==================== spi_txn_ctrl_flat
==> spi_txn_ctrl_flat/power_grid.png <==
Scale: 4 px per micron. Pins as bars on the die edge.
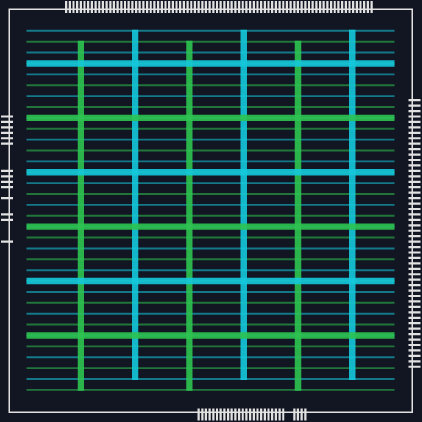
==> spi_txn_ctrl_flat/placement_by_type.png <==
Scale: 3 px per micron. Fill, decap, tap and diode cells in grey.
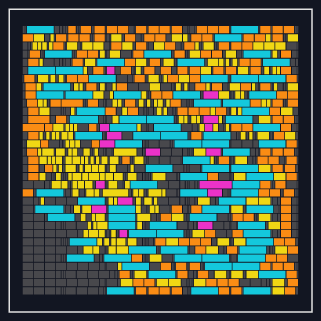
<file path="config.mk">
export PLATFORM = sky130hd
export DESIGN_NAME = spi_txn_ctrl_flat
export DESIGN_NICKNAME = d
export VERILOG_FILES = /design/src/rtl/spi_txn_ctrl_if.sv /design/src/rtl/spi_txn_ctrl.sv /design/src/flat_wrapper.sv
export SDC_FILE = /design/constraint.sdc
export NUM_CORES = 1
export LEC_CHECK = 0
export CORE_MARGIN = 4
export CORE_UTILIZATION = 45
export CTS_CLUSTER_DIAMETER = 120
export DETAILED_ROUTE_END_ITERATION = 6
export PLACE_DENSITY = 0.86
export SLEW_MARGIN = 20
export SYNTH_ARGS = -nofsm -noshare
export SYNTH_HDL_FRONTEND = slang
export SYNTH_SLANG_ARGS = --single-unit
export TNS_END_PERCENT = 100
</file>
<file path="constraint.sdc">
create_clock -name clk -period 3.7 [get_ports clk]
set_input_delay 1.11 -clock clk [delete_from_list [all_inputs] [get_ports clk]]
set_output_delay 1.11 -clock clk [all_outputs]
set_load 0.05 [all_outputs]
</file>
<file path="src/rtl/spi_txn_ctrl_if.sv">
// Bus bundle for the SPI transaction controller: two requester ports,
// the response port, status flags and the shifter handshake.
// slave  = the controller's view, master = the surrounding environment.
interface spi_txn_ctrl_if #(
    parameter int W_Data = 32
);
    // requester 0 (CPU)
    logic              req0_valid;
    logic [W_Data-1:0] req0_data;
    logic              req0_last;
    logic              req0_ready;
    // requester 1 (boot/DMA)
    logic              req1_valid;
    logic [W_Data-1:0] req1_data;
    logic              req1_last;
    logic              req1_ready;
    // response and status
    logic [W_Data-1:0] rsp_data;
    logic              rsp_valid;
    logic              rsp_id;
    logic              busy;
    logic              timeout_err;
    logic              ss_n;
    // shifter handshake
    logic [W_Data-1:0] shf_tx_data;
    logic              shf_tx_valid;
    logic              shf_tx_ready;
    logic [W_Data-1:0] shf_rx_data;
    logic              shf_rx_valid;

    modport slave (
        input  req0_valid, req0_data, req0_last,
        output req0_ready,
        input  req1_valid, req1_data, req1_last,
        output req1_ready,
        output rsp_data, rsp_valid, rsp_id, busy, timeout_err, ss_n,
        output shf_tx_data, shf_tx_valid,
        input  shf_tx_ready, shf_rx_data, shf_rx_valid
    );

    modport master (
        output req0_valid, req0_data, req0_last,
        input  req0_ready,
        output req1_valid, req1_data, req1_last,
        input  req1_ready,
        input  rsp_data, rsp_valid, rsp_id, busy, timeout_err, ss_n,
        input  shf_tx_data, shf_tx_valid,
        output shf_tx_ready, shf_rx_data, shf_rx_valid
    );
endinterface

</file>
<file path="src/rtl/spi_txn_ctrl.sv">
// SPI transaction controller: round-robin arbitration between two requesters,
// slave-select framing with setup/hold, word-by-word shifter sequencing and
// stall detection with a clean flush of the remaining words.
module spi_txn_ctrl #(
    parameter int W_Data   = 32,
    parameter int CS_SETUP = 2,
    parameter int CS_HOLD  = 2,
    parameter int TIMEOUT  = 1023
) (
    input  logic          clk,
    input  logic          rst,
    spi_txn_ctrl_if.slave bus
);

    // one shared counter covers setup, hold and the stall timeout
    localparam int CNT_MAX_A = (CS_SETUP > CS_HOLD) ? CS_SETUP : CS_HOLD;
    localparam int CNT_MAX   = (TIMEOUT > CNT_MAX_A) ? TIMEOUT : CNT_MAX_A;
    localparam int CNT_W     = $clog2(CNT_MAX + 1);

    localparam logic [CNT_W-1:0] SETUP_END   = CNT_W'(CS_SETUP - 1);
    localparam logic [CNT_W-1:0] HOLD_END    = CNT_W'(CS_HOLD - 1);
    localparam logic [CNT_W-1:0] TIMEOUT_END = CNT_W'(TIMEOUT - 1);

    typedef enum logic [2:0] {
        S_IDLE,
        S_GRANT,
        S_SETUP,
        S_SEND,
        S_RECV,
        S_HOLD,
        S_FLUSH
    } state_t;

    state_t            state_reg, state_next;
    logic [CNT_W-1:0]  cnt_reg, cnt_next;
    logic              owner_reg;
    logic              last_grant_reg;
    logic              grant_sel;
    logic              last_reg;
    logic [W_Data-1:0] tx_data_reg;
    logic              tx_valid_reg;
    logic [W_Data-1:0] rsp_data_reg;
    logic              rsp_valid_reg;
    logic              rsp_id_reg;
    logic              timeout_reg;
    logic              ss_n_reg, ss_n_next;

    logic              take_tx;
    logic              take_flush;
    logic              take_rx;
    logic              timeout_hit;
    logic              take_word;

    // requester ports gathered into vectors so the owner can index them
    logic [1:0]        req_valid;
    logic [1:0]        req_last;
    logic [1:0]        req_ready;
    logic [W_Data-1:0] req_data [2];
    logic              own_valid;
    logic              own_last;
    logic [W_Data-1:0] own_data;

    assign req_valid   = {bus.req1_valid, bus.req0_valid};
    assign req_last    = {bus.req1_last,  bus.req0_last};
    assign req_data[0] = bus.req0_data;
    assign req_data[1] = bus.req1_data;

    assign own_valid = req_valid[owner_reg];
    assign own_last  = req_last[owner_reg];
    assign own_data  = req_data[owner_reg];

    // a word is consumed either by the shifter path or by the flush path
    assign take_word = take_tx | take_flush;

    // only the owner ever sees ready, so both can never be high together
    generate
        for (genvar gi = 0; gi < 2; gi++) begin : g_ready
            assign req_ready[gi] = take_word && (owner_reg == 1'(gi));
        end
    endgenerate

    assign bus.req0_ready   = req_ready[0];
    assign bus.req1_ready   = req_ready[1];
    assign bus.rsp_data     = rsp_data_reg;
    assign bus.rsp_valid    = rsp_valid_reg;
    assign bus.rsp_id       = rsp_id_reg;
    assign bus.busy         = (state_reg != S_IDLE);
    assign bus.timeout_err  = timeout_reg;
    assign bus.ss_n         = ss_n_reg;
    assign bus.shf_tx_data  = tx_data_reg;
    assign bus.shf_tx_valid = tx_valid_reg;

    // next-state, handshake strobes, shared counter and slave-select target
    always_comb begin
        state_next  = state_reg;
        grant_sel   = last_grant_reg;
        take_tx     = 1'b0;
        take_flush  = 1'b0;
        take_rx     = 1'b0;
        timeout_hit = 1'b0;
        cnt_next    = '0;
        ss_n_next   = 1'b1;

        case (state_reg)
            S_IDLE: begin
                if (|req_valid) begin
                    state_next = S_GRANT;
                end
            end
            S_GRANT: begin
                // a tie goes to whichever requester was not granted last time
                if (req_valid == 2'b11) begin
                    grant_sel = ~last_grant_reg;
                end else begin
                    grant_sel = req_valid[1];
                end
                state_next = (|req_valid) ? S_SETUP : S_IDLE;
            end
            S_SETUP: begin
                if (cnt_reg == SETUP_END) begin
                    state_next = S_SEND;
                end
            end
            S_SEND: begin
                if (own_valid && bus.shf_tx_ready) begin
                    take_tx    = 1'b1;
                    state_next = S_RECV;
                end else if (cnt_reg == TIMEOUT_END) begin
                    // the stored last here belongs to an earlier, non-final word
                    timeout_hit = 1'b1;
                    state_next  = S_FLUSH;
                end
            end
            S_RECV: begin
                if (bus.shf_rx_valid) begin
                    take_rx    = 1'b1;
                    state_next = last_reg ? S_HOLD : S_SEND;
                end else if (cnt_reg == TIMEOUT_END) begin
                    timeout_hit = 1'b1;
                    state_next  = last_reg ? S_HOLD : S_FLUSH;
                end
            end
            S_HOLD: begin
                if (cnt_reg == HOLD_END) begin
                    state_next = S_IDLE;
                end
            end
            S_FLUSH: begin
                if (own_valid) begin
                    take_flush = 1'b1;
                    if (own_last) begin
                        state_next = S_HOLD;
                    end
                end
            end
            default: begin
                state_next = S_IDLE;
            end
        endcase

        // counter restarts on every state change and runs only where it is compared
        if (state_next == state_reg &&
            (state_reg == S_SETUP || state_reg == S_SEND ||
             state_reg == S_RECV  || state_reg == S_HOLD)) begin
            cnt_next = cnt_reg + 1'b1;
        end

        // slave select is low for the whole framed part of a transaction
        ss_n_next = (state_next == S_IDLE) || (state_next == S_GRANT);
    end

    // state, counter, arbitration and output registers
    always_ff @(posedge clk or negedge rst) begin
        if (!rst) begin
            state_reg      <= S_IDLE;
            cnt_reg        <= '0;
            owner_reg      <= 1'b0;
            last_grant_reg <= 1'b1;
            last_reg       <= 1'b0;
            tx_data_reg    <= '0;
            tx_valid_reg   <= 1'b0;
            rsp_data_reg   <= '0;
            rsp_valid_reg  <= 1'b0;
            rsp_id_reg     <= 1'b0;
            timeout_reg    <= 1'b0;
            ss_n_reg       <= 1'b1;
        end else begin
            state_reg     <= state_next;
            cnt_reg       <= cnt_next;
            ss_n_reg      <= ss_n_next;
            tx_valid_reg  <= take_tx;
            rsp_valid_reg <= take_rx;
            timeout_reg   <= timeout_hit;

            if (state_reg == S_GRANT) begin
                owner_reg      <= grant_sel;
                last_grant_reg <= grant_sel;
                last_reg       <= 1'b0;
            end

            if (take_tx) begin
                tx_data_reg <= own_data;
                last_reg    <= own_last;
            end

            if (take_rx) begin
                rsp_data_reg <= bus.shf_rx_data;
                rsp_id_reg   <= owner_reg;
            end
        end
    end

endmodule

</file>
<file path="src/flat_wrapper.sv">
// flat-port wrapper written by rule: the top's interface ports become plain ports
module spi_txn_ctrl_flat 
#(
    parameter int W_Data   = 32,
    parameter int CS_SETUP = 2,
    parameter int CS_HOLD  = 2,
    parameter int TIMEOUT  = 1023
)
  (clk, rst, bus_req0_valid, bus_req0_data, bus_req0_last, bus_req0_ready, bus_req1_valid, bus_req1_data, bus_req1_last, bus_req1_ready, bus_rsp_data, bus_rsp_valid, bus_rsp_id, bus_busy, bus_timeout_err, bus_ss_n, bus_shf_tx_data, bus_shf_tx_valid, bus_shf_tx_ready, bus_shf_rx_data, bus_shf_rx_valid);
  spi_txn_ctrl_if #(.W_Data(W_Data)) bus_i ();
  input  logic clk;
  input  logic rst;
  input wire logic [$bits(bus_i.req0_valid)-1:0] bus_req0_valid;
  input wire logic [$bits(bus_i.req0_data)-1:0] bus_req0_data;
  input wire logic [$bits(bus_i.req0_last)-1:0] bus_req0_last;
  output wire logic [$bits(bus_i.req0_ready)-1:0] bus_req0_ready;
  input wire logic [$bits(bus_i.req1_valid)-1:0] bus_req1_valid;
  input wire logic [$bits(bus_i.req1_data)-1:0] bus_req1_data;
  input wire logic [$bits(bus_i.req1_last)-1:0] bus_req1_last;
  output wire logic [$bits(bus_i.req1_ready)-1:0] bus_req1_ready;
  output wire logic [$bits(bus_i.rsp_data)-1:0] bus_rsp_data;
  output wire logic [$bits(bus_i.rsp_valid)-1:0] bus_rsp_valid;
  output wire logic [$bits(bus_i.rsp_id)-1:0] bus_rsp_id;
  output wire logic [$bits(bus_i.busy)-1:0] bus_busy;
  output wire logic [$bits(bus_i.timeout_err)-1:0] bus_timeout_err;
  output wire logic [$bits(bus_i.ss_n)-1:0] bus_ss_n;
  output wire logic [$bits(bus_i.shf_tx_data)-1:0] bus_shf_tx_data;
  output wire logic [$bits(bus_i.shf_tx_valid)-1:0] bus_shf_tx_valid;
  input wire logic [$bits(bus_i.shf_tx_ready)-1:0] bus_shf_tx_ready;
  input wire logic [$bits(bus_i.shf_rx_data)-1:0] bus_shf_rx_data;
  input wire logic [$bits(bus_i.shf_rx_valid)-1:0] bus_shf_rx_valid;
  assign bus_i.req0_valid = bus_req0_valid;
  assign bus_i.req0_data = bus_req0_data;
  assign bus_i.req0_last = bus_req0_last;
  assign bus_req0_ready = bus_i.req0_ready;
  assign bus_i.req1_valid = bus_req1_valid;
  assign bus_i.req1_data = bus_req1_data;
  assign bus_i.req1_last = bus_req1_last;
  assign bus_req1_ready = bus_i.req1_ready;
  assign bus_rsp_data = bus_i.rsp_data;
  assign bus_rsp_valid = bus_i.rsp_valid;
  assign bus_rsp_id = bus_i.rsp_id;
  assign bus_busy = bus_i.busy;
  assign bus_timeout_err = bus_i.timeout_err;
  assign bus_ss_n = bus_i.ss_n;
  assign bus_shf_tx_data = bus_i.shf_tx_data;
  assign bus_shf_tx_valid = bus_i.shf_tx_valid;
  assign bus_i.shf_tx_ready = bus_shf_tx_ready;
  assign bus_i.shf_rx_data = bus_shf_rx_data;
  assign bus_i.shf_rx_valid = bus_shf_rx_valid;
  spi_txn_ctrl #(.W_Data(W_Data), .CS_SETUP(CS_SETUP), .CS_HOLD(CS_HOLD), .TIMEOUT(TIMEOUT)) u_core (.clk(clk), .rst(rst), .bus(bus_i));
endmodule
</file>
==> impl_metrics.json <==
{
  "diodes": 0,
  "fp_nets": 444,
  "dp_hpwl_microns": 8040,
  "ant_nets": 0,
  "ys_async_sr_fraction_pct": 100,
  "status": "finished, final reports clean",
  "synthCells": 337,
  "crit_end": "bus_req0_ready",
  "holdCritPathClass": "reg -> reg",
  "drive_gt1_share_pct": 13.0,
  "topRoutingLayerUsed": "met4",
  "grt_max_degree": 80,
  "setup_slack_ns": 0.0970,
  "xor_area_share_pct": 1.82,
  "r2r_cells": 6,
  "critPathMaxFanout": 2
}
## Picture notes: spi_txn_ctrl_flat/power_grid.png
green -> VSS
cyan -> VDD
met4 straps = 6
met5 straps = 6
rows = 33
met1 rails = 34
Core Area: 0.00826 sq mm
DIE WIDTH: 100 microns
Die Ht: 100 microns
VDD IR max: 462 uV

## Picture notes: spi_txn_ctrl_flat/placement_by_type.png
cyan -> flops  # cells 85
orange -> other buffers and delay cells  # cells 182
yellow -> combinational and other logic  # cells 234
magenta -> clock drivers and dummy loads  # cells 16

per-stage QoR:
stage | hold WS [ns] | area [sq um] | util, % | total power [mW]
after floorplan | 0.439 | 3850 | - | 3.19
after global placement | 0.451 | 5740 | 69.5 | 4.06
after detailed placement | 0.468 | 5740 | 69.5 | 4.13
after CTS | 0.478 | 5940 | 72.0 | 4.81
after global routing | 0.493 | 5940 | 72.0 | 5.02
final | 0.475 | 5940 | 72.0 | 4.77
critical path: stages:
cell and delay (ns):
clkdlybuf4s50_1 0.48, mux2_2 0.16, and2_1 0.14, a21o_1 0.11, nand2_1 0.07, nor3b_2 0.26
buf_12 0.17

==================== zero_pattern_gen_flat
--- src/rtl/zp_pkg.sv ---
`default_nettype none
// ============================================================================
// Module   : zp_pkg
// Purpose  : Shared constants, state type and helpers for zero_pattern_gen.
// Revision : 1.0 - initial release
// ============================================================================
package zp_pkg;

    localparam int ZP_WIDTH  = 8;
    localparam int MAX_ZEROS = 8;
    localparam int IDX_W     = 7;

    typedef enum logic [0:0] {
        IDLE = 1'b0,
        RUN  = 1'b1
    } zp_state_t;

    // Number of 8-bit patterns with exactly k zero bits (0 when k is out of range).
    function automatic int unsigned n_choose_k_8(input int unsigned k);
        int unsigned acc;
        acc = 1;
        if (k > 8) begin
            acc = 0;
        end else begin
            for (int unsigned i = 0; i < k; i++) begin
                acc = (acc * (8 - i)) / (i + 1);
            end
        end
        return acc;
    endfunction

endpackage
`default_nettype wire

--- src/rtl/zero_pattern_gen_if.sv ---
`default_nettype none
// ============================================================================
// Module   : zero_pattern_gen_if
// Purpose  : Valid/ready pattern stream carrying data, index and last flag.
// Revision : 1.0 - initial release
// ============================================================================
interface zero_pattern_gen_if;
    import zp_pkg::*;

    logic [ZP_WIDTH-1:0] out_data;
    logic                out_valid;
    logic                out_ready;
    logic                out_last;
    logic [IDX_W-1:0]    out_idx;

    modport master (
        output out_data,
        output out_valid,
        output out_last,
        output out_idx,
        input  out_ready
    );

    modport slave (
        input  out_data,
        input  out_valid,
        input  out_last,
        input  out_idx,
        output out_ready
    );

endinterface
`default_nettype wire

--- src/rtl/zero_pattern_next.sv ---
`default_nettype none
// ============================================================================
// Module   : zero_pattern_next
// Purpose  : Next larger 8-bit value with the same popcount (combinational).
// Revision : 1.0 - initial release
// ============================================================================
module zero_pattern_next
    import zp_pkg::*;
(
    input  wire logic [ZP_WIDTH-1:0] in_pat,
    output logic      [ZP_WIDTH-1:0] out_pat
);

    logic [3:0]          w_tz;
    logic [ZP_WIDTH-1:0] w_low;
    logic [ZP_WIDTH-1:0] w_ripple;
    logic [ZP_WIDTH-1:0] w_diff;
    logic [ZP_WIDTH-1:0] w_ones;

    // Priority encoder: position of the lowest set bit (8 when input is zero).
    always_comb begin
        w_tz = 4'd8;
        for (int i = ZP_WIDTH - 1; i >= 0; i--) begin
            if (in_pat[i]) begin
                w_tz = i[3:0];
            end
        end
    end

    // Adding the lowest one ripples the lowest run up by one bit; the bits it
    // cleared, shifted down past the run start, re-pack the leftover ones.
    assign w_low    = in_pat & (~in_pat + 8'd1);
    assign w_ripple = in_pat + w_low;
    assign w_diff   = w_ripple ^ in_pat;
    assign w_ones   = w_diff >> (w_tz + 4'd2);
    assign out_pat  = w_ripple | w_ones;

endmodule
`default_nettype wire

--- src/rtl/zero_pattern_gen.sv ---
`default_nettype none
// ============================================================================
// Module   : zero_pattern_gen
// Purpose  : Streams every 8-bit pattern with k zero bits in ascending order.
// Revision : 1.0 - initial release
// ============================================================================
module zero_pattern_gen
    import zp_pkg::*;
(
    input  wire logic               clk,
    input  wire logic               rst,
    input  wire logic               start,
    input  wire logic [3:0]         zero_cnt,
    zero_pattern_gen_if.master      out_if,
    output logic                    busy,
    output logic                    done,
    output logic                    err
);

    zp_state_t           r_state;
    logic [3:0]          r_k;
    logic [ZP_WIDTH-1:0] r_data;
    logic                r_valid;
    logic                r_last;
    logic [IDX_W-1:0]    r_idx;
    logic                r_done;
    logic                r_err;

    logic [ZP_WIDTH-1:0] w_next;
    logic [ZP_WIDTH-1:0] w_last_pat;
    logic [ZP_WIDTH-1:0] w_first_pat;
    logic                w_xfer;
    logic                w_k_ok;
    logic                w_single;

    zero_pattern_next u_next (
        .in_pat  (r_data),
        .out_pat (w_next)
    );

    assign w_xfer      = r_valid & out_if.out_ready;
    assign w_k_ok      = (zero_cnt <= 4'(MAX_ZEROS));
    // Smallest pattern has its ones packed low; largest has them packed high.
    assign w_first_pat = 8'hFF >> zero_cnt;
    assign w_last_pat  = 8'hFF << r_k;
    assign w_single    = (zero_cnt == 4'd0) || (zero_cnt == 4'(MAX_ZEROS));

    always_ff @(posedge clk) begin
        if (rst) begin
            r_state <= IDLE;
            r_k     <= 4'd0;
            r_data  <= '0;
            r_valid <= 1'b0;
            r_last  <= 1'b0;
            r_idx   <= '0;
            r_done  <= 1'b0;
            r_err   <= 1'b0;
        end else begin
            r_done <= 1'b0;
            r_err  <= 1'b0;
            case (r_state)
                IDLE: begin
                    if (start) begin
                        if (w_k_ok) begin
                            r_k     <= zero_cnt;
                            r_data  <= w_first_pat;
                            r_idx   <= '0;
                            r_valid <= 1'b1;
                            r_last  <= w_single;
                            r_state <= RUN;
                        end else begin
                            r_err <= 1'b1;
                        end
                    end
                end
                RUN: begin
                    // Without a transfer everything holds so the beat stays stable.
                    if (w_xfer) begin
                        if (r_last) begin
                            r_valid <= 1'b0;
                            r_done  <= 1'b1;
                            r_state <= IDLE;
                        end else begin
                            r_data <= w_next;
                            r_idx  <= r_idx + 7'd1;
                            r_last <= (w_next == w_last_pat);
                        end
                    end
                end
                default: r_state <= IDLE;
            endcase
        end
    end

    assign out_if.out_data  = r_data;
    assign out_if.out_valid = r_valid;
    assign out_if.out_last  = r_last;
    assign out_if.out_idx   = r_idx;
    assign busy             = (r_state == RUN);
    assign done             = r_done;
    assign err              = r_err;

endmodule
`default_nettype wire

--- src/flat_wrapper.sv ---
// flat-port wrapper written by rule: the top's interface ports become plain ports
module zero_pattern_gen_flat import zp_pkg::*;
  (clk, rst, start, zero_cnt, busy, done, err, out_if_out_data, out_if_out_valid, out_if_out_last, out_if_out_idx, out_if_out_ready);
  zero_pattern_gen_if out_if_i ();
  input  wire logic clk;
  input  wire logic rst;
  input  wire logic start;
  input  wire logic [3:0] zero_cnt;
  output logic busy;
  output logic done;
  output logic err;
  output wire logic [$bits(out_if_i.out_data)-1:0] out_if_out_data;
  output wire logic [$bits(out_if_i.out_valid)-1:0] out_if_out_valid;
  output wire logic [$bits(out_if_i.out_last)-1:0] out_if_out_last;
  output wire logic [$bits(out_if_i.out_idx)-1:0] out_if_out_idx;
  input wire logic [$bits(out_if_i.out_ready)-1:0] out_if_out_ready;
  assign out_if_out_data = out_if_i.out_data;
  assign out_if_out_valid = out_if_i.out_valid;
  assign out_if_out_last = out_if_i.out_last;
  assign out_if_out_idx = out_if_i.out_idx;
  assign out_if_i.out_ready = out_if_out_ready;
  zero_pattern_gen u_core (.clk(clk), .rst(rst), .start(start), .zero_cnt(zero_cnt), .out_if(out_if_i), .busy(busy), .done(done), .err(err));
endmodule
--- config.mk ---
export PLATFORM = sky130hd
export DESIGN_NAME = zero_pattern_gen_flat
export DESIGN_NICKNAME = d
export VERILOG_FILES = /design/src/rtl/zp_pkg.sv /design/src/rtl/zero_pattern_gen_if.sv /design/src/rtl/zero_pattern_next.sv /design/src/rtl/zero_pattern_gen.sv /design/src/flat_wrapper.sv
export SDC_FILE = /design/constraint.sdc
export NUM_CORES = 1
export LEC_CHECK = 0
export CORE_ASPECT_RATIO = 2
export CORE_UTILIZATION = 50
export DETAILED_ROUTE_END_ITERATION = 6
export PLACE_DENSITY = 0.79
export SLEW_MARGIN = 20
export SYNTH_ARGS = -nofsm -noshare
export SYNTH_HDL_FRONTEND = slang
export SYNTH_HIERARCHICAL = 1
export SYNTH_SLANG_ARGS = --single-unit
--- constraint.sdc ---
create_clock -name clk -period 3.8 [get_ports clk]
set_input_delay 0.57 -clock clk [delete_from_list [all_inputs] [get_ports clk]]
set_output_delay 0.57 -clock clk [all_outputs]
set_load 0.005 [all_outputs]
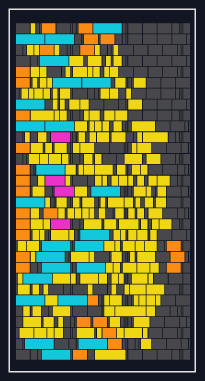
(zero_pattern_gen_flat/placement_by_type.png)
Scale: 4 px per micron. Fill, decap, tap and diode cells in grey.
yellow -> combinational and other logic  # cells 197
cyan -> flops  # cells 24
orange -> other buffers and delay cells  # cells 28
magenta -> clock drivers and dummy loads  # cells 4

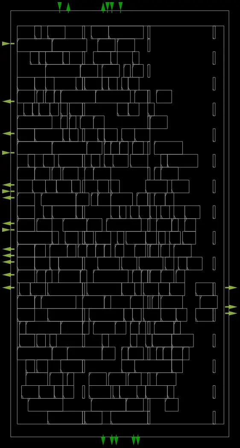
(zero_pattern_gen_flat/placement.png)
registers: 24
# rows: 31
Layout Utilization: 60.1%
fin cells: 302
Seq/total area: 21.7%

cells in the mapped netlist (5+ instances only):
cell and instances:
nand3_1 10, o21ai_0 7, a21oi_1 13, xnor2_1 5, nand2b_1 7, a31oi_1 6
nor2_1 31, a211oi_2 8, nand2_1 14, nor3_1 8, dfxtp_1 24, inv_1 7
mux2i_1 8, clkbuf_1 7, buf_6 6
cell type report:
cell class              instances  share of cell area, %
repair buffers                 28                   12.5
flip-flops and latches         24                   21.7
multi-input cells             189                   58.5
inverters                       8                   1.98
clock buffers                   4                   2.49
well taps                      49                   2.77
==> impl_metrics.json <==
{
  "die_w_microns": 46.1,
  "routedWlPerCell_microns": 16.0,
  "crit_path_top_delay_cell": "or4_4",
  "overflow": 0,
  "finalCritPeriodShare_pct": 88.2,
  "status": "finished, final reports clean",
  "wl_met3_microns": 103,
  "tightestPinTransition_ns": 0.915,
  "lay_top_cells": "31 x nor2_1, 27 x clkdlybuf4s50_1, 24 x dfxtp_1",
  "io_pins": 28,
  "grt_use_total_pct": 25.0,
  "intPower_mw": 0.517,
  "die_y_microns": 90.3,
  "maxPowerGroup": "combinational cells",
  "synth.yosys.chip_area_sq_mm": 0.00195,
  "ys_sh_simple_pct": 27.4
}

==================== rv64_multicycle_ctrl
==> rv64_multicycle_ctrl/power_grid.png <==
Scale: 3 px per micron. Pins as bars on the die edge.
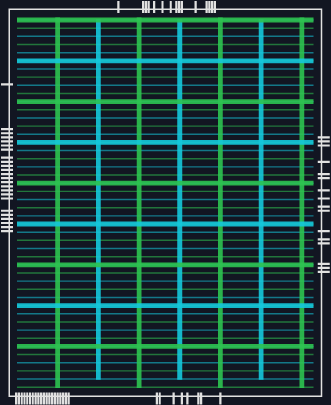
===== config.mk =====
export PLATFORM = sky130hd
export DESIGN_NAME = rv64_multicycle_ctrl
export DESIGN_NICKNAME = d
export VERILOG_FILES = /design/src/rtl/rv64_multicycle_ctrl.sv
export SDC_FILE = /design/constraint.sdc
export NUM_CORES = 1
export LEC_CHECK = 0
export CAP_MARGIN = 15
export CORE_ASPECT_RATIO = 1.25
export CORE_MARGIN = 2
export CORE_UTILIZATION = 25
export CTS_BUF_LIST = sky130_fd_sc_hd__clkbuf_2
export CTS_CLUSTER_DIAMETER = 100
export DETAILED_ROUTE_END_ITERATION = 6
export PLACE_DENSITY = 0.57
export SLEW_MARGIN = 0
export SYNTH_ARGS = -nofsm -noshare
export SYNTH_HDL_FRONTEND = slang
export SYNTH_SLANG_ARGS = --single-unit

===== constraint.sdc =====
create_clock -name clk -period 2.15 [get_ports clk]
set_input_delay 0.43 -clock clk [delete_from_list [all_inputs] [get_ports clk]]
set_output_delay 0.43 -clock clk [all_outputs]
set_load 0.01 [all_outputs]

===== src/rtl/rv64_multicycle_ctrl.sv =====
// Multi-cycle control FSM for the RV64 single-issue datapath: sequences fetch,
// decode, execute, memory and write-back, with illegal-opcode and timeout detection.
module rv64_multicycle_ctrl #(
    parameter int unsigned MEM_TIMEOUT = 16,
    parameter int unsigned CNT_W       = 32
) (
    input  logic             clk,
    input  logic             reset,
    output logic             imem_req,
    input  logic             imem_ack,
    input  logic [31:0]      inst,
    output logic             ir_load,
    output logic             dmem_req,
    output logic             dmem_we,
    input  logic             dmem_ack,
    input  logic             alu_zero,
    output logic             alu_src_imm,
    output logic             rf_wen,
    output logic             wb_sel,
    output logic             pc_write,
    output logic             pc_sel,
    output logic             illegal,
    output logic             timeout,
    output logic [2:0]       state,
    output logic [CNT_W-1:0] retire_count
);

    localparam int unsigned WAIT_W = 8;
    localparam logic [6:0] OP_R      = 7'b0110011;
    localparam logic [6:0] OP_I      = 7'b0010011;
    localparam logic [6:0] OP_LOAD   = 7'b0000011;
    localparam logic [6:0] OP_STORE  = 7'b0100011;
    localparam logic [6:0] OP_BRANCH = 7'b1100011;

    typedef enum logic [2:0] {
        S_FETCH  = 3'd0,
        S_DECODE = 3'd1,
        S_EXEC   = 3'd2,
        S_MEM    = 3'd3,
        S_WB     = 3'd4,
        S_ERROR  = 3'd7
    } state_t;

    state_t              state_q, state_d;
    logic [6:0]          opcode_q;
    logic [4:0]          rd_q;
    logic [WAIT_W-1:0]   wait_q;
    logic                illegal_q, timeout_q;
    logic [CNT_W-1:0]    count_q;
    logic                set_illegal, set_timeout;
    logic                wait_tick, timeout_hit;
    logic                is_r, is_i, is_load, is_store, is_branch, is_legal;
    logic                unused_inst_bits;

    assign unused_inst_bits = ^inst[31:12];

    assign is_r      = (opcode_q == OP_R);
    assign is_i      = (opcode_q == OP_I);
    assign is_load   = (opcode_q == OP_LOAD);
    assign is_store  = (opcode_q == OP_STORE);
    assign is_branch = (opcode_q == OP_BRANCH);
    assign is_legal  = is_r | is_i | is_load | is_store | is_branch;

    // A request cycle without its ack; the last permitted one trips the timeout.
    assign wait_tick   = ((state_q == S_FETCH) && !imem_ack) || ((state_q == S_MEM) && !dmem_ack);
    assign timeout_hit = wait_tick && (wait_q == WAIT_W'(MEM_TIMEOUT - 1));

    always_ff @(posedge clk) begin
        if (reset) begin
            state_q <= S_FETCH;
        end else begin
            state_q <= state_d;
        end
    end

    always_comb begin
        state_d     = state_q;
        set_illegal = 1'b0;
        set_timeout = 1'b0;
        case (state_q)
            S_FETCH: begin
                if (imem_ack) begin
                    state_d = S_DECODE;
                end else if (timeout_hit) begin
                    state_d     = S_ERROR;
                    set_timeout = 1'b1;
                end
            end
            S_DECODE: begin
                if (is_legal) begin
                    state_d = S_EXEC;
                end else begin
                    state_d     = S_ERROR;
                    set_illegal = 1'b1;
                end
            end
            S_EXEC: begin
                if (is_branch) begin
                    state_d = S_FETCH;
                end else if (is_load || is_store) begin
                    state_d = S_MEM;
                end else begin
                    state_d = S_WB;
                end
            end
            S_MEM: begin
                if (dmem_ack) begin
                    state_d = is_load ? S_WB : S_FETCH;
                end else if (timeout_hit) begin
                    state_d     = S_ERROR;
                    set_timeout = 1'b1;
                end
            end
            S_WB:    state_d = S_FETCH;
            S_ERROR: state_d = S_ERROR;
            default: state_d = S_ERROR;
        endcase
    end

    always_comb begin
        imem_req    = 1'b0;
        ir_load     = 1'b0;
        dmem_req    = 1'b0;
        dmem_we     = 1'b0;
        alu_src_imm = 1'b0;
        rf_wen      = 1'b0;
        wb_sel      = 1'b0;
        pc_write    = 1'b0;
        pc_sel      = 1'b0;
        if (!reset) begin
            case (state_q)
                S_FETCH: begin
                    imem_req = 1'b1;
                    ir_load  = imem_ack;
                end
                S_EXEC: begin
                    alu_src_imm = is_i | is_load | is_store;
                    if (is_branch) begin
                        pc_write = 1'b1;
                        pc_sel   = alu_zero;
                    end
                end
                S_MEM: begin
                    dmem_req    = 1'b1;
                    dmem_we     = is_store;
                    alu_src_imm = 1'b1;
                    pc_write    = dmem_ack && is_store;
                end
                S_WB: begin
                    rf_wen   = (rd_q != 5'd0);
                    wb_sel   = is_load;
                    pc_write = 1'b1;
                end
                default: ;
            endcase
        end
    end

    // Instruction fields, wait counter, sticky flags and retire counter.
    always_ff @(posedge clk) begin
        if (reset) begin
            opcode_q  <= 7'd0;
            rd_q      <= 5'd0;
            wait_q    <= '0;
            illegal_q <= 1'b0;
            timeout_q <= 1'b0;
            count_q   <= '0;
        end else begin
            if ((state_q == S_FETCH) && imem_ack) begin
                opcode_q <= inst[6:0];
                rd_q     <= inst[11:7];
            end
            if (state_d != state_q) begin
                wait_q <= '0;
            end else if (wait_tick) begin
                wait_q <= wait_q + WAIT_W'(1);
            end
            if (set_illegal) illegal_q <= 1'b1;
            if (set_timeout) timeout_q <= 1'b1;
            if (pc_write)    count_q   <= count_q + CNT_W'(1);
        end
    end

    assign illegal      = illegal_q & ~reset;
    assign timeout      = timeout_q & ~reset;
    assign state        = reset ? 3'd0 : 3'(state_q);
    assign retire_count = reset ? '0 : count_q;

endmodule


==> impl_metrics.json <==
{
  "postSynthAreaPerCell_sq_um": 8.26,
  "gp_congestion": 0.828,
  "remaining_drc_errors": 0,
  "grt_use_met3_pct": 2.89,
  "clock_area_share_pct": 1.47,
  "violations": "negative setup slack",
  "endpoint_kind": "flip-flop",
  "area_leaders": "dfxtp_1 37%, nor2b_1 6.5%, nor2_1 5.9%",
  "overflow": 0,
  "hold_buffers": 0,
  "setup_viol": 21,
  "cp_cell_sequence": "clkdlybuf4s50_1 > nand3b_1 > a2111o_4 > buf_4 > buf_12 > a2111oi_4 > buf_4 > nand4_1 > mux2_2",
  "wl_met3_microns": 339,
  "top_area_cell": "dfxtp_1",
  "drt-initial-drc-count": 104,
  "fp_nets": 414,
  "synthAoiAreaFrac_pct": 16.6,
  "status": "finished with violations",
  "setup_slack_ns": -0.193,
  "topRoutingLayerUsed": "met4",
  "p_leak_nw": 1.92
}
Notes on rv64_multicycle_ctrl/power_grid.png above:
green -> VSS
cyan -> VDD
met1 rails = 46
rows = 45

-- worst paths after layout --
check | from | end | slack, ns | cells after the start
setup / recovery | dmem_ack | count_q[25] | -0.19 | 9
hold / removal | reset | count_q[18] | 0.38 | 3
setup reg to reg | opcode_q[6] | count_q[25] | -0.14 | 8
hold reg to reg | rd_q[4] | rd_q[4] | 0.46 | 2
-- sequential cells by signal, indices dropped and copies added (netlist names) --
| name | flops |
|---|---|
| state_q | 3 |
| timeout_q | 1 |
| illegal_q | 1 |
| wait_q | 8 |
| rd_q | 5 |
| count_q | 32 |
| opcode_q | 7 |

==================== rvvi_retire_arbiter_flat
File: src/rtl/rvvi_retire_arbiter_if.sv
// Record streams for the retirement arbiter: per-hart inputs, merged output and
// sticky status. The arbiter sits on the slave side.
interface rvvi_retire_arbiter_if #(
    parameter int unsigned NHART   = 2,
    parameter int unsigned REC_W   = 128,
    parameter int unsigned ORDER_W = 64
);
    localparam int unsigned HART_W = (NHART > 1) ? $clog2(NHART) : 1;

    logic [NHART-1:0]         in_valid;
    logic [NHART-1:0]         in_ready;
    logic [NHART*ORDER_W-1:0] in_order;
    logic [NHART*REC_W-1:0]   in_rec;
    logic                     out_valid;
    logic                     out_ready;
    logic [HART_W-1:0]        out_hart;
    logic [ORDER_W-1:0]       out_order;
    logic [REC_W-1:0]         out_rec;
    logic [NHART-1:0]         order_err;
    logic [NHART-1:0]         overflow;

    modport master (
        output in_valid, in_order, in_rec, out_ready,
        input  in_ready, out_valid, out_hart, out_order, out_rec, order_err, overflow
    );

    modport slave (
        input  in_valid, in_order, in_rec, out_ready,
        output in_ready, out_valid, out_hart, out_order, out_rec, order_err, overflow
    );
endinterface

File: src/rtl/rvvi_retire_arbiter.sv
// Per-hart retirement FIFOs merged round-robin onto one stream, with sticky
// per-hart order-gap and overflow flags.
module rvvi_retire_arbiter #(
    parameter int unsigned NHART   = 2,
    parameter int unsigned DEPTH   = 4,
    parameter int unsigned REC_W   = 128,
    parameter int unsigned ORDER_W = 64
) (
    input logic                  clk,
    input logic                  reset_n,
    input logic                  flush,
    rvvi_retire_arbiter_if.slave bus
);
    localparam int unsigned HART_W = (NHART > 1) ? $clog2(NHART) : 1;
    localparam int unsigned AW     = $clog2(DEPTH);
    localparam int unsigned ENT_W  = ORDER_W + REC_W;

    logic [ENT_W-1:0]   mem_q       [NHART][DEPTH];
    logic [AW:0]        wr_ptr_q    [NHART];
    logic [AW:0]        rd_ptr_q    [NHART];
    logic [ORDER_W-1:0] exp_order_q [NHART];
    logic [NHART-1:0]   order_err_q, overflow_q;
    logic [HART_W-1:0]  rr_ptr_q, rr_ptr_d, lock_hart_q, lock_hart_d, grant;
    logic               lock_q, lock_d, fire;
    logic [NHART-1:0]   nonempty, full, push, pop;

    always_comb begin
        for (int unsigned h = 0; h < NHART; h++) begin
            nonempty[h] = wr_ptr_q[h] != rd_ptr_q[h];
            full[h]     = (wr_ptr_q[h][AW] != rd_ptr_q[h][AW]) &&
                          (wr_ptr_q[h][AW-1:0] == rd_ptr_q[h][AW-1:0]);
        end
        bus.out_valid = |nonempty;
        bus.in_ready  = ~full;
        bus.order_err = order_err_q;
        bus.overflow  = overflow_q;
    end

    // A stalled grant stays registered so the presented record cannot change under the sampler.
    always_comb begin
        int unsigned idx;
        logic        found;
        idx   = 0;
        found = 1'b0;
        grant = lock_hart_q;
        if (!lock_q) begin
            grant = '0;
            for (int unsigned i = 0; i < NHART; i++) begin
                idx = 32'(rr_ptr_q) + i;
                if (idx >= NHART) idx = idx - NHART;
                for (int unsigned h = 0; h < NHART; h++) begin
                    if (!found && nonempty[h] && idx == h) begin
                        grant = HART_W'(h);
                        found = 1'b1;
                    end
                end
            end
        end
    end

    always_comb begin
        fire        = bus.out_valid & bus.out_ready & ~flush;
        rr_ptr_d    = rr_ptr_q;
        lock_d      = lock_q;
        lock_hart_d = lock_hart_q;
        if (flush) begin
            rr_ptr_d = '0;
            lock_d   = 1'b0;
        end else if (fire) begin
            lock_d = 1'b0;
            if (32'(grant) + 32'd1 >= NHART) rr_ptr_d = '0;
            else                             rr_ptr_d = grant + 1'b1;
        end else if (bus.out_valid) begin
            lock_d      = 1'b1;
            lock_hart_d = grant;
        end
        for (int unsigned h = 0; h < NHART; h++) begin
            push[h] = bus.in_valid[h] & ~full[h] & ~flush;
            pop[h]  = fire & (grant == HART_W'(h));
        end
    end

    always_comb begin
        bus.out_hart  = grant;
        bus.out_order = '0;
        bus.out_rec   = '0;
        for (int unsigned h = 0; h < NHART; h++) begin
            if (bus.out_valid && grant == HART_W'(h)) begin
                {bus.out_order, bus.out_rec} = mem_q[h][rd_ptr_q[h][AW-1:0]];
            end
        end
    end

    always_ff @(posedge clk) begin
        for (int unsigned h = 0; h < NHART; h++) begin
            if (push[h]) begin
                mem_q[h][wr_ptr_q[h][AW-1:0]] <= {bus.in_order[h*ORDER_W +: ORDER_W],
                                                  bus.in_rec[h*REC_W +: REC_W]};
            end
        end
    end

    always_ff @(posedge clk or negedge reset_n) begin
        if (!reset_n) begin
            for (int unsigned h = 0; h < NHART; h++) begin
                wr_ptr_q[h]    <= '0;
                rd_ptr_q[h]    <= '0;
                exp_order_q[h] <= '0;
            end
            order_err_q <= '0;
            overflow_q  <= '0;
            rr_ptr_q    <= '0;
            lock_q      <= 1'b0;
            lock_hart_q <= '0;
        end else begin
            overflow_q  <= overflow_q | (bus.in_valid & full);
            rr_ptr_q    <= rr_ptr_d;
            lock_q      <= lock_d;
            lock_hart_q <= lock_hart_d;
            for (int unsigned h = 0; h < NHART; h++) begin
                if (push[h]) begin
                    wr_ptr_q[h]    <= wr_ptr_q[h] + 1'b1;
                    // Resync on every push so one gap reports once, not on every later record.
                    exp_order_q[h] <= bus.in_order[h*ORDER_W +: ORDER_W] + 1'b1;
                    if (bus.in_order[h*ORDER_W +: ORDER_W] != exp_order_q[h]) begin
                        order_err_q[h] <= 1'b1;
                    end
                end
                if (pop[h]) rd_ptr_q[h] <= rd_ptr_q[h] + 1'b1;
                if (flush) begin
                    wr_ptr_q[h] <= '0;
                    rd_ptr_q[h] <= '0;
                end
            end
        end
    end
endmodule

File: src/flat_wrapper.sv
// flat-port wrapper written by rule: the top's interface ports become plain ports
module rvvi_retire_arbiter_flat 
#(
    parameter int unsigned NHART   = 2,
    parameter int unsigned DEPTH   = 4,
    parameter int unsigned REC_W   = 128,
    parameter int unsigned ORDER_W = 64
)
  (clk, reset_n, flush, bus_in_valid, bus_in_order, bus_in_rec, bus_out_ready, bus_in_ready, bus_out_valid, bus_out_hart, bus_out_order, bus_out_rec, bus_order_err, bus_overflow);
  rvvi_retire_arbiter_if #(.NHART(NHART), .REC_W(REC_W), .ORDER_W(ORDER_W)) bus_i ();
  input logic clk;
  input logic reset_n;
  input logic flush;
  input wire logic [$bits(bus_i.in_valid)-1:0] bus_in_valid;
  input wire logic [$bits(bus_i.in_order)-1:0] bus_in_order;
  input wire logic [$bits(bus_i.in_rec)-1:0] bus_in_rec;
  input wire logic [$bits(bus_i.out_ready)-1:0] bus_out_ready;
  output wire logic [$bits(bus_i.in_ready)-1:0] bus_in_ready;
  output wire logic [$bits(bus_i.out_valid)-1:0] bus_out_valid;
  output wire logic [$bits(bus_i.out_hart)-1:0] bus_out_hart;
  output wire logic [$bits(bus_i.out_order)-1:0] bus_out_order;
  output wire logic [$bits(bus_i.out_rec)-1:0] bus_out_rec;
  output wire logic [$bits(bus_i.order_err)-1:0] bus_order_err;
  output wire logic [$bits(bus_i.overflow)-1:0] bus_overflow;
  assign bus_i.in_valid = bus_in_valid;
  assign bus_i.in_order = bus_in_order;
  assign bus_i.in_rec = bus_in_rec;
  assign bus_i.out_ready = bus_out_ready;
  assign bus_in_ready = bus_i.in_ready;
  assign bus_out_valid = bus_i.out_valid;
  assign bus_out_hart = bus_i.out_hart;
  assign bus_out_order = bus_i.out_order;
  assign bus_out_rec = bus_i.out_rec;
  assign bus_order_err = bus_i.order_err;
  assign bus_overflow = bus_i.overflow;
  rvvi_retire_arbiter #(.NHART(NHART), .DEPTH(DEPTH), .REC_W(REC_W), .ORDER_W(ORDER_W)) u_core (.clk(clk), .reset_n(reset_n), .flush(flush), .bus(bus_i));
endmodule
File: config.mk
export PLATFORM = sky130hd
export DESIGN_NAME = rvvi_retire_arbiter_flat
export DESIGN_NICKNAME = d
export VERILOG_FILES = /design/src/rtl/rvvi_retire_arbiter_if.sv /design/src/rtl/rvvi_retire_arbiter.sv /design/src/flat_wrapper.sv
export SDC_FILE = /design/constraint.sdc
export NUM_CORES = 2
export LEC_CHECK = 0
export ABC_AREA = 1
export CORE_ASPECT_RATIO = 0.5
export CORE_MARGIN = 2
export CORE_UTILIZATION = 58
export CTS_CLUSTER_DIAMETER = 80
export DETAILED_ROUTE_END_ITERATION = 6
export GPL_TIMING_DRIVEN = 1
export PLACE_DENSITY = 0.8
export SKIP_LAST_GASP = 1
export SYNTH_ARGS = -nofsm -noshare
export SYNTH_HDL_FRONTEND = slang
export SYNTH_SLANG_ARGS = --single-unit
export TNS_END_PERCENT = 1
File: constraint.sdc
create_clock -name clk -period 13.95 [get_ports clk]
set_input_delay 2.0925 -clock clk [delete_from_list [all_inputs] [get_ports clk]]
set_output_delay 2.0925 -clock clk [all_outputs]
set_load 0.05 [all_outputs]
==> impl_metrics.json <==
{
  "status": "finished, final reports clean",
  "holdCritPathClass": "reg -> reg",
  "taps": 1610,
  "clock-sinks": 1683,
  "setup.worst_path.start_class": "flip-flop",
  "netlist_area_sq_mm": 0.0710,
  "nFillCells": 8355,
  "postCtsSetupBuffers": 0,
  "final-comb-area_sq_mm": 0.0189,
  "dp_hpwl_microns": 123000,
  "crit_path_top_delay_cell": "buf_4",
  "area_leaders": "edfxtp_1 65%, nand2_1 7.0%, o21ai_0 6.3%",
  "setup_slack_ns": 6.39,
  "cp_num_buf_inv": 4,
  "holdWs_ns": 0.469,
  "cp_cell_sequence": "buf_4 > xnor2_1 > nand3_1 > nand2_1 > a21boi_4 > nor2_4 > buf_4 > buf_4 > nand2_1 > nand2_1 > clkdlybuf4s50_1",
  "yosys_warnings": 0,
  "design.seq.count": 1683,
  "diodes": 64,
  "seq_share_pct": 60.1,
  "synth.top_cell.area_share_pct": 64.9
}
[sequential cells by signal, summed over array words and instances, names as in the netlist]
signal	count
u_core.mem_q	1536
u_core.exp_order_q	128
u_core.rd_ptr_q	6
u_core.wr_ptr_q	6
u_core.bus.order_err	2
u_core.bus.overflow	2
u_core.lock_hart_q	1
u_core.lock_q	1
u_core.rr_ptr_q	1
[power by group]
| group | total (mW) | internal [mW] | switching (mW) |
|---|---|---|---|
| Clock | 4.00 | 2.16 | 1.84 |
| Sequential | 5.79 | 5.70 | 0.0877 |
| Combinational | 6.77 | 1.88 | 4.89 |
| Total | 16.6 | 9.74 | 6.82 |
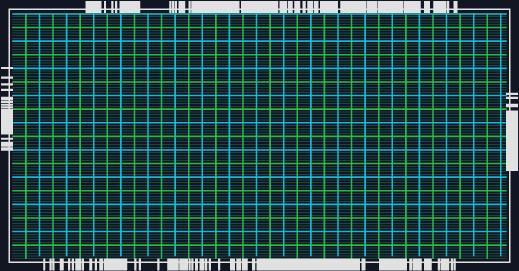
(rvvi_retire_arbiter_flat/power_grid.png)
Scale: 1 px per micron. Pins as bars on the die edge.
cyan -> VDD
green -> VSS
met5 straps = 18
met4 straps = 36
signal pins = 590
rows = 90
DIE WIDTH: 499 microns
VDD IR max: 253 uV
Core Area: 0.121 sq mm
Die Ht: 251 microns

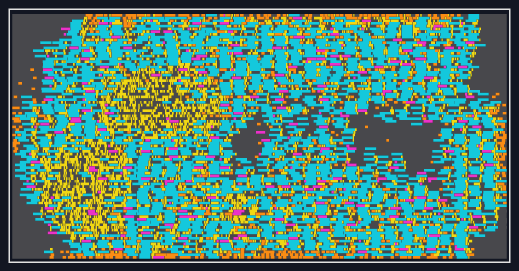
(rvvi_retire_arbiter_flat/placement_by_type.png)
Scale: 1 px per micron. Fill, decap, tap and diode cells in grey.
cyan -> flops  # cells 1683
yellow -> combinational and other logic  # cells 4479
orange -> other buffers and delay cells  # cells 648
magenta -> clock drivers and dummy loads  # cells 257
# rows: 90
Design Area, Final: 0.0829 sq mm

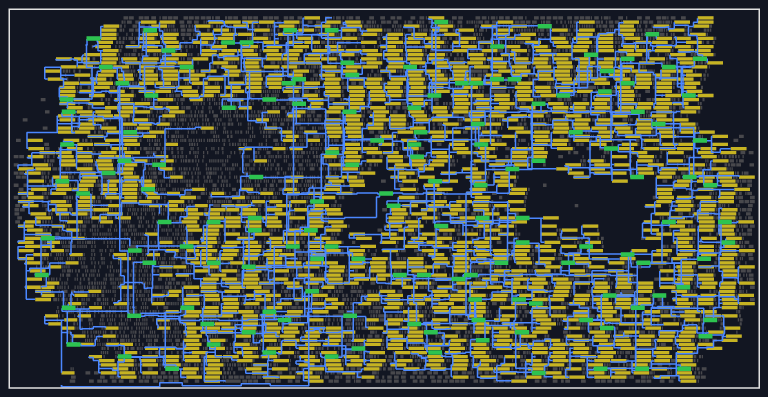
(rvvi_retire_arbiter_flat/clk_routes.png)
Scale: 1.5 px per micron.
blue -> clock wires  # length 18200 microns
yellow -> flip-flops  # count 1683
green -> clock drivers  # count 144
routed clock nets = 145


==================== serial_sub8
--- src/rtl/serial_sub8.sv ---
// Bit-serial 8-bit two's-complement subtractor.
// Computes A - B as A + ~B + 1, one bit per clock, LSB first.
// A start in IDLE latches the operands; eight SHIFT cycles follow,
// then a single DONE cycle. diff, overflow and borrow are loaded
// only on the final SHIFT edge and otherwise hold their values.
module serial_sub8 (
   input  logic       clk,
   input  logic       rst_n,
   input  logic       start,
   input  logic [7:0] A,
   input  logic [7:0] B,
   output logic       busy,
   output logic       done,
   output logic [7:0] diff,
   output logic       overflow,
   output logic       borrow
);

   typedef enum logic [1:0] {IDLE, SHIFT, DONE} state_t;

   state_t     state, state_nx;
   logic [7:0] a_sh, b_sh, res_sh;
   logic [2:0] cnt;
   logic       carry;
   logic       bit_a, bit_nb, sum_bit, carry_nx, last_bit;

   // One full-adder slice over the current LSBs of A and ~B
   always_comb begin
      bit_a    = a_sh[0];
      bit_nb   = ~b_sh[0];
      sum_bit  = bit_a ^ bit_nb ^ carry;
      carry_nx = (bit_a & bit_nb) | (bit_a & carry) | (bit_nb & carry);
      last_bit = (cnt == 3'd7);
   end

   // State register
   always_ff @(posedge clk or negedge rst_n) begin
      if (!rst_n) state <= IDLE;
      else        state <= state_nx;
   end

   // Next-state logic and status outputs decoded from the state
   always_comb begin
      state_nx = state;
      busy     = 1'b0;
      done     = 1'b0;
      case (state)
         IDLE: begin
            if (start) state_nx = SHIFT;
         end
         SHIFT: begin
            busy = 1'b1;
            if (last_bit) state_nx = DONE;
         end
         DONE: begin
            done     = 1'b1;
            state_nx = IDLE;
         end
         default: state_nx = IDLE;
      endcase
   end

   // Operand/result shifting and result capture
   always_ff @(posedge clk or negedge rst_n) begin
      if (!rst_n) begin
         a_sh     <= '0;
         b_sh     <= '0;
         res_sh   <= '0;
         cnt      <= '0;
         carry    <= 1'b0;
         diff     <= '0;
         overflow <= 1'b0;
         borrow   <= 1'b0;
      end else begin
         case (state)
            IDLE: begin
               if (start) begin
                  a_sh  <= A;
                  b_sh  <= B;
                  cnt   <= '0;
                  carry <= 1'b1;
               end
            end
            SHIFT: begin
               res_sh <= {sum_bit, res_sh[7:1]};
               a_sh   <= {1'b0, a_sh[7:1]};
               b_sh   <= {1'b0, b_sh[7:1]};
               cnt    <= cnt + 3'd1;
               carry  <= carry_nx;
               if (last_bit) begin
                  // On the last bit the operand LSBs are the latched sign bits
                  diff     <= {sum_bit, res_sh[7:1]};
                  overflow <= (bit_a ^ ~bit_nb) & (sum_bit ^ bit_a);
                  borrow   <= ~carry_nx;
               end
            end
            default: ;
         endcase
      end
   end

endmodule

--- config.mk ---
export PLATFORM = sky130hd
export DESIGN_NAME = serial_sub8
export DESIGN_NICKNAME = d
export VERILOG_FILES = /design/src/rtl/serial_sub8.sv
export SDC_FILE = /design/constraint.sdc
export NUM_CORES = 1
export LEC_CHECK = 0
export CAP_MARGIN = 20
export CORE_MARGIN = 2
export CORE_UTILIZATION = 55
export CTS_CLUSTER_DIAMETER = 150
export CTS_CLUSTER_SIZE = 40
export DETAILED_ROUTE_END_ITERATION = 12
export GPL_ROUTABILITY_DRIVEN = 0
export GPL_TIMING_DRIVEN = 1
export PLACE_DENSITY = 0.83
export SYNTH_ARGS = -nofsm -noshare
export SYNTH_HDL_FRONTEND = slang
export SYNTH_SLANG_ARGS = --single-unit
export TNS_END_PERCENT = 20
--- constraint.sdc ---
create_clock -name clk -period 3 [get_ports clk]
set_input_delay 0.6 -clock clk [delete_from_list [all_inputs] [get_ports clk]]
set_output_delay 0.6 -clock clk [all_outputs]
set_load 0.05 [all_outputs]
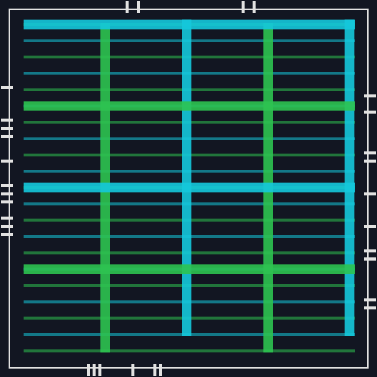
(serial_sub8/power_grid.png)
Scale: 6 px per micron. Pins as bars on the die edge.
cyan -> VDD
green -> VSS
signal pins = 31
met1 rails = 21
met5 straps = 4
VDD IR max: 600 uV
Die Ht: 59.5 microns

==> impl_metrics.json <==
{
  "sh_comb_area_pct": 30.8,
  "top_usage_layer": "met2",
  "pg_comb_mw": 1.06,
  "num-nonclk-buffers": 31,
  "hold_buffers": 0,
  "cts_resized": 0,
  "r2r_slack_ns": 1.50,
  "clk_pin_slew_worst_paths_ns": 0.11,
  "grt_use_met3_pct": 6.99,
  "worstPathRequired_ns": 2.40,
  "stdcell_count": 215,
  "io_pins": 31,
  "r2r_cells": 4,
  "critical_path_class": "reg -> out",
  "layout.nonclk_buf_share_pct": 14.5,
  "grt_pass1_vias": 1266,
  "inverters": 5,
  "grt_use_total_pct": 21.5,
  "status": "finished, final reports clean",
  "grt_pass1_wl_microns": 5580,
  "syn_to_final_growth_pct": 22.5,
  "rr_startpoint": "cnt[0]",
  "ys_ff": 39,
  "ys_seq_share_pct": 57.6
}
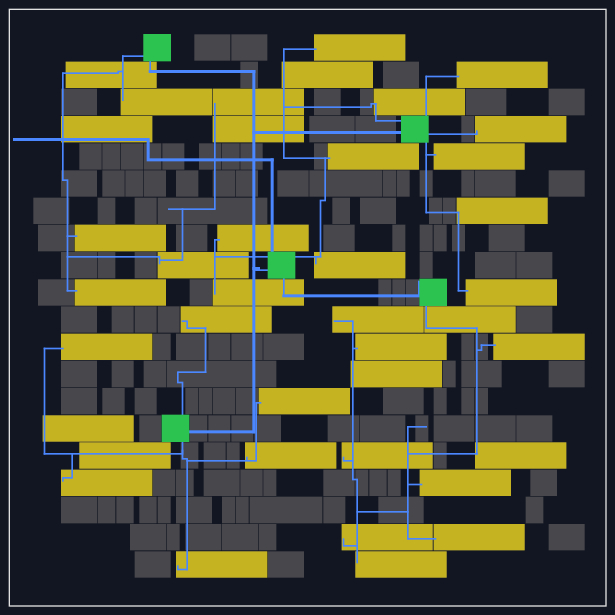
(serial_sub8/clk_routes.png)
Scale: 10 px per micron.
blue -> clock wires  # length 461 microns
yellow -> flip-flops  # count 39
green -> clock drivers  # count 5
flops lie = spread over the die
routed clock nets = 6
clock latency on the worst-skew pair: 0.35 ns
Clock net power: 0.435 mW
clock power share: 17.8%
Clock Skew: 0.0102 ns

-- worst min path at each step --
stage	start	endpoint	slack [ns]	depth (start not counted)
2_1_floorplan	rst_n	a_sh[0]	0.30	0
3_3_place_gp	res_sh[1]	res_sh[1]	0.46	2
3_5_place_dp	res_sh[1]	res_sh[1]	0.46	2
4_1_cts	rst_n	diff[4]	0.35	1
5_1_grt	rst_n	res_sh[2]	0.37	1
6_report	rst_n	res_sh[2]	0.33	1
-- registers in the layout, indices dropped and copies added (netlist names) --
register	cells
diff	8
overflow	1
res_sh	7
a_sh	8
carry	1
cnt	3
borrow	1
state	2
b_sh	8

==================== link_tx_framer
$ cat src/rtl/noc_params.sv
`default_nettype none
// ============================================================================
//  Module   : noc_params (package)
//  Brief    : Packet format, link framing constants and link FSM states
//             shared by the link framer and its receiver.
//  Revision : 1.0
// ============================================================================
package noc_params;

    localparam int PAYLOAD_SIZE = 8;
    localparam int COORD_W      = 4;

    typedef struct packed {
        logic [COORD_W-1:0]      y_dest;
        logic [COORD_W-1:0]      x_dest;
        logic [PAYLOAD_SIZE-1:0] payload;
    } packet_t;

    localparam int         PKT_BYTES = ($bits(packet_t) + 7) / 8;
    localparam int         PKT_BITS  = PKT_BYTES * 8;
    localparam logic [7:0] IDLE_BYTE = 8'h00;

    typedef enum logic [2:0] {
        IDLE = 3'd0,
        SOF  = 3'd1,
        DATA = 3'd2,
        CHK  = 3'd3,
        GAP  = 3'd4
    } link_state_t;

    // XOR of every byte of a zero-padded packet image; the receiver's checker
    // recomputes the check byte with this.
    function automatic logic [7:0] xor_fold(input logic [PKT_BITS-1:0] bytes);
        logic [7:0] acc;
        acc = 8'h00;
        for (int i = 0; i < PKT_BYTES; i++) begin
            acc = acc ^ bytes[8*i +: 8];
        end
        return acc;
    endfunction

endpackage
`default_nettype wire

$ cat src/rtl/link_tx_framer.sv
`default_nettype none
// ============================================================================
//  Module   : link_tx_framer
//  Brief    : Serialises one packet per frame onto an 8-bit neighbour link:
//             SOF, packet bytes MSB-first, optional XOR check byte, idle gap.
//             Check byte enabled by defining LINK_TX_CHKSUM_EN.
//  Revision : 1.0
// ============================================================================
module link_tx_framer
    import noc_params::*;
#(
    parameter int unsigned GAP_CYCLES = 1,
    parameter logic [7:0]  SOF_VALUE  = 8'hA5
) (
    input  logic        clk,
    input  logic        rst,
    input  logic        valid_in,
    input  packet_t     pkt,
    output logic        ready,
    output logic [7:0]  tx_byte,
    output logic        busy,
    output logic        frame_done
);

    localparam int             BCW         = $clog2(PKT_BYTES + 1);
    localparam logic [BCW-1:0] c_last_byte = BCW'(PKT_BYTES - 1);
    localparam logic [3:0]     c_gap_last  = (GAP_CYCLES == 0) ? 4'd0 : 4'(GAP_CYCLES - 1);
    localparam link_state_t    c_after_frame = (GAP_CYCLES == 0) ? IDLE : GAP;

    link_state_t         r_state;
    link_state_t         w_next_state;
    logic [PKT_BITS-1:0] r_shift;
    logic [BCW-1:0]      r_byte_cnt;
    logic [BCW-1:0]      w_byte_cnt_next;
    logic [3:0]          r_gap_cnt;
    logic [7:0]          w_tx_next;
    logic                w_done_next;
    logic                w_accept;
`ifdef LINK_TX_CHKSUM_EN
    logic [7:0]          r_xor;
`endif

    assign ready    = (r_state == IDLE);
    assign w_accept = (r_state == IDLE) && valid_in;

    always_comb begin
        w_next_state    = r_state;
        w_byte_cnt_next = r_byte_cnt;
        case (r_state)
            IDLE: begin
                if (valid_in) begin
                    w_next_state = SOF;
                end
            end
            SOF: begin
                w_next_state    = DATA;
                w_byte_cnt_next = '0;
            end
            DATA: begin
                if (r_byte_cnt == c_last_byte) begin
`ifdef LINK_TX_CHKSUM_EN
                    w_next_state = CHK;
`else
                    w_next_state = c_after_frame;
`endif
                end else begin
                    w_byte_cnt_next = r_byte_cnt + 1'b1;
                end
            end
`ifdef LINK_TX_CHKSUM_EN
            CHK: begin
                w_next_state = c_after_frame;
            end
`endif
            GAP: begin
                if (r_gap_cnt == c_gap_last) begin
                    w_next_state = IDLE;
                end
            end
            default: begin
                w_next_state = IDLE;
            end
        endcase
    end

    // Link byte and frame_done are registered, so they are derived from the
    // state being entered rather than the current one.
    always_comb begin
        w_tx_next   = IDLE_BYTE;
        w_done_next = 1'b0;
        case (w_next_state)
            SOF: begin
                w_tx_next = SOF_VALUE;
            end
            DATA: begin
                w_tx_next = r_shift[PKT_BITS-1 -: 8];
`ifndef LINK_TX_CHKSUM_EN
                w_done_next = (w_byte_cnt_next == c_last_byte);
`endif
            end
`ifdef LINK_TX_CHKSUM_EN
            CHK: begin
                w_tx_next   = r_xor;
                w_done_next = 1'b1;
            end
`endif
            default: begin
                w_tx_next = IDLE_BYTE;
            end
        endcase
    end

    always_ff @(posedge clk) begin
        if (rst) begin
            r_state    <= IDLE;
            r_shift    <= '0;
            r_byte_cnt <= '0;
            r_gap_cnt  <= 4'd0;
            tx_byte    <= IDLE_BYTE;
            busy       <= 1'b0;
            frame_done <= 1'b0;
        end else begin
            r_state    <= w_next_state;
            r_byte_cnt <= w_byte_cnt_next;
            tx_byte    <= w_tx_next;
            busy       <= (w_next_state != IDLE);
            frame_done <= w_done_next;
            if (w_accept) begin
                r_shift <= PKT_BITS'(pkt);
            end else if (w_next_state == DATA) begin
                r_shift <= r_shift << 8;
            end
            if (w_next_state == GAP) begin
                r_gap_cnt <= (r_state == GAP) ? r_gap_cnt + 4'd1 : 4'd0;
            end
        end
    end

`ifdef LINK_TX_CHKSUM_EN
    // Running check: folds in each data byte as it is loaded onto the link.
    always_ff @(posedge clk) begin
        if (rst) begin
            r_xor <= 8'h00;
        end else if (w_accept) begin
            r_xor <= 8'h00;
        end else if (w_next_state == DATA) begin
            r_xor <= r_xor ^ r_shift[PKT_BITS-1 -: 8];
        end
    end
`endif

endmodule
`default_nettype wire

$ cat config.mk
export PLATFORM = sky130hd
export DESIGN_NAME = link_tx_framer
export DESIGN_NICKNAME = d
export VERILOG_FILES = /design/src/rtl/noc_params.sv /design/src/rtl/link_tx_framer.sv
export SDC_FILE = /design/constraint.sdc
export NUM_CORES = 1
export LEC_CHECK = 0
export CORE_MARGIN = 2
export CORE_UTILIZATION = 45
export CTS_CLUSTER_SIZE = 10
export DETAILED_ROUTE_END_ITERATION = 8
export PLACE_DENSITY_LB_ADDON = 0.2
export SLEW_MARGIN = 5
export SYNTH_ARGS = -nofsm -noshare
export SYNTH_HDL_FRONTEND = slang
export SYNTH_SLANG_ARGS = --single-unit
export TNS_END_PERCENT = 100
$ cat constraint.sdc
create_clock -name clk -period 2.68 [get_ports clk]
set_input_delay 0.536 -clock clk [delete_from_list [all_inputs] [get_ports clk]]
set_output_delay 0.536 -clock clk [all_outputs]
set_load 0.03 [all_outputs]
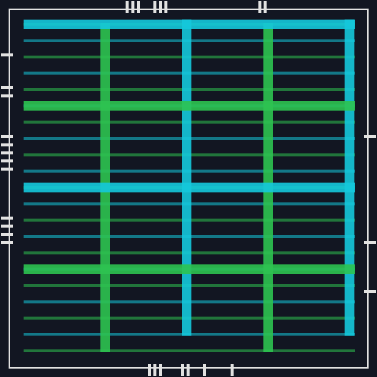
(link_tx_framer/power_grid.png)
Scale: 6 px per micron. Pins as bars on the die edge.
cyan -> VDD
green -> VSS
met5 straps = 4
met1 rails = 21
rows = 20
met4 straps = 4
signal pins = 30
Core Area: 0.00300 sq mm
VDD IR max: 330 uV
DIE WIDTH: 59.5 microns

==> impl_metrics.json <==
{
  "status": "finished, final reports clean",
  "p_sw_share_pct": 24.3,
  "ys_sh_simple_pct": 19.2,
  "cts_resized": 0,
  "fp_nets": 141,
  "worstPathRequired_ns": 2.14,
  "drive_gt1_share_pct": 13.1,
  "portBuffers": 29,
  "layout_top_cell": "dfxtp_1",
  "period_minus_slack_ns": 2.24,
  "synthCells": 120,
  "root_buffer": "clkbuf_4",
  "intPower_mw": 0.784,
  "p_leak_nw": 0.657,
  "largest_register": "r_shift",
  "maxCapViolCount": 0,
  "grt_use_met3_pct": 8.30,
  "syn_to_final_growth_pct": 25.0,
  "routed_wl_microns": 2460,
  "met2_length_microns": 1130,
  "route.vias.total": 984,
  "cp_cell_sequence": "nor3_1 > clkdlybuf4s50_1",
  "via_per_inst": 5.29,
  "ys_sh_mux_pct": 0.722,
  "hold_viol_final": 0,
  "crit_path_top_delay_cell": "clkdlybuf4s50_1",
  "setup_slack_ns": 0.439,
  "hold_buffers": 0,
  "ys_ff": 35,
  "routedWlPerCell_microns": 13.2
}
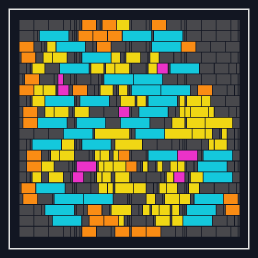
(link_tx_framer/placement_by_type.png)
Scale: 4 px per micron. Fill, decap, tap and diode cells in grey.
magenta -> clock drivers and dummy loads  # cells 8
yellow -> combinational and other logic  # cells 79
orange -> other buffers and delay cells  # cells 31
cyan -> flops  # cells 35
Design Area, Final: 0.00173 sq mm
# rows: 20

## per-stage QoR
step | cells | cell area [sq um] | utilization [%] | power [mW]
detailed placement | 178 | 1660 | 55.4 | 0.733
global placement | 178 | 1660 | 55.4 | 0.729
floorplan | 120 | 1390 | - | 0.679
global route | 186 | 1730 | 57.7 | 1.09
CTS | 186 | 1730 | 57.7 | 1.04
finish | 186 | 1730 | 57.7 | 1.04
## area by class of cell
class                   count  area (sq um)  area share (%)
clock buffers               8          68.8            3.97
inverters                   3          11.3           0.650
multi-input cells          76           606            34.9
flip-flops and latches     35           701            40.4
well taps                  33          41.3            2.38
repair buffers             31           305            17.6

==================== iter_seq_controller
==> iter_seq_controller/power_grid.png <==
Scale: 6 px per micron. Pins as bars on the die edge.
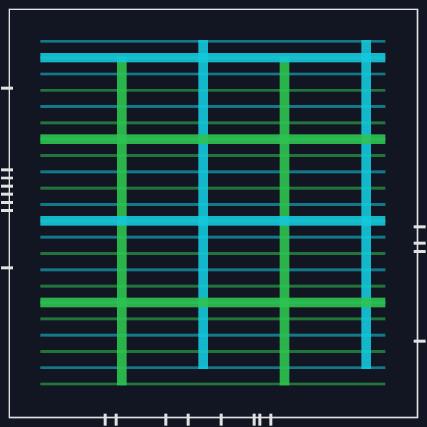
[config.mk]
export PLATFORM = sky130hd
export DESIGN_NAME = iter_seq_controller
export DESIGN_NICKNAME = d
export VERILOG_FILES = /design/src/rtl/iter_seq_controller_pkg.sv /design/src/rtl/seq_watchdog.sv /design/src/rtl/iter_seq_controller.sv
export SDC_FILE = /design/constraint.sdc
export NUM_CORES = 1
export LEC_CHECK = 0
export ABC_AREA = 1
export ABC_CLOCK_PERIOD_IN_PS = 2200
export CELL_PAD_IN_SITES_DETAIL_PLACEMENT = 1
export CELL_PAD_IN_SITES_GLOBAL_PLACEMENT = 1
export CORE_MARGIN = 5
export CORE_UTILIZATION = 38
export CTS_CLUSTER_SIZE = 28
export DETAILED_ROUTE_END_ITERATION = 12
export MAX_ROUTING_LAYER = met4
export PLACE_DENSITY_LB_ADDON = 0.1
export REMOVE_ABC_BUFFERS = 1
export SETUP_SLACK_MARGIN = 0.2
export SLEW_MARGIN = 15
export SYNTH_ARGS = -nofsm -noshare
export SYNTH_HDL_FRONTEND = slang
export SYNTH_HIERARCHICAL = 1
export SYNTH_SLANG_ARGS = --single-unit
[constraint.sdc]
create_clock -name clk -period 2.2 [get_ports clk]
set_clock_uncertainty 0.05 [all_clocks]
set_input_delay 0.55 -clock clk [delete_from_list [all_inputs] [get_ports clk]]
set_output_delay 0.55 -clock clk [all_outputs]
set_load 0.1 [all_outputs]
[src/rtl/iter_seq_controller_pkg.sv]
// Shared constants for the iterative matrix-multiply sequencer:
// state encoding and parameter defaults.
package iter_seq_controller_pkg;

   localparam int CNT_W_DEF   = 4;
   localparam int TO_W_DEF    = 8;
   localparam int TIMEOUT_DEF = 200;

   localparam logic [2:0] S_IDLE     = 3'd0;
   localparam logic [2:0] S_INIT     = 3'd1;
   localparam logic [2:0] S_CHECK    = 3'd2;
   localparam logic [2:0] S_MUL_WAIT = 3'd3;
   localparam logic [2:0] S_DONE     = 3'd4;
   localparam logic [2:0] S_ERR      = 3'd5;

endpackage

[src/rtl/seq_watchdog.sv]
// Multiplier watchdog: counts wait cycles, flags the last one
// allowed before the sequencer gives up on mul_done.
module seq_watchdog
   import iter_seq_controller_pkg::*;
#(
   parameter int TO_W    = TO_W_DEF,
   parameter int TIMEOUT = TIMEOUT_DEF
) (
   input  logic clk,
   input  logic rst_n,
   input  logic clr,
   input  logic en,
   output logic tc
);

   localparam logic [TO_W-1:0] TC_VAL = TO_W'(TIMEOUT - 1);

   logic [TO_W-1:0] r_cnt;

   always_ff @(posedge clk or negedge rst_n) begin
      if (!rst_n) begin
         r_cnt <= '0;
      end else if (clr) begin
         r_cnt <= '0;
      end else if (en && !tc) begin
         r_cnt <= r_cnt + TO_W'(1);
      end
   end

   assign tc = (r_cnt == TC_VAL);

endmodule

[src/rtl/iter_seq_controller.sv]
// Sequencer for repeated multiply/accumulate: runtime iteration
// count, multi-cycle multiplier handshake, watchdog and abort.
module iter_seq_controller
   import iter_seq_controller_pkg::*;
#(
   parameter int CNT_W   = CNT_W_DEF,
   parameter int TO_W    = TO_W_DEF,
   parameter int TIMEOUT = TIMEOUT_DEF
) (
   input  logic             clk,
   input  logic             rst_n,
   input  logic             start,
   input  logic [CNT_W-1:0] n_cfg,
   input  logic             abort,
   input  logic             mul_done,
   output logic             init,
   output logic             inc,
   output logic             mul_start,
   output logic             ld_reg,
   output logic             ready,
   output logic             busy,
   output logic             err,
   output logic [CNT_W-1:0] idx
);

   logic [2:0]       r_state;
   logic [2:0]       w_next;
   logic [CNT_W-1:0] r_n;
   logic [CNT_W-1:0] r_idx;
   logic             r_err;
   logic             w_busy;
   logic             w_go;
   logic             w_lt;
   logic             w_accept;
   logic             w_tc;
   logic             w_wd_en;

   assign w_busy   = (r_state != S_IDLE) && (r_state != S_ERR);
   assign w_go     = w_busy && !abort;
   assign w_lt     = (r_idx < r_n);
   assign w_accept = start &&
                     ((r_state == S_IDLE) || (r_state == S_ERR));

   // An abort cancels every strobe of the cycle it arrives in.
   assign init      = w_go && (r_state == S_INIT);
   assign inc       = w_go && (r_state == S_CHECK) && w_lt;
   assign mul_start = inc;
   assign ld_reg    = w_go &&
                      (((r_state == S_CHECK) && !w_lt) ||
                       ((r_state == S_MUL_WAIT) && mul_done));
   assign ready     = w_go && (r_state == S_DONE);
   assign busy      = w_busy;
   assign err       = r_err;
   assign idx       = r_idx;

   assign w_wd_en = w_go && (r_state == S_MUL_WAIT) && !mul_done;

   seq_watchdog #(
      .TO_W    (TO_W),
      .TIMEOUT (TIMEOUT)
   ) u_wd (
      .clk   (clk),
      .rst_n (rst_n),
      .clr   (inc),
      .en    (w_wd_en),
      .tc    (w_tc)
   );

   always_comb begin
      w_next = r_state;
      case (r_state)
         S_IDLE:     if (start) w_next = S_INIT;
         S_INIT:     w_next = S_CHECK;
         S_CHECK:    w_next = w_lt ? S_MUL_WAIT : S_DONE;
         S_MUL_WAIT: begin
            if (mul_done)  w_next = S_CHECK;
            else if (w_tc) w_next = S_ERR;
         end
         S_DONE:     w_next = S_IDLE;
         S_ERR:      if (start) w_next = S_INIT;
         default:    w_next = S_IDLE;
      endcase
      if (abort && w_busy) w_next = S_IDLE;
   end

   always_ff @(posedge clk or negedge rst_n) begin
      if (!rst_n) begin
         r_state <= S_IDLE;
         r_n     <= '0;
         r_idx   <= '0;
         r_err   <= 1'b0;
      end else begin
         r_state <= w_next;
         if (w_accept) begin
            r_n   <= n_cfg;
            r_err <= 1'b0;
         end else if ((r_state == S_MUL_WAIT) && (w_next == S_ERR)) begin
            r_err <= 1'b1;
         end
         if (init) begin
            r_idx <= '0;
         end else if (inc) begin
            r_idx <= r_idx + CNT_W'(1);
         end
      end
   end

endmodule

==> impl_metrics.json <==
{
  "holdCritPathClass": "reg -> reg",
  "root_buffer": "clkbuf_4",
  "path_delay_family": "flip-flops",
  "ys_async_sr_fraction_pct": 100,
  "violations": "negative setup slack",
  "status": "finished with violations",
  "rsz0062_at_grt": "yes",
  "cts_max_level": 1,
  "cp_num_buf_inv": 2,
  "nFillCells": 421,
  "ant_nets": 0,
  "r2r_slack_ns": 0.33,
  "setup_viol": 4,
  "cp_common_cell": "nand2_2",
  "setup_slack_ns": -0.126,
  "wl_met3_microns": 129,
  "relSlewSlack_pct": 71.5
}
Notes on iter_seq_controller/power_grid.png above:
green -> VSS
cyan -> VDD
met5 straps = 4
met4 straps = 4
Die Ht: 67.8 microns
DIE WIDTH: 67.8 microns
VDD IR max: 1020 uV
Core Area: 0.00328 sq mm

-- where the power goes --
group	internal, mW	switching, mW
clock	0.101	0.127
sequential	0.467	0.0855
combinational	0.623	1.03
total	1.19	1.24
-- layout make-up --
type / instances / area share [%]
multi-input combinational: 124 / 37.5
tap: 46 / 3.06
inverter: 31 / 6.19
clock buffer: 4 / 1.93
timing repair buffer: 41 / 24.6
sequential: 20 / 26.7
-- state kept, by name (all words and copies together) (netlist names) --
signal      flops
r_n             4
u_wd/r_cnt      8
idx             4
err             1
r_state         3

==================== cdb_arbiter
==> cdb_arbiter/power_grid.png <==
Scale: 4 px per micron. Pins as bars on the die edge.
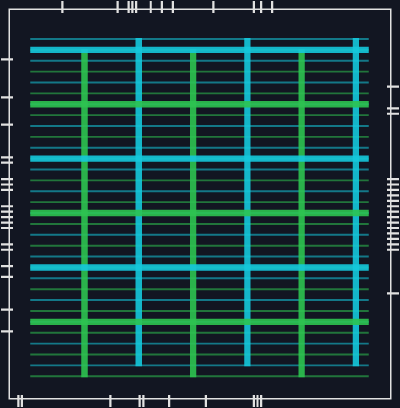
==> cdb_arbiter/placement_by_type.png <==
Scale: 3 px per micron. Fill, decap, tap and diode cells in grey.
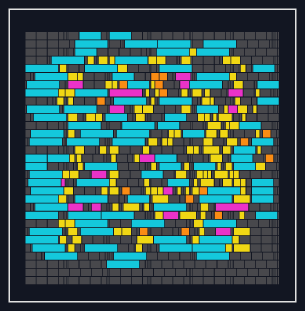
==> cdb_arbiter/clk_routes.png <==
Scale: 6 px per micron.
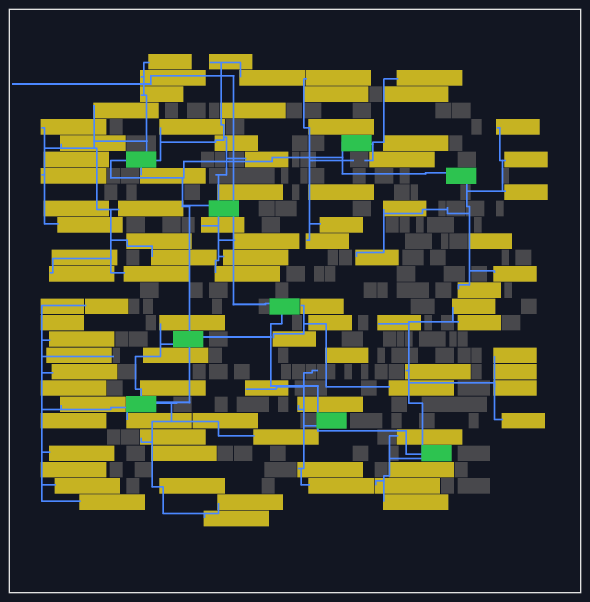
===== src/rtl/cdb_pkg.sv =====
// Shared CDB word layout, source ids and idle value for the CDB arbiter and its FIFOs.
// Latency: none (declarations only). Backpressure: not applicable.
// Also holds the destination-field format check used at accept time.
package cdb_pkg;

    localparam int DEST_MSB = 15;
    localparam int DEST_LSB = 13;
    localparam int RS_MSB   = 12;
    localparam int RS_LSB   = 11;
    localparam int SRC_BIT  = 10;
    localparam int DATA_MSB = 9;
    localparam int DATA_LSB = 0;

    localparam logic SRC_ULA  = 1'b1;
    localparam logic SRC_LDSD = 1'b0;

    localparam logic [15:0] CDB_IDLE_WORD = 16'hFFFF;

    function automatic logic is_onehot3(input logic [2:0] v);
        return (v == 3'b001) || (v == 3'b010) || (v == 3'b100);
    endfunction

endpackage


===== src/rtl/cdb_src_fifo.sv =====
// Per-source result FIFO: DEPTH x WIDTH circular buffer with count-based ready.
// Latency: a pushed word is visible at the head the cycle after the push edge.
// Backpressure: o_ready low while full or in reset; pops of an empty FIFO are ignored.
module cdb_src_fifo #(
    parameter int DEPTH = 2,
    parameter int WIDTH = 16
) (
    input  logic             i_clock,
    input  logic             i_reset_n,
    input  logic             i_push,
    input  logic [WIDTH-1:0] i_push_dat,
    input  logic             i_pop,
    output logic [WIDTH-1:0] o_head_dat,
    output logic             o_empty,
    output logic             o_ready
);
    localparam int AW = $clog2(DEPTH);
    localparam logic [AW:0] FULL_CNT = (AW + 1)'(DEPTH);

    logic [WIDTH-1:0] r_mem [DEPTH];
    logic [AW-1:0]    r_wr_ptr;
    logic [AW-1:0]    r_rd_ptr;
    logic [AW:0]      r_count;
    logic             w_push;
    logic             w_pop;

    assign o_empty = (r_count == '0);
    // Ready looks only at the stored count, never at a same-cycle pop.
    assign o_ready = i_reset_n && (r_count < FULL_CNT);
    assign w_push  = i_push & o_ready;
    assign w_pop   = i_pop & ~o_empty;
    assign o_head_dat = r_mem[r_rd_ptr];

    always_ff @(posedge i_clock) begin
        if (!i_reset_n) begin
            r_wr_ptr <= '0;
            r_rd_ptr <= '0;
            r_count  <= '0;
        end else begin
            if (w_push) r_wr_ptr <= r_wr_ptr + 1'b1;
            if (w_pop)  r_rd_ptr <= r_rd_ptr + 1'b1;
            r_count <= r_count + {{AW{1'b0}}, w_push} - {{AW{1'b0}}, w_pop};
        end
    end

    always_ff @(posedge i_clock) begin
        if (w_push) r_mem[r_wr_ptr] <= i_push_dat;
    end

endmodule


===== src/rtl/cdb_arbiter.sv =====
// Round-robin arbiter sharing the CDB between the ULA (source 1) and load/store ULA (source 0).
// Latency: one cycle from grant decision to registered CDB word; accept-to-CDB is at least 1 cycle.
// Backpressure: per-source FIFO ready; i_cdb_hold blocks grants but not accepts.
module cdb_arbiter import cdb_pkg::*; #(
    parameter int               DEPTH     = 2,
    parameter int               WIDTH     = 16,
    parameter logic [WIDTH-1:0] IDLE_WORD = CDB_IDLE_WORD
) (
    input  logic             i_clock,
    input  logic             i_reset_n,
    input  logic [WIDTH-1:0] i_ula_word,
    input  logic             i_ula_valid,
    output logic             o_ula_ready,
    input  logic [WIDTH-1:0] i_ldsd_word,
    input  logic             i_ldsd_valid,
    output logic             o_ldsd_ready,
    input  logic             i_cdb_hold,
    output logic [WIDTH-1:0] o_cdb_data,
    output logic             o_cdb_valid,
    output logic             o_grant_ula,
    output logic             o_grant_ldsd,
    output logic             o_fmt_err
);
    logic             w_ula_acc,  w_ula_bad,  w_ula_push,  w_ula_empty;
    logic             w_ldsd_acc, w_ldsd_bad, w_ldsd_push, w_ldsd_empty;
    logic [WIDTH-1:0] w_ula_tag,  w_ldsd_tag;
    logic [WIDTH-1:0] w_ula_head, w_ldsd_head;
    logic             w_gnt_ula,  w_gnt_ldsd;

    logic             r_prio_ula;
    logic [WIDTH-1:0] r_cdb_data;
    logic             r_cdb_valid;
    logic             r_grant_ula;
    logic             r_grant_ldsd;
    logic             r_fmt_err;

    // Malformed words still complete the handshake; they are just not stored.
    assign w_ula_acc   = i_ula_valid & o_ula_ready;
    assign w_ula_bad   = w_ula_acc & ~is_onehot3(i_ula_word[DEST_MSB:DEST_LSB]);
    assign w_ula_push  = w_ula_acc & ~w_ula_bad;
    assign w_ldsd_acc  = i_ldsd_valid & o_ldsd_ready;
    assign w_ldsd_bad  = w_ldsd_acc & ~is_onehot3(i_ldsd_word[DEST_MSB:DEST_LSB]);
    assign w_ldsd_push = w_ldsd_acc & ~w_ldsd_bad;

    always_comb begin
        w_ula_tag           = i_ula_word;
        w_ula_tag[SRC_BIT]  = SRC_ULA;
        w_ldsd_tag          = i_ldsd_word;
        w_ldsd_tag[SRC_BIT] = SRC_LDSD;
    end

    cdb_src_fifo #(.DEPTH(DEPTH), .WIDTH(WIDTH)) u_ula_fifo (
        .i_clock    (i_clock),
        .i_reset_n  (i_reset_n),
        .i_push     (w_ula_push),
        .i_push_dat (w_ula_tag),
        .i_pop      (w_gnt_ula),
        .o_head_dat (w_ula_head),
        .o_empty    (w_ula_empty),
        .o_ready    (o_ula_ready)
    );

    cdb_src_fifo #(.DEPTH(DEPTH), .WIDTH(WIDTH)) u_ldsd_fifo (
        .i_clock    (i_clock),
        .i_reset_n  (i_reset_n),
        .i_push     (w_ldsd_push),
        .i_push_dat (w_ldsd_tag),
        .i_pop      (w_gnt_ldsd),
        .o_head_dat (w_ldsd_head),
        .o_empty    (w_ldsd_empty),
        .o_ready    (o_ldsd_ready)
    );

    // r_prio_ula selects the winner only when both sources have a word waiting.
    always_comb begin
        w_gnt_ula  = 1'b0;
        w_gnt_ldsd = 1'b0;
        if (!i_cdb_hold) begin
            if (!w_ula_empty && !w_ldsd_empty) begin
                w_gnt_ula  = r_prio_ula;
                w_gnt_ldsd = ~r_prio_ula;
            end else begin
                w_gnt_ula  = ~w_ula_empty;
                w_gnt_ldsd = ~w_ldsd_empty;
            end
        end
    end

    always_ff @(posedge i_clock) begin
        if (!i_reset_n) begin
            r_prio_ula   <= 1'b1;
            r_cdb_data   <= IDLE_WORD;
            r_cdb_valid  <= 1'b0;
            r_grant_ula  <= 1'b0;
            r_grant_ldsd <= 1'b0;
            r_fmt_err    <= 1'b0;
        end else begin
            r_cdb_valid  <= w_gnt_ula | w_gnt_ldsd;
            r_grant_ula  <= w_gnt_ula;
            r_grant_ldsd <= w_gnt_ldsd;
            r_fmt_err    <= w_ula_bad | w_ldsd_bad;
            if (w_gnt_ula)       r_cdb_data <= w_ula_head;
            else if (w_gnt_ldsd) r_cdb_data <= w_ldsd_head;
            else                 r_cdb_data <= IDLE_WORD;
            if (w_gnt_ula)       r_prio_ula <= 1'b0;
            else if (w_gnt_ldsd) r_prio_ula <= 1'b1;
        end
    end

    assign o_cdb_data   = r_cdb_data;
    assign o_cdb_valid  = r_cdb_valid;
    assign o_grant_ula  = r_grant_ula;
    assign o_grant_ldsd = r_grant_ldsd;
    assign o_fmt_err    = r_fmt_err;

endmodule


===== config.mk =====
export PLATFORM = sky130hd
export DESIGN_NAME = cdb_arbiter
export DESIGN_NICKNAME = d
export VERILOG_FILES = /design/src/rtl/cdb_pkg.sv /design/src/rtl/cdb_src_fifo.sv /design/src/rtl/cdb_arbiter.sv
export SDC_FILE = /design/constraint.sdc
export NUM_CORES = 1
export LEC_CHECK = 0
export CORE_AREA = 5 5 90 92
export CTS_CLUSTER_SIZE = 30
export DETAILED_ROUTE_END_ITERATION = 7
export DIE_AREA = 0 0 95 97
export DONT_BUFFER_PORTS = 1
export SYNTH_ARGS = -nofsm -noshare
export SYNTH_HDL_FRONTEND = slang
export SYNTH_SLANG_ARGS = --single-unit

===== constraint.sdc =====
create_clock -name i_clock -period 2.65 [get_ports i_clock]
set_clock_uncertainty 0.1 [all_clocks]
set_input_delay 0.6625 -clock i_clock [delete_from_list [all_inputs] [get_ports i_clock]]
set_output_delay 0.6625 -clock i_clock [all_outputs]
set_load 0.05 [all_outputs]

==> impl_metrics.json <==
{
  "status": "finished, final reports clean",
  "finalCritPeriodShare_pct": 80.5,
  "clock-sinks": 91,
  "worstPathRequired_ns": 2.84,
  "post-place-ws_ns": 0.375,
  "ant_nets": 0,
  "lay_top_cells": "60 x edfxtp_1, 31 x dfxtp_1, 25 x nor2b_1",
  "wl_met1_microns": 2680,
  "synthCells": 242,
  "area_leaders": "edfxtp_1 52%, dfxtp_1 18%, a2111oi_0 5.8%",
  "crit_path_top_delay_cell": "o21bai_2",
  "grt_pass1_vias": 1994,
  "cp_num_buf_inv": 1,
  "maxCapViolCount": 0,
  "cp_common_cell": "ha_1",
  "rsz0062_at_grt": "no"
}
Notes on cdb_arbiter/power_grid.png above:
cyan -> VDD
green -> VSS
met5 straps = 6
rows = 31
met4 straps = 6
signal pins = 59
met1 rails = 32

Notes on cdb_arbiter/placement_by_type.png above:
yellow -> combinational and other logic  # cells 137
cyan -> flops  # cells 91
magenta -> clock drivers and dummy loads  # cells 16
orange -> other buffers and delay cells  # cells 15
Seq/total area: 62.8%
Layout Utilization: 54.0%
Design Area, Final: 0.00385 sq mm
Core Area: 0.00714 sq mm

Notes on cdb_arbiter/clk_routes.png above:
green -> clock drivers  # count 9
yellow -> flip-flops  # count 91
blue -> clock wires  # length 942 microns
routed clock nets = 10
clock power share: 26.9%
Clock net power: 1.02 mW
clock latency on the worst-skew pair: 0.36 ns

[power breakdown]
| group | internal, mW | switching [mW] |
|---|---|---|
| sequential | 1.68 | 0.361 |
| combinational | 0.284 | 0.438 |
| clock | 0.538 | 0.483 |
| total | 2.51 | 1.28 |
[path summary, 6_finish.rpt]
kind / start / endpoint / cells past startpoint
worst min register to register: u_ula_fifo.r_wr_ptr / u_ula_fifo.r_wr_ptr / 1
worst max register to register: u_ula_fifo.r_count[1] / u_ula_fifo.r_count[1] / 8
worst min-delay path: i_reset_n / o_cdb_data[14] / 1
worst max-delay path: u_ula_fifo.r_count[1] / u_ula_fifo.r_count[1] / 8

==================== ahb_port_arbiter_flat
==> ahb_port_arbiter_flat/power_grid.png <==
Scale: 3 px per micron. Pins as bars on the die edge.
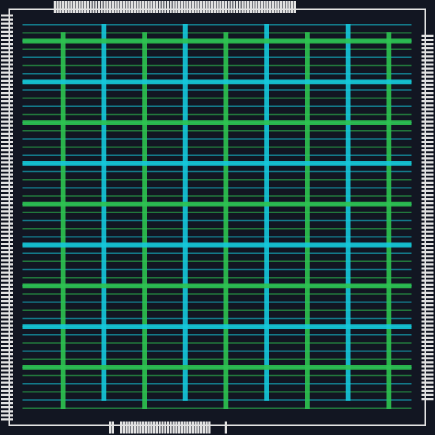
==> ahb_port_arbiter_flat/placement_by_type.png <==
Scale: 2 px per micron. Fill, decap, tap and diode cells in grey.
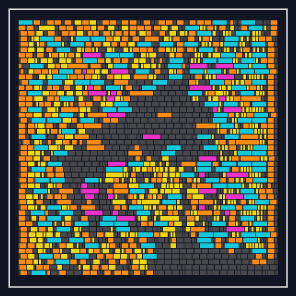
$ cat config.mk
export PLATFORM = sky130hd
export DESIGN_NAME = ahb_port_arbiter_flat
export DESIGN_NICKNAME = d
export VERILOG_FILES = /design/src/rtl/ahb_port_arbiter_if.sv /design/src/rtl/ahb_port_arbiter.sv /design/src/flat_wrapper.sv
export SDC_FILE = /design/constraint.sdc
export NUM_CORES = 1
export LEC_CHECK = 0
export CAP_MARGIN = 10
export CORE_MARGIN = 4
export CORE_UTILIZATION = 36
export DETAILED_ROUTE_END_ITERATION = 7
export HOLD_SLACK_MARGIN = 0.15
export PLACE_DENSITY = 0.81
export SETUP_SLACK_MARGIN = 0.05
export SLEW_MARGIN = 25
export SYNTH_ARGS = -nofsm -noshare
export SYNTH_HDL_FRONTEND = slang
export SYNTH_SLANG_ARGS = --single-unit
$ cat constraint.sdc
create_clock -name clk -period 1.6 [get_ports clk]
set_input_delay 0.48 -clock clk [delete_from_list [all_inputs] [get_ports clk]]
set_output_delay 0.48 -clock clk [all_outputs]
set_load 0.01 [all_outputs]
$ cat src/rtl/ahb_port_arbiter_if.sv
// Bundle of the two requester ports, the arbiter enable and the AHB-side command/response
// signals. The master modport is the arbiter; the slave modport is its environment.
interface ahb_port_arbiter_if;
  localparam int unsigned ADDR_W = 32;
  localparam int unsigned DATA_W = 32;
  localparam int unsigned SIZE_W = 3;

  logic              arb_en;

  logic              m0_req;
  logic              m0_wr;
  logic [ADDR_W-1:0] m0_addr;
  logic [DATA_W-1:0] m0_wdata;
  logic [SIZE_W-1:0] m0_size;
  logic              m0_ack;
  logic              m0_done;
  logic              m0_err;
  logic [DATA_W-1:0] m0_rdata;

  logic              m1_req;
  logic              m1_wr;
  logic [ADDR_W-1:0] m1_addr;
  logic [DATA_W-1:0] m1_wdata;
  logic [SIZE_W-1:0] m1_size;
  logic              m1_ack;
  logic              m1_done;
  logic              m1_err;
  logic [DATA_W-1:0] m1_rdata;

  logic              ahb_en;
  logic              ahb_wr_en;
  logic [ADDR_W-1:0] ahb_addr;
  logic [DATA_W-1:0] ahb_wr_data;
  logic [SIZE_W-1:0] ahb_data_size;
  logic [DATA_W-1:0] ahb_rd_data;
  logic              ahb_rd_vld;
  logic              ahb_busy;

  modport master (
    input  arb_en,
    input  m0_req, m0_wr, m0_addr, m0_wdata, m0_size,
    output m0_ack, m0_done, m0_err, m0_rdata,
    input  m1_req, m1_wr, m1_addr, m1_wdata, m1_size,
    output m1_ack, m1_done, m1_err, m1_rdata,
    output ahb_en, ahb_wr_en, ahb_addr, ahb_wr_data, ahb_data_size,
    input  ahb_rd_data, ahb_rd_vld, ahb_busy
  );

  modport slave (
    output arb_en,
    output m0_req, m0_wr, m0_addr, m0_wdata, m0_size,
    input  m0_ack, m0_done, m0_err, m0_rdata,
    output m1_req, m1_wr, m1_addr, m1_wdata, m1_size,
    input  m1_ack, m1_done, m1_err, m1_rdata,
    input  ahb_en, ahb_wr_en, ahb_addr, ahb_wr_data, ahb_data_size,
    output ahb_rd_data, ahb_rd_vld, ahb_busy
  );
endinterface

$ cat src/rtl/ahb_port_arbiter.sv
// Two-port round-robin arbiter in front of a single AHB command port with a WAIT watchdog.
// Every output is registered: ack/done/err/rdata appear the cycle after the accepting/completing edge.
module ahb_port_arbiter #(
  parameter int unsigned TIMEOUT = 255
) (
  input logic                clk,
  input logic                rst,
  ahb_port_arbiter_if.master bus
);
  localparam int unsigned WDOG_W = 8;
  localparam logic [WDOG_W-1:0] WDOG_LAST = WDOG_W'(TIMEOUT - 1);

  typedef enum logic [1:0] {
    IDLE  = 2'd0,
    ISSUE = 2'd1,
    WAIT  = 2'd2
  } state_t;

  state_t            state;
  logic              gnt;
  logic              last;
  logic [WDOG_W-1:0] wdog;

  logic any_req;
  logic pick;
  logic xfer_ok;
  logic expired;

  // Round-robin choice: on contention the port that was not granted last wins.
  always_comb begin
    any_req = bus.m0_req | bus.m1_req;
    pick    = 1'b0;
    if (bus.m0_req && bus.m1_req) begin
      pick = ~last;
    end else if (bus.m1_req) begin
      pick = 1'b1;
    end
  end

  // Writes finish on the first non-busy WAIT cycle; reads only on rd_vld.
  always_comb begin
    xfer_ok = bus.ahb_wr_en ? ~bus.ahb_busy : bus.ahb_rd_vld;
    expired = (wdog == WDOG_LAST);
  end

  always_ff @(posedge clk) begin
    if (rst) begin
      state             <= IDLE;
      gnt               <= 1'b0;
      last              <= 1'b1;
      wdog              <= '0;
      bus.ahb_en        <= 1'b0;
      bus.ahb_wr_en     <= 1'b0;
      bus.ahb_addr      <= '0;
      bus.ahb_wr_data   <= '0;
      bus.ahb_data_size <= '0;
      bus.m0_ack        <= 1'b0;
      bus.m0_done       <= 1'b0;
      bus.m0_err        <= 1'b0;
      bus.m0_rdata      <= '0;
      bus.m1_ack        <= 1'b0;
      bus.m1_done       <= 1'b0;
      bus.m1_err        <= 1'b0;
      bus.m1_rdata      <= '0;
    end else begin
      bus.m0_ack  <= 1'b0;
      bus.m0_done <= 1'b0;
      bus.m0_err  <= 1'b0;
      bus.m1_ack  <= 1'b0;
      bus.m1_done <= 1'b0;
      bus.m1_err  <= 1'b0;

      case (state)
        IDLE: begin
          if (bus.arb_en && any_req) begin
            gnt               <= pick;
            bus.ahb_en        <= 1'b1;
            bus.ahb_wr_en     <= pick ? bus.m1_wr    : bus.m0_wr;
            bus.ahb_addr      <= pick ? bus.m1_addr  : bus.m0_addr;
            bus.ahb_wr_data   <= pick ? bus.m1_wdata : bus.m0_wdata;
            bus.ahb_data_size <= pick ? bus.m1_size  : bus.m0_size;
            state             <= ISSUE;
          end
        end

        ISSUE: begin
          if (!bus.ahb_busy) begin
            bus.ahb_en <= 1'b0;
            bus.m0_ack <= ~gnt;
            bus.m1_ack <= gnt;
            wdog       <= '0;
            state      <= WAIT;
          end
        end

        WAIT: begin
          // A response landing on the last watchdog cycle still counts as success.
          if (xfer_ok || expired) begin
            bus.m0_done <= ~gnt;
            bus.m1_done <= gnt;
            bus.m0_err  <= ~gnt & ~xfer_ok;
            bus.m1_err  <= gnt & ~xfer_ok;
            if (xfer_ok && !bus.ahb_wr_en) begin
              if (gnt) begin
                bus.m1_rdata <= bus.ahb_rd_data;
              end else begin
                bus.m0_rdata <= bus.ahb_rd_data;
              end
            end
            last  <= gnt;
            state <= IDLE;
          end else begin
            wdog <= wdog + WDOG_W'(1);
          end
        end

        default: begin
          bus.ahb_en <= 1'b0;
          state      <= IDLE;
        end
      endcase
    end
  end
endmodule

$ cat src/flat_wrapper.sv
// flat-port wrapper written by rule: the top's interface ports become plain ports
module ahb_port_arbiter_flat 
#(
  parameter int unsigned TIMEOUT = 255
)
  (clk, rst, bus_arb_en, bus_m0_req, bus_m0_wr, bus_m0_addr, bus_m0_wdata, bus_m0_size, bus_m0_ack, bus_m0_done, bus_m0_err, bus_m0_rdata, bus_m1_req, bus_m1_wr, bus_m1_addr, bus_m1_wdata, bus_m1_size, bus_m1_ack, bus_m1_done, bus_m1_err, bus_m1_rdata, bus_ahb_en, bus_ahb_wr_en, bus_ahb_addr, bus_ahb_wr_data, bus_ahb_data_size, bus_ahb_rd_data, bus_ahb_rd_vld, bus_ahb_busy);
  ahb_port_arbiter_if bus_i ();
  input logic clk;
  input logic rst;
  input wire logic [$bits(bus_i.arb_en)-1:0] bus_arb_en;
  input wire logic [$bits(bus_i.m0_req)-1:0] bus_m0_req;
  input wire logic [$bits(bus_i.m0_wr)-1:0] bus_m0_wr;
  input wire logic [$bits(bus_i.m0_addr)-1:0] bus_m0_addr;
  input wire logic [$bits(bus_i.m0_wdata)-1:0] bus_m0_wdata;
  input wire logic [$bits(bus_i.m0_size)-1:0] bus_m0_size;
  output wire logic [$bits(bus_i.m0_ack)-1:0] bus_m0_ack;
  output wire logic [$bits(bus_i.m0_done)-1:0] bus_m0_done;
  output wire logic [$bits(bus_i.m0_err)-1:0] bus_m0_err;
  output wire logic [$bits(bus_i.m0_rdata)-1:0] bus_m0_rdata;
  input wire logic [$bits(bus_i.m1_req)-1:0] bus_m1_req;
  input wire logic [$bits(bus_i.m1_wr)-1:0] bus_m1_wr;
  input wire logic [$bits(bus_i.m1_addr)-1:0] bus_m1_addr;
  input wire logic [$bits(bus_i.m1_wdata)-1:0] bus_m1_wdata;
  input wire logic [$bits(bus_i.m1_size)-1:0] bus_m1_size;
  output wire logic [$bits(bus_i.m1_ack)-1:0] bus_m1_ack;
  output wire logic [$bits(bus_i.m1_done)-1:0] bus_m1_done;
  output wire logic [$bits(bus_i.m1_err)-1:0] bus_m1_err;
  output wire logic [$bits(bus_i.m1_rdata)-1:0] bus_m1_rdata;
  output wire logic [$bits(bus_i.ahb_en)-1:0] bus_ahb_en;
  output wire logic [$bits(bus_i.ahb_wr_en)-1:0] bus_ahb_wr_en;
  output wire logic [$bits(bus_i.ahb_addr)-1:0] bus_ahb_addr;
  output wire logic [$bits(bus_i.ahb_wr_data)-1:0] bus_ahb_wr_data;
  output wire logic [$bits(bus_i.ahb_data_size)-1:0] bus_ahb_data_size;
  input wire logic [$bits(bus_i.ahb_rd_data)-1:0] bus_ahb_rd_data;
  input wire logic [$bits(bus_i.ahb_rd_vld)-1:0] bus_ahb_rd_vld;
  input wire logic [$bits(bus_i.ahb_busy)-1:0] bus_ahb_busy;
  assign bus_i.arb_en = bus_arb_en;
  assign bus_i.m0_req = bus_m0_req;
  assign bus_i.m0_wr = bus_m0_wr;
  assign bus_i.m0_addr = bus_m0_addr;
  assign bus_i.m0_wdata = bus_m0_wdata;
  assign bus_i.m0_size = bus_m0_size;
  assign bus_m0_ack = bus_i.m0_ack;
  assign bus_m0_done = bus_i.m0_done;
  assign bus_m0_err = bus_i.m0_err;
  assign bus_m0_rdata = bus_i.m0_rdata;
  assign bus_i.m1_req = bus_m1_req;
  assign bus_i.m1_wr = bus_m1_wr;
  assign bus_i.m1_addr = bus_m1_addr;
  assign bus_i.m1_wdata = bus_m1_wdata;
  assign bus_i.m1_size = bus_m1_size;
  assign bus_m1_ack = bus_i.m1_ack;
  assign bus_m1_done = bus_i.m1_done;
  assign bus_m1_err = bus_i.m1_err;
  assign bus_m1_rdata = bus_i.m1_rdata;
  assign bus_ahb_en = bus_i.ahb_en;
  assign bus_ahb_wr_en = bus_i.ahb_wr_en;
  assign bus_ahb_addr = bus_i.ahb_addr;
  assign bus_ahb_wr_data = bus_i.ahb_wr_data;
  assign bus_ahb_data_size = bus_i.ahb_data_size;
  assign bus_i.ahb_rd_data = bus_ahb_rd_data;
  assign bus_i.ahb_rd_vld = bus_ahb_rd_vld;
  assign bus_i.ahb_busy = bus_ahb_busy;
  ahb_port_arbiter #(.TIMEOUT(TIMEOUT)) u_core (.clk(clk), .rst(rst), .bus(bus_i));
endmodule
==> impl_metrics.json <==
{
  "status": "finished, final reports clean",
  "p_sw_share_pct": 25.9,
  "placedCellCount": 1209,
  "syn_to_final_growth_pct": 77.8,
  "grt_use_total_pct": 21.7,
  "yosys-stat-cells": 679,
  "layout_top_cell": "clkdlybuf4s50_1",
  "grt_max_degree": 73,
  "cp-startpoint": "u_core.state[0]",
  "met2_length_microns": 10900,
  "cts_tree": "built",
  "setup_viol": 0,
  "hold_start": "rst",
  "grt_use_met3_pct": 6.60,
  "dp_hpwl_microns": 15300,
  "rr_startpoint": "u_core.state[0]",
  "route.vias.total": 6344,
  "edf_count": 0,
  "ys_ff": 151,
  "ys_sh_mux_pct": 11.5,
  "grt_util_met2_pct": 37.3,
  "portBuffers": 313,
  "p_total_mw": 9.94,
  "hold-path-endpoint": "u_core.wdog[1]",
  "path_delay_family": "buffers and inverters",
  "peakVddDrop_uv": 690,
  "fmax_mhz": 643,
  "log.warning_count": 30,
  "die_w_microns": 138
}
About ahb_port_arbiter_flat/power_grid.png:
cyan -> VDD
green -> VSS
signal pins = 314
met5 straps = 9

About ahb_port_arbiter_flat/placement_by_type.png:
yellow -> combinational and other logic  # cells 473
magenta -> clock drivers and dummy loads  # cells 32
orange -> other buffers and delay cells  # cells 386
cyan -> flops  # cells 151
Seq/total area: 28.0%
Core Area: 0.0166 sq mm
Layout Utilization: 65.4%

==> layout make-up <==
type | count | area share [%]
Multi-Input combinational cell | 468 | 27.0
Clock inverter | 14 | 1.49
Antenna cell | 2 | 0.0461
Tap cell | 220 | 2.54
Clock buffer | 18 | 4.05
Timing Repair Buffer | 386 | 36.7
Sequential cell | 151 | 28.0
Inverter | 5 | 0.173
==> power groups by stage <==
stage	Clock, mW	Combinational (mW)	Sequential, mW
global placement	0	1.74	4.12
floorplan	0	0.600	4.20
detailed placement	0	1.76	4.13
finish	4.11	1.79	4.05
CTS	4.17	1.72	4.05
global route	4.33	1.93	4.07

==================== input_debounce
**config.mk**
```make
export PLATFORM = sky130hd
export DESIGN_NAME = input_debounce
export DESIGN_NICKNAME = d
export VERILOG_FILES = /design/src/rtl/debounce_pkg.sv /design/src/rtl/sync_2ff.sv /design/src/rtl/input_debounce.sv
export SDC_FILE = /design/constraint.sdc
export NUM_CORES = 1
export LEC_CHECK = 0
export ABC_AREA = 1
export CAP_MARGIN = 20
export CORE_MARGIN = 3
export CORE_UTILIZATION = 40
export CTS_CLUSTER_DIAMETER = 200
export DETAILED_ROUTE_END_ITERATION = 8
export RECOVER_POWER = 100
export SKIP_CTS_REPAIR_TIMING = 1
export SYNTH_ARGS = -nofsm -noshare
export SYNTH_HDL_FRONTEND = slang
export SYNTH_SLANG_ARGS = --single-unit
```
**constraint.sdc**
```tcl
create_clock -name clk -period 1.95 [get_ports clk]
set_input_delay 0.39 -clock clk [delete_from_list [all_inputs] [get_ports clk]]
set_output_delay 0.39 -clock clk [all_outputs]
set_load 0.1 [all_outputs]
```
**src/rtl/debounce_pkg.sv**
```systemverilog
// Shared debounce definitions: FSM state encodings and the default qualification length.
// Multi-key instances import this package so that they all agree on both.
package debounce_pkg;

  localparam int unsigned CNT_MAX_DEFAULT = 32'd1000000;

  localparam logic [1:0] ST_STABLE_LO = 2'd0;
  localparam logic [1:0] ST_WAIT_HI   = 2'd1;
  localparam logic [1:0] ST_STABLE_HI = 2'd2;
  localparam logic [1:0] ST_WAIT_LO   = 2'd3;

  typedef enum logic [1:0] {
    STABLE_LO = ST_STABLE_LO,
    WAIT_HI   = ST_WAIT_HI,
    STABLE_HI = ST_STABLE_HI,
    WAIT_LO   = ST_WAIT_LO
  } state_e;

endpackage

```
**src/rtl/sync_2ff.sv**
```systemverilog
// Two-flop synchronizer for one asynchronous input.
// Both stages take a chosen level while in reset.
module sync_2ff #(
  parameter logic INIT_LEVEL = 1'b0
) (
  input  logic clk,
  input  logic rst_n,
  input  logic d,
  output logic q
);

  logic meta_r;

  // Two-stage shift; only q is safe to use downstream.
  always_ff @(posedge clk or negedge rst_n) begin
    if (!rst_n) begin
      meta_r <= INIT_LEVEL;
      q      <= INIT_LEVEL;
    end else begin
      meta_r <= d;
      q      <= meta_r;
    end
  end

endmodule

```
**src/rtl/input_debounce.sv**
```systemverilog
// Debouncer: synchronizes din, then accepts a new level only after CNT_MAX stable cycles.
// Produces registered single-cycle rise and fall pulses.
module input_debounce
  import debounce_pkg::*;
#(
  parameter int unsigned CNT_MAX    = CNT_MAX_DEFAULT,
  parameter logic        INIT_LEVEL = 1'b0
) (
  input  logic clk,
  input  logic rst_n,
  input  logic din,
  output logic dout,
  output logic rise,
  output logic fall
);

  localparam int unsigned CW = $clog2(CNT_MAX);
  // The edge that enters a WAIT state is already the first stable cycle,
  // so a count of CNT_MAX-2 there means this edge completes the CNT_MAX-th cycle.
  localparam logic [CW-1:0] CNT_ACCEPT = CW'(CNT_MAX - 32'd2);
  localparam state_e        RST_STATE  = INIT_LEVEL ? STABLE_HI : STABLE_LO;

  logic          din_s;
  state_e        state_r;
  logic [CW-1:0] cnt_r;

  sync_2ff #(
    .INIT_LEVEL(INIT_LEVEL)
  ) u_sync (
    .clk  (clk),
    .rst_n(rst_n),
    .d    (din),
    .q    (din_s)
  );

  // Qualification FSM with counter and registered level/pulse outputs.
  always_ff @(posedge clk or negedge rst_n) begin
    if (!rst_n) begin
      state_r <= RST_STATE;
      cnt_r   <= {CW{1'b0}};
      dout    <= INIT_LEVEL;
      rise    <= 1'b0;
      fall    <= 1'b0;
    end else begin
      rise <= 1'b0;
      fall <= 1'b0;
      case (state_r)
        STABLE_LO: begin
          if (din_s) begin
            state_r <= WAIT_HI;
            cnt_r   <= {CW{1'b0}};
          end
        end
        WAIT_HI: begin
          if (!din_s) begin
            state_r <= STABLE_LO;
            cnt_r   <= {CW{1'b0}};
          end else if (cnt_r == CNT_ACCEPT) begin
            state_r <= STABLE_HI;
            cnt_r   <= {CW{1'b0}};
            dout    <= 1'b1;
            rise    <= 1'b1;
          end else begin
            cnt_r <= cnt_r + CW'(1);
          end
        end
        STABLE_HI: begin
          if (!din_s) begin
            state_r <= WAIT_LO;
            cnt_r   <= {CW{1'b0}};
          end
        end
        WAIT_LO: begin
          if (din_s) begin
            state_r <= STABLE_HI;
            cnt_r   <= {CW{1'b0}};
          end else if (cnt_r == CNT_ACCEPT) begin
            state_r <= STABLE_LO;
            cnt_r   <= {CW{1'b0}};
            dout    <= 1'b0;
            fall    <= 1'b1;
          end else begin
            cnt_r <= cnt_r + CW'(1);
          end
        end
        default: begin
          state_r <= RST_STATE;
          cnt_r   <= {CW{1'b0}};
          dout    <= INIT_LEVEL;
        end
      endcase
    end
  end

endmodule
```
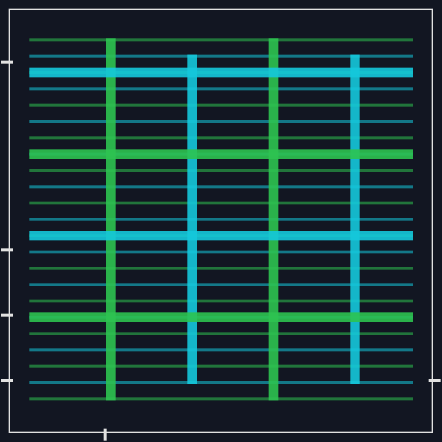
(input_debounce/power_grid.png)
Scale: 6 px per micron. Pins as bars on the die edge.
cyan -> VDD
green -> VSS
met4 straps = 4
met1 rails = 23
rows = 22

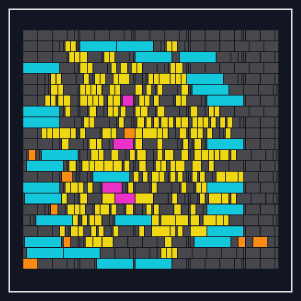
(input_debounce/placement_by_type.png)
Scale: 4 px per micron. Fill, decap, tap and diode cells in grey.
magenta -> clock drivers and dummy loads  # cells 4
yellow -> combinational and other logic  # cells 205
cyan -> flops  # cells 27
orange -> other buffers and delay cells  # cells 8

==> impl_metrics.json <==
{
  "status": "finished, final reports clean",
  "setup.worst_path.start_class": "flip-flop",
  "route.vias.total": 1448,
  "num-nonclk-buffers": 8,
  "nets": 250,
  "rsz0062_at_grt": "no",
  "met2_length_microns": 1530,
  "top_area_cell": "dfrtp_1",
  "routed_wl_microns": 3540,
  "setup_viol": 0,
  "portBuffers": 5,
  "p_leak_nw": 0.827,
  "pwr-share-seq_pct": 49.8,
  "gp_congestion": 0.874,
  "die_w_microns": 70.3,
  "ys_async_sr_fraction_pct": 100,
  "num-clock-buffers": 3,
  "met1_usage_pct": 22.9,
  "hold_viol_final": 0,
  "largest_reg_flops": 20,
  "drt_first_pass_iters": 4,
  "critPathMaxFanout": 12,
  "r2r_slack_ns": 0.27,
  "design.seq.count": 27,
  "ant_nets": 0,
  "design_area_sq_mm": 0.00178
}
[worst max-delay path: cells and delay by family, from the launching register on]
family                     cells  cell delay (ns)
adders and majority gates      1             0.13
buffers and inverters          3             0.27
DFF                            1             0.43
and+or+nand+nor                7             0.75
[power by group through the flow]
stage | logic (mW) | registers [mW] | clock network [mW]
floorplan | 0.261 | 0.648 | 0
global placement | 0.334 | 0.659 | 0
detailed placement | 0.338 | 0.659 | 0
CTS | 0.338 | 0.648 | 0.342
global route | 0.374 | 0.655 | 0.358
finish | 0.328 | 0.648 | 0.325

==================== offset_postinc
==> offset_postinc/power_grid.png <==
Scale: 2 px per micron. Pins as bars on the die edge.
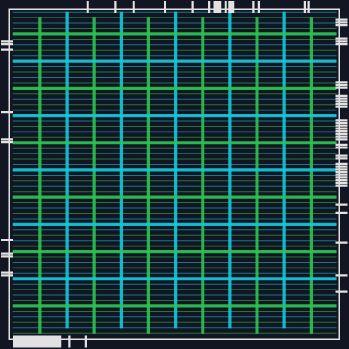
==> config.mk <==
export PLATFORM = sky130hd
export DESIGN_NAME = offset_postinc
export DESIGN_NICKNAME = d
export VERILOG_FILES = /design/src/rtl/offset_postinc.sv
export SDC_FILE = /design/constraint.sdc
export NUM_CORES = 1
export LEC_CHECK = 0
export ABC_AREA = 0
export CAP_MARGIN = 20
export CORE_UTILIZATION = 40
export CTS_BUF_LIST = sky130_fd_sc_hd__clkbuf_4
export CTS_CLUSTER_DIAMETER = 150
export DETAILED_ROUTE_END_ITERATION = 8
export HOLD_SLACK_MARGIN = 0.12
export PLACE_DENSITY = 0.66
export SYNTH_ARGS = -nofsm -noshare
export SYNTH_HDL_FRONTEND = slang
export SYNTH_SLANG_ARGS = --single-unit
==> constraint.sdc <==
create_clock -name clock -period 10.39 [get_ports clock]
set_input_delay 3.117 -clock clock [delete_from_list [all_inputs] [get_ports clock]]
set_output_delay 3.117 -clock clock [all_outputs]
set_load 0.005 [all_outputs]
==> src/rtl/offset_postinc.sv <==
// offset_postinc: per-thread post-increment engine for translated addressing offsets.
// A thread counter rotates through THREAD_COUNT threads. ALU writes to the offset
// range load the shadow copy and are forwarded to the offsets RAM one cycle later.
// ALU writes to the increment range load the per-thread increment. A translated
// access by the current thread with a non-zero increment writes shadow+increment
// back to the offsets RAM one cycle later. If the ALU write and the increment
// collide, the ALU write takes the port and the increment is parked in a
// one-entry pending slot.
// Optional feature macro OFFSET_POSTINC_LIMIT_EN: adds per-thread limit registers.
// A non-zero limit folds the sum back by subtracting the limit.
// Ports:
//   clock, reset_n      - clock, asynchronous active-low reset
//   access_valid        - current thread issued a translated access
//   write_addr/data     - ALU write port
//   offsets_wren/_write_addr/_write_data - offsets RAM write port (registered)
//   postinc_overflow    - sticky: an increment was dropped
module offset_postinc #(
  parameter int unsigned OFFSETS_WORD_WIDTH  = 10,
  parameter int unsigned WORD_WIDTH          = 36,
  parameter int unsigned WRITE_ADDR_WIDTH    = 10,
  parameter int unsigned OFFSETS_H_ADDR_BASE = 0,
  parameter int unsigned INC_H_ADDR_BASE     = 8,
  parameter int unsigned LIMIT_H_ADDR_BASE   = 16,
  parameter int unsigned INITIAL_THREAD      = 0,
  parameter int unsigned THREAD_COUNT        = 8,
  parameter int unsigned THREAD_ADDR_WIDTH   = 3
) (
  input  logic                        clock,
  input  logic                        reset_n,
  input  logic                        access_valid,
  input  logic [WRITE_ADDR_WIDTH-1:0] write_addr,
  input  logic [WORD_WIDTH-1:0]       write_data,
  output logic                        offsets_wren,
  output logic [WRITE_ADDR_WIDTH-1:0] offsets_write_addr,
  output logic [WORD_WIDTH-1:0]       offsets_write_data,
  output logic                        postinc_overflow
);

  localparam int unsigned OW = OFFSETS_WORD_WIDTH;
  localparam int unsigned AW = WRITE_ADDR_WIDTH;
  localparam int unsigned DW = WORD_WIDTH;
  localparam int unsigned TW = THREAD_ADDR_WIDTH;
  localparam logic [AW-1:0] OFF_BASE = AW'(OFFSETS_H_ADDR_BASE);
  localparam logic [AW-1:0] INC_BASE = AW'(INC_H_ADDR_BASE);
  localparam logic [AW-1:0] THR_SPAN = AW'(THREAD_COUNT);
  localparam logic [TW-1:0] THR_LAST = TW'(THREAD_COUNT - 1);
  localparam logic [TW-1:0] THR_INIT = TW'(INITIAL_THREAD);

  logic [TW-1:0] thread;
  logic [OW-1:0] shadow    [THREAD_COUNT];
  logic [OW-1:0] increment [THREAD_COUNT];
  logic          pend_valid;
  logic [TW-1:0] pend_thread;
  logic [OW-1:0] pend_data;

  // Only the low offset bits of the ALU word are meaningful here.
  logic [OW-1:0] alu_word;
  logic          unused_data_bits;
  assign alu_word         = write_data[OW-1:0];
  assign unused_data_bits = &{1'b0, write_data[DW-1:OW]};

  // Address decode of the ALU write port.
  logic [AW-1:0] off_rel, inc_rel;
  logic          off_hit, inc_hit;
  logic [TW-1:0] off_t, inc_t;
  assign off_rel = write_addr - OFF_BASE;
  assign inc_rel = write_addr - INC_BASE;
  assign off_hit = (write_addr >= OFF_BASE) && (off_rel < THR_SPAN);
  assign inc_hit = (write_addr >= INC_BASE) && (inc_rel < THR_SPAN);
  assign off_t   = TW'(off_rel);
  assign inc_t   = TW'(inc_rel);

  logic [OW-1:0] cur_shadow, cur_inc, new_off;
  assign cur_shadow = shadow[thread];
  assign cur_inc    = increment[thread];

`ifdef OFFSET_POSTINC_LIMIT_EN
  localparam logic [AW-1:0] LIM_BASE = AW'(LIMIT_H_ADDR_BASE);
  logic [OW-1:0] limit [THREAD_COUNT];
  logic [AW-1:0] lim_rel;
  logic          lim_hit;
  logic [TW-1:0] lim_t;
  logic [OW-1:0] cur_limit;
  logic [OW:0]   sum;
  assign lim_rel   = write_addr - LIM_BASE;
  assign lim_hit   = (write_addr >= LIM_BASE) && (lim_rel < THR_SPAN);
  assign lim_t     = TW'(lim_rel);
  assign cur_limit = limit[thread];

  // Sum is compared against the limit before any modulo wrap.
  always_comb begin
    sum     = {1'b0, cur_shadow} + {1'b0, cur_inc};
    new_off = sum[OW-1:0];
    if ((cur_limit != '0) && (sum >= {1'b0, cur_limit})) begin
      new_off = OW'(sum - {1'b0, cur_limit});
    end
  end

  // Limit registers.
  always_ff @(posedge clock or negedge reset_n) begin
    if (!reset_n) begin
      for (int i = 0; i < int'(THREAD_COUNT); i++) limit[i] <= '0;
    end else if (lim_hit) begin
      limit[lim_t] <= alu_word;
    end
  end
`else
  localparam logic [AW-1:0] lim_base_unused = AW'(LIMIT_H_ADDR_BASE);
  assign new_off = cur_shadow + cur_inc;
`endif

  // Request classification for this cycle.
  logic inc_req, inc_live, pend_live;
  assign inc_req   = access_valid && (cur_inc != '0);
  assign inc_live  = inc_req && !(off_hit && (off_t == thread));
  assign pend_live = pend_valid && !(off_hit && (off_t == pend_thread));

  // Port arbitration: ALU forward, then pending entry, then fresh increment.
  logic          nxt_wren;
  logic [AW-1:0] nxt_addr;
  logic [DW-1:0] nxt_data;
  logic          nxt_pend_valid;
  logic [TW-1:0] nxt_pend_thread;
  logic [OW-1:0] nxt_pend_data;
  logic          inc_commit, inc_drop;

  always_comb begin
    nxt_wren        = 1'b0;
    nxt_addr        = '0;
    nxt_data        = '0;
    nxt_pend_valid  = pend_live;
    nxt_pend_thread = pend_thread;
    nxt_pend_data   = pend_data;
    inc_commit      = 1'b0;
    inc_drop        = 1'b0;
    if (off_hit) begin
      nxt_wren = 1'b1;
      nxt_addr = write_addr;
      nxt_data = DW'(alu_word);
      if (inc_live) begin
        if (pend_live) begin
          inc_drop = 1'b1;
        end else begin
          nxt_pend_valid  = 1'b1;
          nxt_pend_thread = thread;
          nxt_pend_data   = new_off;
          inc_commit      = 1'b1;
        end
      end
    end else if (pend_live) begin
      nxt_wren        = 1'b1;
      nxt_addr        = OFF_BASE + AW'(pend_thread);
      nxt_data        = DW'(pend_data);
      nxt_pend_valid  = inc_live;
      nxt_pend_thread = thread;
      nxt_pend_data   = new_off;
      inc_commit      = inc_live;
    end else if (inc_live) begin
      nxt_wren   = 1'b1;
      nxt_addr   = OFF_BASE + AW'(thread);
      nxt_data   = DW'(new_off);
      inc_commit = 1'b1;
    end
  end

  // State and output registers.
  always_ff @(posedge clock or negedge reset_n) begin
    if (!reset_n) begin
      thread             <= THR_INIT;
      pend_valid         <= 1'b0;
      pend_thread        <= '0;
      pend_data          <= '0;
      offsets_wren       <= 1'b0;
      offsets_write_addr <= '0;
      offsets_write_data <= '0;
      postinc_overflow   <= 1'b0;
      for (int i = 0; i < int'(THREAD_COUNT); i++) begin
        shadow[i]    <= '0;
        increment[i] <= '0;
      end
    end else begin
      thread             <= (thread == THR_LAST) ? '0 : thread + TW'(1);
      pend_valid         <= nxt_pend_valid;
      pend_thread        <= nxt_pend_thread;
      pend_data          <= nxt_pend_data;
      offsets_wren       <= nxt_wren;
      offsets_write_addr <= nxt_addr;
      offsets_write_data <= nxt_data;
      if (inc_drop)   postinc_overflow  <= 1'b1;
      if (off_hit)    shadow[off_t]     <= alu_word;
      if (inc_commit) shadow[thread]    <= new_off;
      if (inc_hit)    increment[inc_t]  <= alu_word;
    end
  end

endmodule

==> impl_metrics.json <==
{
  "status": "finished, final reports clean",
  "p_total_mw": 1.40,
  "io_pins": 97,
  "dp_hpwl_microns": 17900,
  "ant_nets": 0,
  "synth.yosys.chip_area_sq_mm": 0.0105,
  "cp_cell_sequence": "clkdlybuf4s50_1 > or4_1 > or4_1 > buf_4 > o21ai_1 > o211a_1 > o21ai_0 > buf_4 > or3_1 > a21oi_1",
  "routedWlPerCell_microns": 22.4,
  "root_buffer": "clkbuf_4",
  "grt_pass1_vias": 7007,
  "worstPathRequired_ns": 10.92,
  "cts_tree": "built",
  "syn_to_final_growth_pct": 10.1,
  "top_cell": "dfrtp_1",
  "final.setup_skew_ns": 0.0335,
  "lay_top_cells": "197 x dfrtp_1, 180 x mux2i_1, 97 x mux2_2",
  "routed_wl_microns": 27900,
  "dominant_cells": "logic gates",
  "wl_met1_microns": 12700
}
Notes on offset_postinc/power_grid.png above:
cyan -> VDD
green -> VSS
met4 straps = 11
rows = 59
met1 rails = 60
met5 straps = 11
signal pins = 97

==> routing by layer <==
metal / GRT usage, % / up-vias
met5: 0 / -
met3: 3.66 / 27
met2: 33.4 / 241
li1: - / 3147
met4: 5.77 / 0
met1: 31.4 / 3694
==> sequential cells by signal, indices dropped and copies added (netlist names) <==
register            flops
increment              80
shadow                 80
postinc_overflow        1
offsets_write_data     10
pend_thread             3
pend_data              10
pend_valid              1
thread                  3
offsets_wren            1
offsets_write_addr     10
==> report_power, final <==
part           internal (mW)  leakage, nW  switching [mW]
Sequential             0.808         2.69          0.0171
Clock                  0.114        0.158           0.313
Combinational         0.0582         2.55          0.0879

==================== guard_ctrl
`src/rtl/guard_pkg.sv`:
```
// guard_pkg: shared state and op encodings for the guarded-evaluation adder controller.
package guard_pkg;
    typedef enum logic [1:0] {
        ST_IDLE = 2'd0,
        ST_EVAL = 2'd1,
        ST_BYP  = 2'd2,
        ST_OUT  = 2'd3
    } state_t;
    localparam logic OP_BYP = 1'b0;
    localparam logic OP_ADD = 1'b1;
endpackage

```
`src/rtl/guard_ctrl_sat_counter.sv`:
```
// sat_counter: synchronous-clear up-counter that sticks at all-ones.
module sat_counter #(
    parameter int CW = 16
) (
    input  logic          clk,
    input  logic          i_clr,
    input  logic          i_en,
    output logic [CW-1:0] o_cnt
);
    logic [CW-1:0] r_cnt;
    always_ff @(posedge clk) begin
        if (i_clr)
            r_cnt <= '0;
        else if (i_en && r_cnt != '1)
            r_cnt <= r_cnt + CW'(1);
    end
    assign o_cnt = r_cnt;
endmodule

```
`src/rtl/guard_ctrl.sv`:
```
// guard_ctrl: drives a guarded adder, raising its select only while an ADD evaluates,
// and returns results over valid/ready with gated-cycle and ADD counters.
module guard_ctrl import guard_pkg::*; #(
    parameter int W      = 32,
    parameter int SETTLE = 1,
    parameter int CW     = 16
) (
    input  logic          clk,
    input  logic          rst,
    input  logic          in_valid,
    output logic          in_ready,
    input  logic          in_op,
    input  logic [W-1:0]  in_a,
    input  logic [W-1:0]  in_b,
    input  logic [W-1:0]  in_bypass,
    output logic [W-1:0]  g_a,
    output logic [W-1:0]  g_b,
    output logic [W-1:0]  g_in,
    output logic          g_sel,
    input  logic [W-1:0]  g_y,
    output logic          out_valid,
    input  logic          out_ready,
    output logic [W-1:0]  out_data,
    output logic [CW-1:0] gated_cnt,
    output logic [CW-1:0] add_cnt
);
    localparam int SW = (SETTLE > 1) ? $clog2(SETTLE) : 1;

    state_t        r_state, w_next;
    logic [SW-1:0] r_cnt;
    logic [W-1:0]  r_a, r_b, r_in, r_data;
    logic          r_sel, r_valid;
    logic [CW-1:0] r_add_cnt;
    logic          w_accept, w_eval_last, w_out_hs;

    always_ff @(posedge clk) begin
        if (rst)
            r_state <= ST_IDLE;
        else
            r_state <= w_next;
    end

    always_comb begin
        w_next = r_state;
        case (r_state)
            ST_IDLE: w_next = w_accept ? ((in_op == OP_ADD) ? ST_EVAL : ST_BYP) : ST_IDLE;
            ST_EVAL: w_next = w_eval_last ? ST_OUT : ST_EVAL;
            ST_BYP:  w_next = ST_OUT;
            ST_OUT:  w_next = w_out_hs ? ST_IDLE : ST_OUT;
            default: w_next = ST_IDLE;
        endcase
    end

    always_comb begin
        in_ready    = (r_state == ST_IDLE) && !rst;
        w_accept    = in_valid && in_ready;
        w_eval_last = (r_state == ST_EVAL) && (r_cnt == SW'(SETTLE - 1));
        w_out_hs    = (r_state == ST_OUT) && out_ready;
    end

    // Adder operands only move on their own op's accept so the adder's latches see no toggles otherwise.
    always_ff @(posedge clk) begin
        if (rst) begin
            r_a       <= '0;
            r_b       <= '0;
            r_in      <= '0;
            r_sel     <= 1'b0;
            r_cnt     <= '0;
            r_data    <= '0;
            r_valid   <= 1'b0;
            r_add_cnt <= '0;
        end else begin
            if (w_accept && in_op == OP_ADD) begin
                r_a   <= in_a;
                r_b   <= in_b;
                r_sel <= 1'b1;
            end
            if (w_accept && in_op == OP_BYP)
                r_in <= in_bypass;
            r_cnt <= (r_state == ST_EVAL) ? r_cnt + SW'(1) : '0;
            if (w_eval_last) begin
                r_sel     <= 1'b0;
                r_add_cnt <= r_add_cnt + CW'(1);
            end
            if (w_eval_last || r_state == ST_BYP) begin
                r_data  <= g_y;
                r_valid <= 1'b1;
            end
            if (w_out_hs)
                r_valid <= 1'b0;
        end
    end

    sat_counter #(.CW(CW)) u_gated (
        .clk   (clk),
        .i_clr (rst),
        .i_en  (!r_sel),
        .o_cnt (gated_cnt)
    );

    assign g_a       = r_a;
    assign g_b       = r_b;
    assign g_in      = r_in;
    assign g_sel     = r_sel;
    assign out_valid = r_valid;
    assign out_data  = r_data;
    assign add_cnt   = r_add_cnt;
endmodule

```
`config.mk`:
```
export PLATFORM = sky130hd
export DESIGN_NAME = guard_ctrl
export DESIGN_NICKNAME = d
export VERILOG_FILES = /design/src/rtl/guard_pkg.sv /design/src/rtl/guard_ctrl_sat_counter.sv /design/src/rtl/guard_ctrl.sv
export SDC_FILE = /design/constraint.sdc
export NUM_CORES = 1
export LEC_CHECK = 0
export ABC_CLOCK_PERIOD_IN_PS = 3650
export CAP_MARGIN = 25
export CELL_PAD_IN_SITES_DETAIL_PLACEMENT = 2
export CELL_PAD_IN_SITES_GLOBAL_PLACEMENT = 2
export CORE_ASPECT_RATIO = 0.6
export CORE_UTILIZATION = 23
export DETAILED_ROUTE_END_ITERATION = 6
export PLACE_DENSITY_LB_ADDON = 0.1
export SLEW_MARGIN = 20
export SYNTH_ARGS = -nofsm -noshare
export SYNTH_HDL_FRONTEND = slang
export SYNTH_SLANG_ARGS = --single-unit
```
`constraint.sdc`:
```
create_clock -name clk -period 3.65 [get_ports clk]
set_clock_uncertainty 0.2 [all_clocks]
set_input_delay 0.365 -clock clk [delete_from_list [all_inputs] [get_ports clk]]
set_output_delay 0.365 -clock clk [all_outputs]
set_load 0.01 [all_outputs]
```
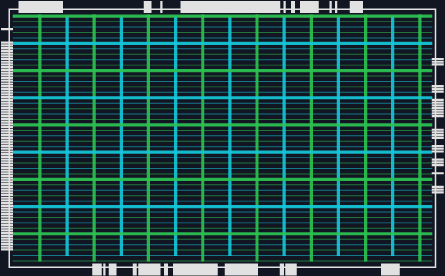
(guard_ctrl/power_grid.png)
Scale: 2 px per micron. Pins as bars on the die edge.
green -> VSS
cyan -> VDD
rows = 45
signal pins = 296
met1 rails = 46

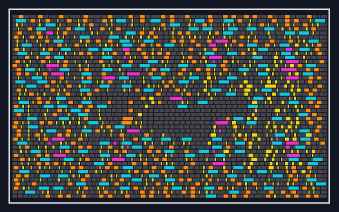
(guard_ctrl/placement_by_type.png)
Scale: 1.5 px per micron. Fill, decap, tap and diode cells in grey.
yellow -> combinational and other logic  # cells 544
magenta -> clock drivers and dummy loads  # cells 32
orange -> other buffers and delay cells  # cells 304
cyan -> flops  # cells 165

==> impl_metrics.json <==
{
  "status": "finished, final reports clean",
  "area_leaders": "dfxtp_1 54%, nand2_1 17%, a21oi_1 12%",
  "cts_resized": 0,
  "drt-initial-drc-count": 208,
  "root_buffer": "clkbuf_16",
  "finalCritPeriodShare_pct": 73.4,
  "antenna_found_initial": 4,
  "fin_util_pct": 38.8,
  "endpoint_kind": "output pin",
  "holdWs_ns": 0.0658,
  "grt_use_total_pct": 19.0,
  "synthTopCellsByCount": "271 x nand2_1, 165 x dfxtp_1, 142 x a21oi_1",
  "num-multi-input-gates": 537,
  "wl_met3_microns": 2420,
  "seq_area_sq_mm": 0.00330,
  "pwr-share-seq_pct": 42.1,
  "xor_area_share_pct": 1.58,
  "diodes": 3,
  "routedWlPerCell_microns": 18.0,
  "die_y_microns": 128,
  "holdCritPathClass": "in -> reg",
  "ys_async_sr_fraction_pct": 0,
  "grt_use_met3_pct": 9.51,
  "die_w_microns": 212,
  "fp_nets": 895,
  "rsz0062_at_grt": "no",
  "gp_congestion": 0.744,
  "synth.top_cell.area_share_pct": 54.1,
  "via_per_inst": 4.50
}
[critical path: cells and delay by family, from the launching register on]
family	cells	cell delay (ns)
simple gates	1	0.58
flops	1	0.39
buf+inv	1	0.70
[path summary, 6_finish.rpt]
| kind | endpoint | slack (ns) | start |
|---|---|---|---|
| setup / recovery | in_ready | 0.97 | r_state[1] |
| hold / removal | add_cnt[2] | 0.07 | rst |
| setup reg to reg | u_gated.o_cnt[14] | 1.03 | u_gated.o_cnt[0] |
| hold reg to reg | out_data[24] | 0.25 | out_data[24] |


==> layout pictures side by side <==
Cell classes on the final placement.
image #1
Scale: 4 px per micron. Fill, decap, tap and diode cells in grey.
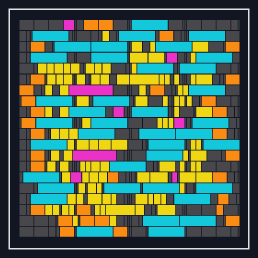
image #2
Scale: 4 px per micron. Fill, decap, tap and diode cells in grey.
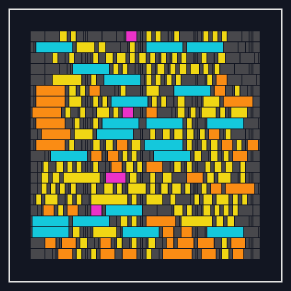
image #3
Scale: 1.5 px per micron. Fill, decap, tap and diode cells in grey.
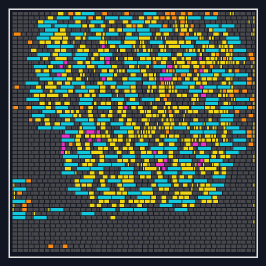
image #4
Scale: 2 px per micron. Fill, decap, tap and diode cells in grey.
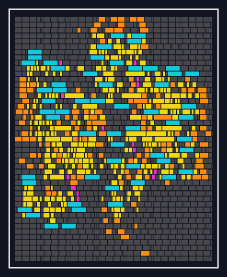
The one with the smallest die is image #1.
The one with the largest die is image #3.
- image #2 = iter_seq_controller
- image #3 = offset_postinc
- image #1 = serial_sub8
- image #4 = rv64_multicycle_ctrl


## Gallery

Routed clock nets over the placement.
Plate I
Scale: 10 px per micron.
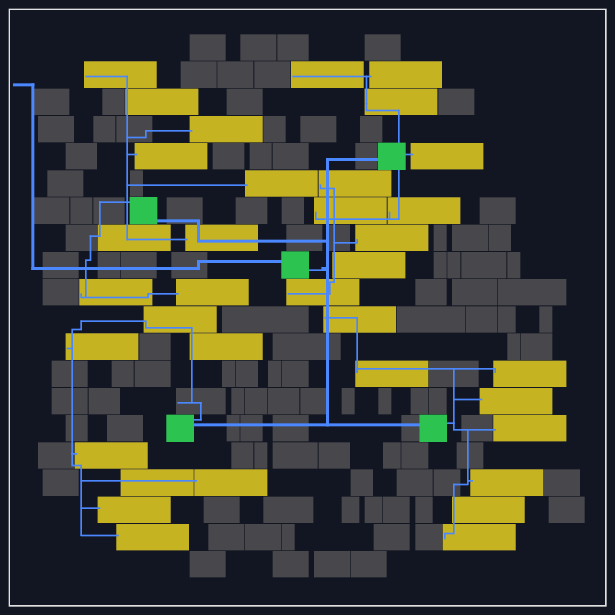
Plate II
Scale: 3 px per micron.
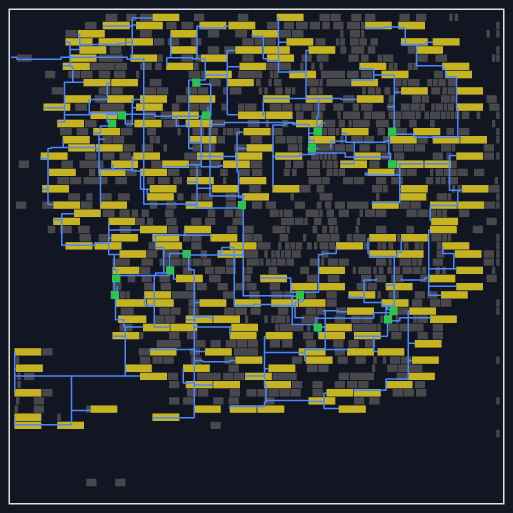
Plate III
Scale: 6 px per micron.
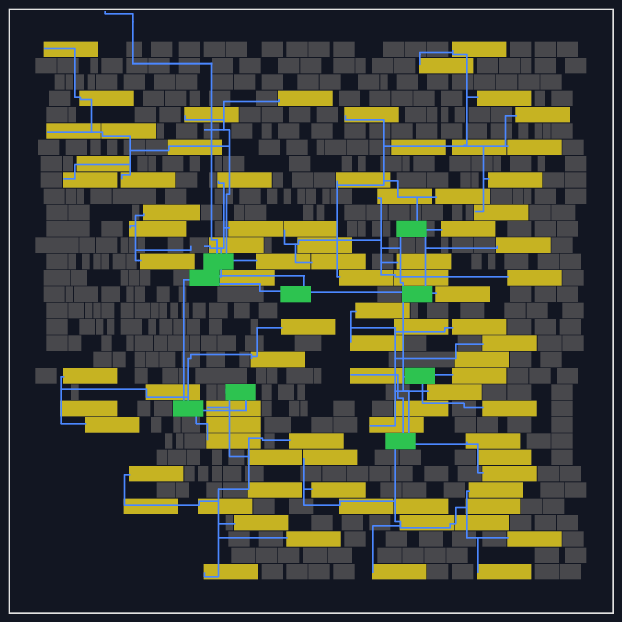
Plate IV
Scale: 8 px per micron.
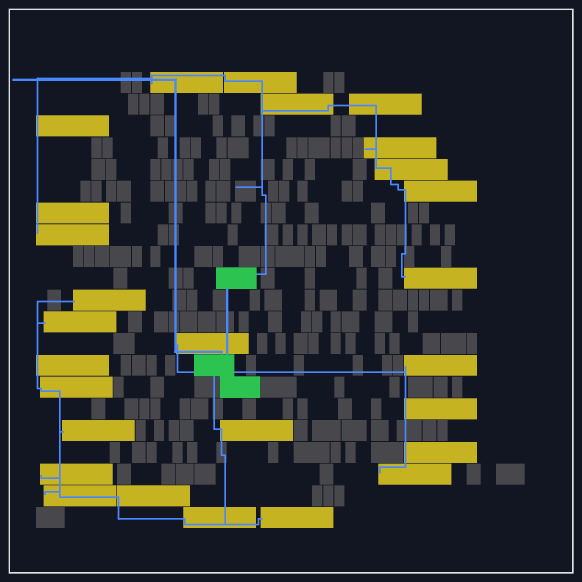
Plate V
Scale: 4 px per micron.
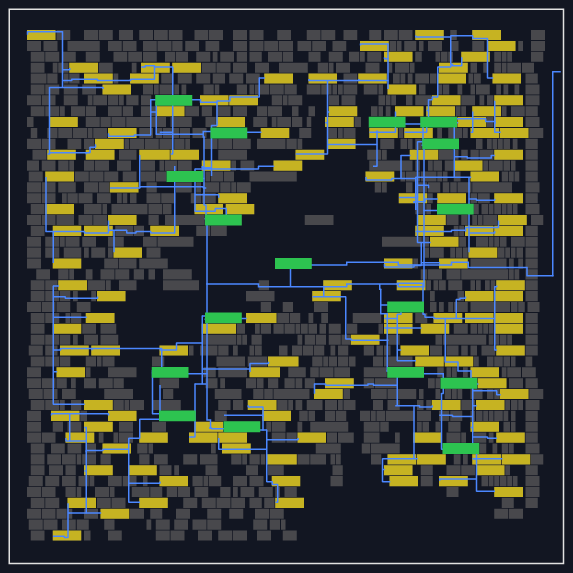
Plate VI
Scale: 4 px per micron.
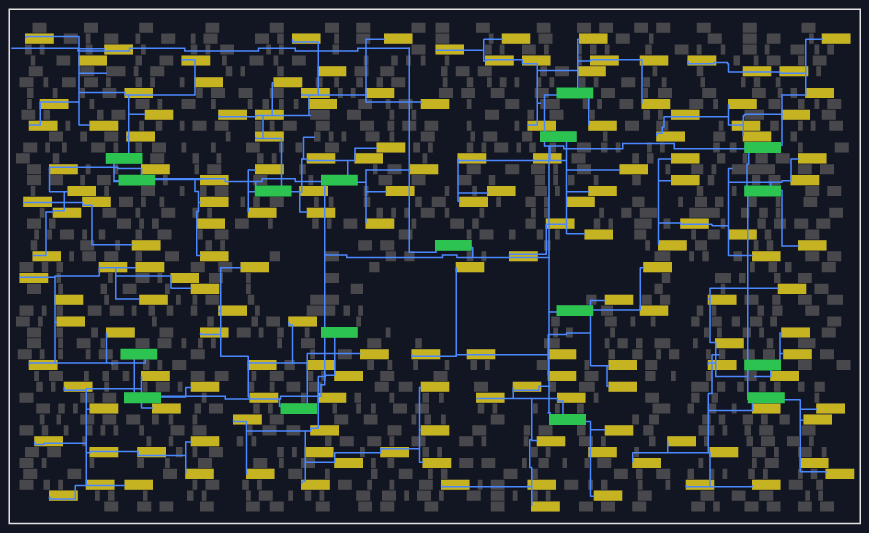
Plate IV is input_debounce.
Plate II is offset_postinc.
Plate VI is guard_ctrl.
Plate V is ahb_port_arbiter_flat.
Plate I is link_tx_framer.
Plate III is spi_txn_ctrl_flat.

Key to Plate I:
blue -> clock wires  # length 377 microns
yellow -> flip-flops  # count 35
green -> clock drivers  # count 5
flops lie = spread over the die

Power and IR drop assume default switching activity.
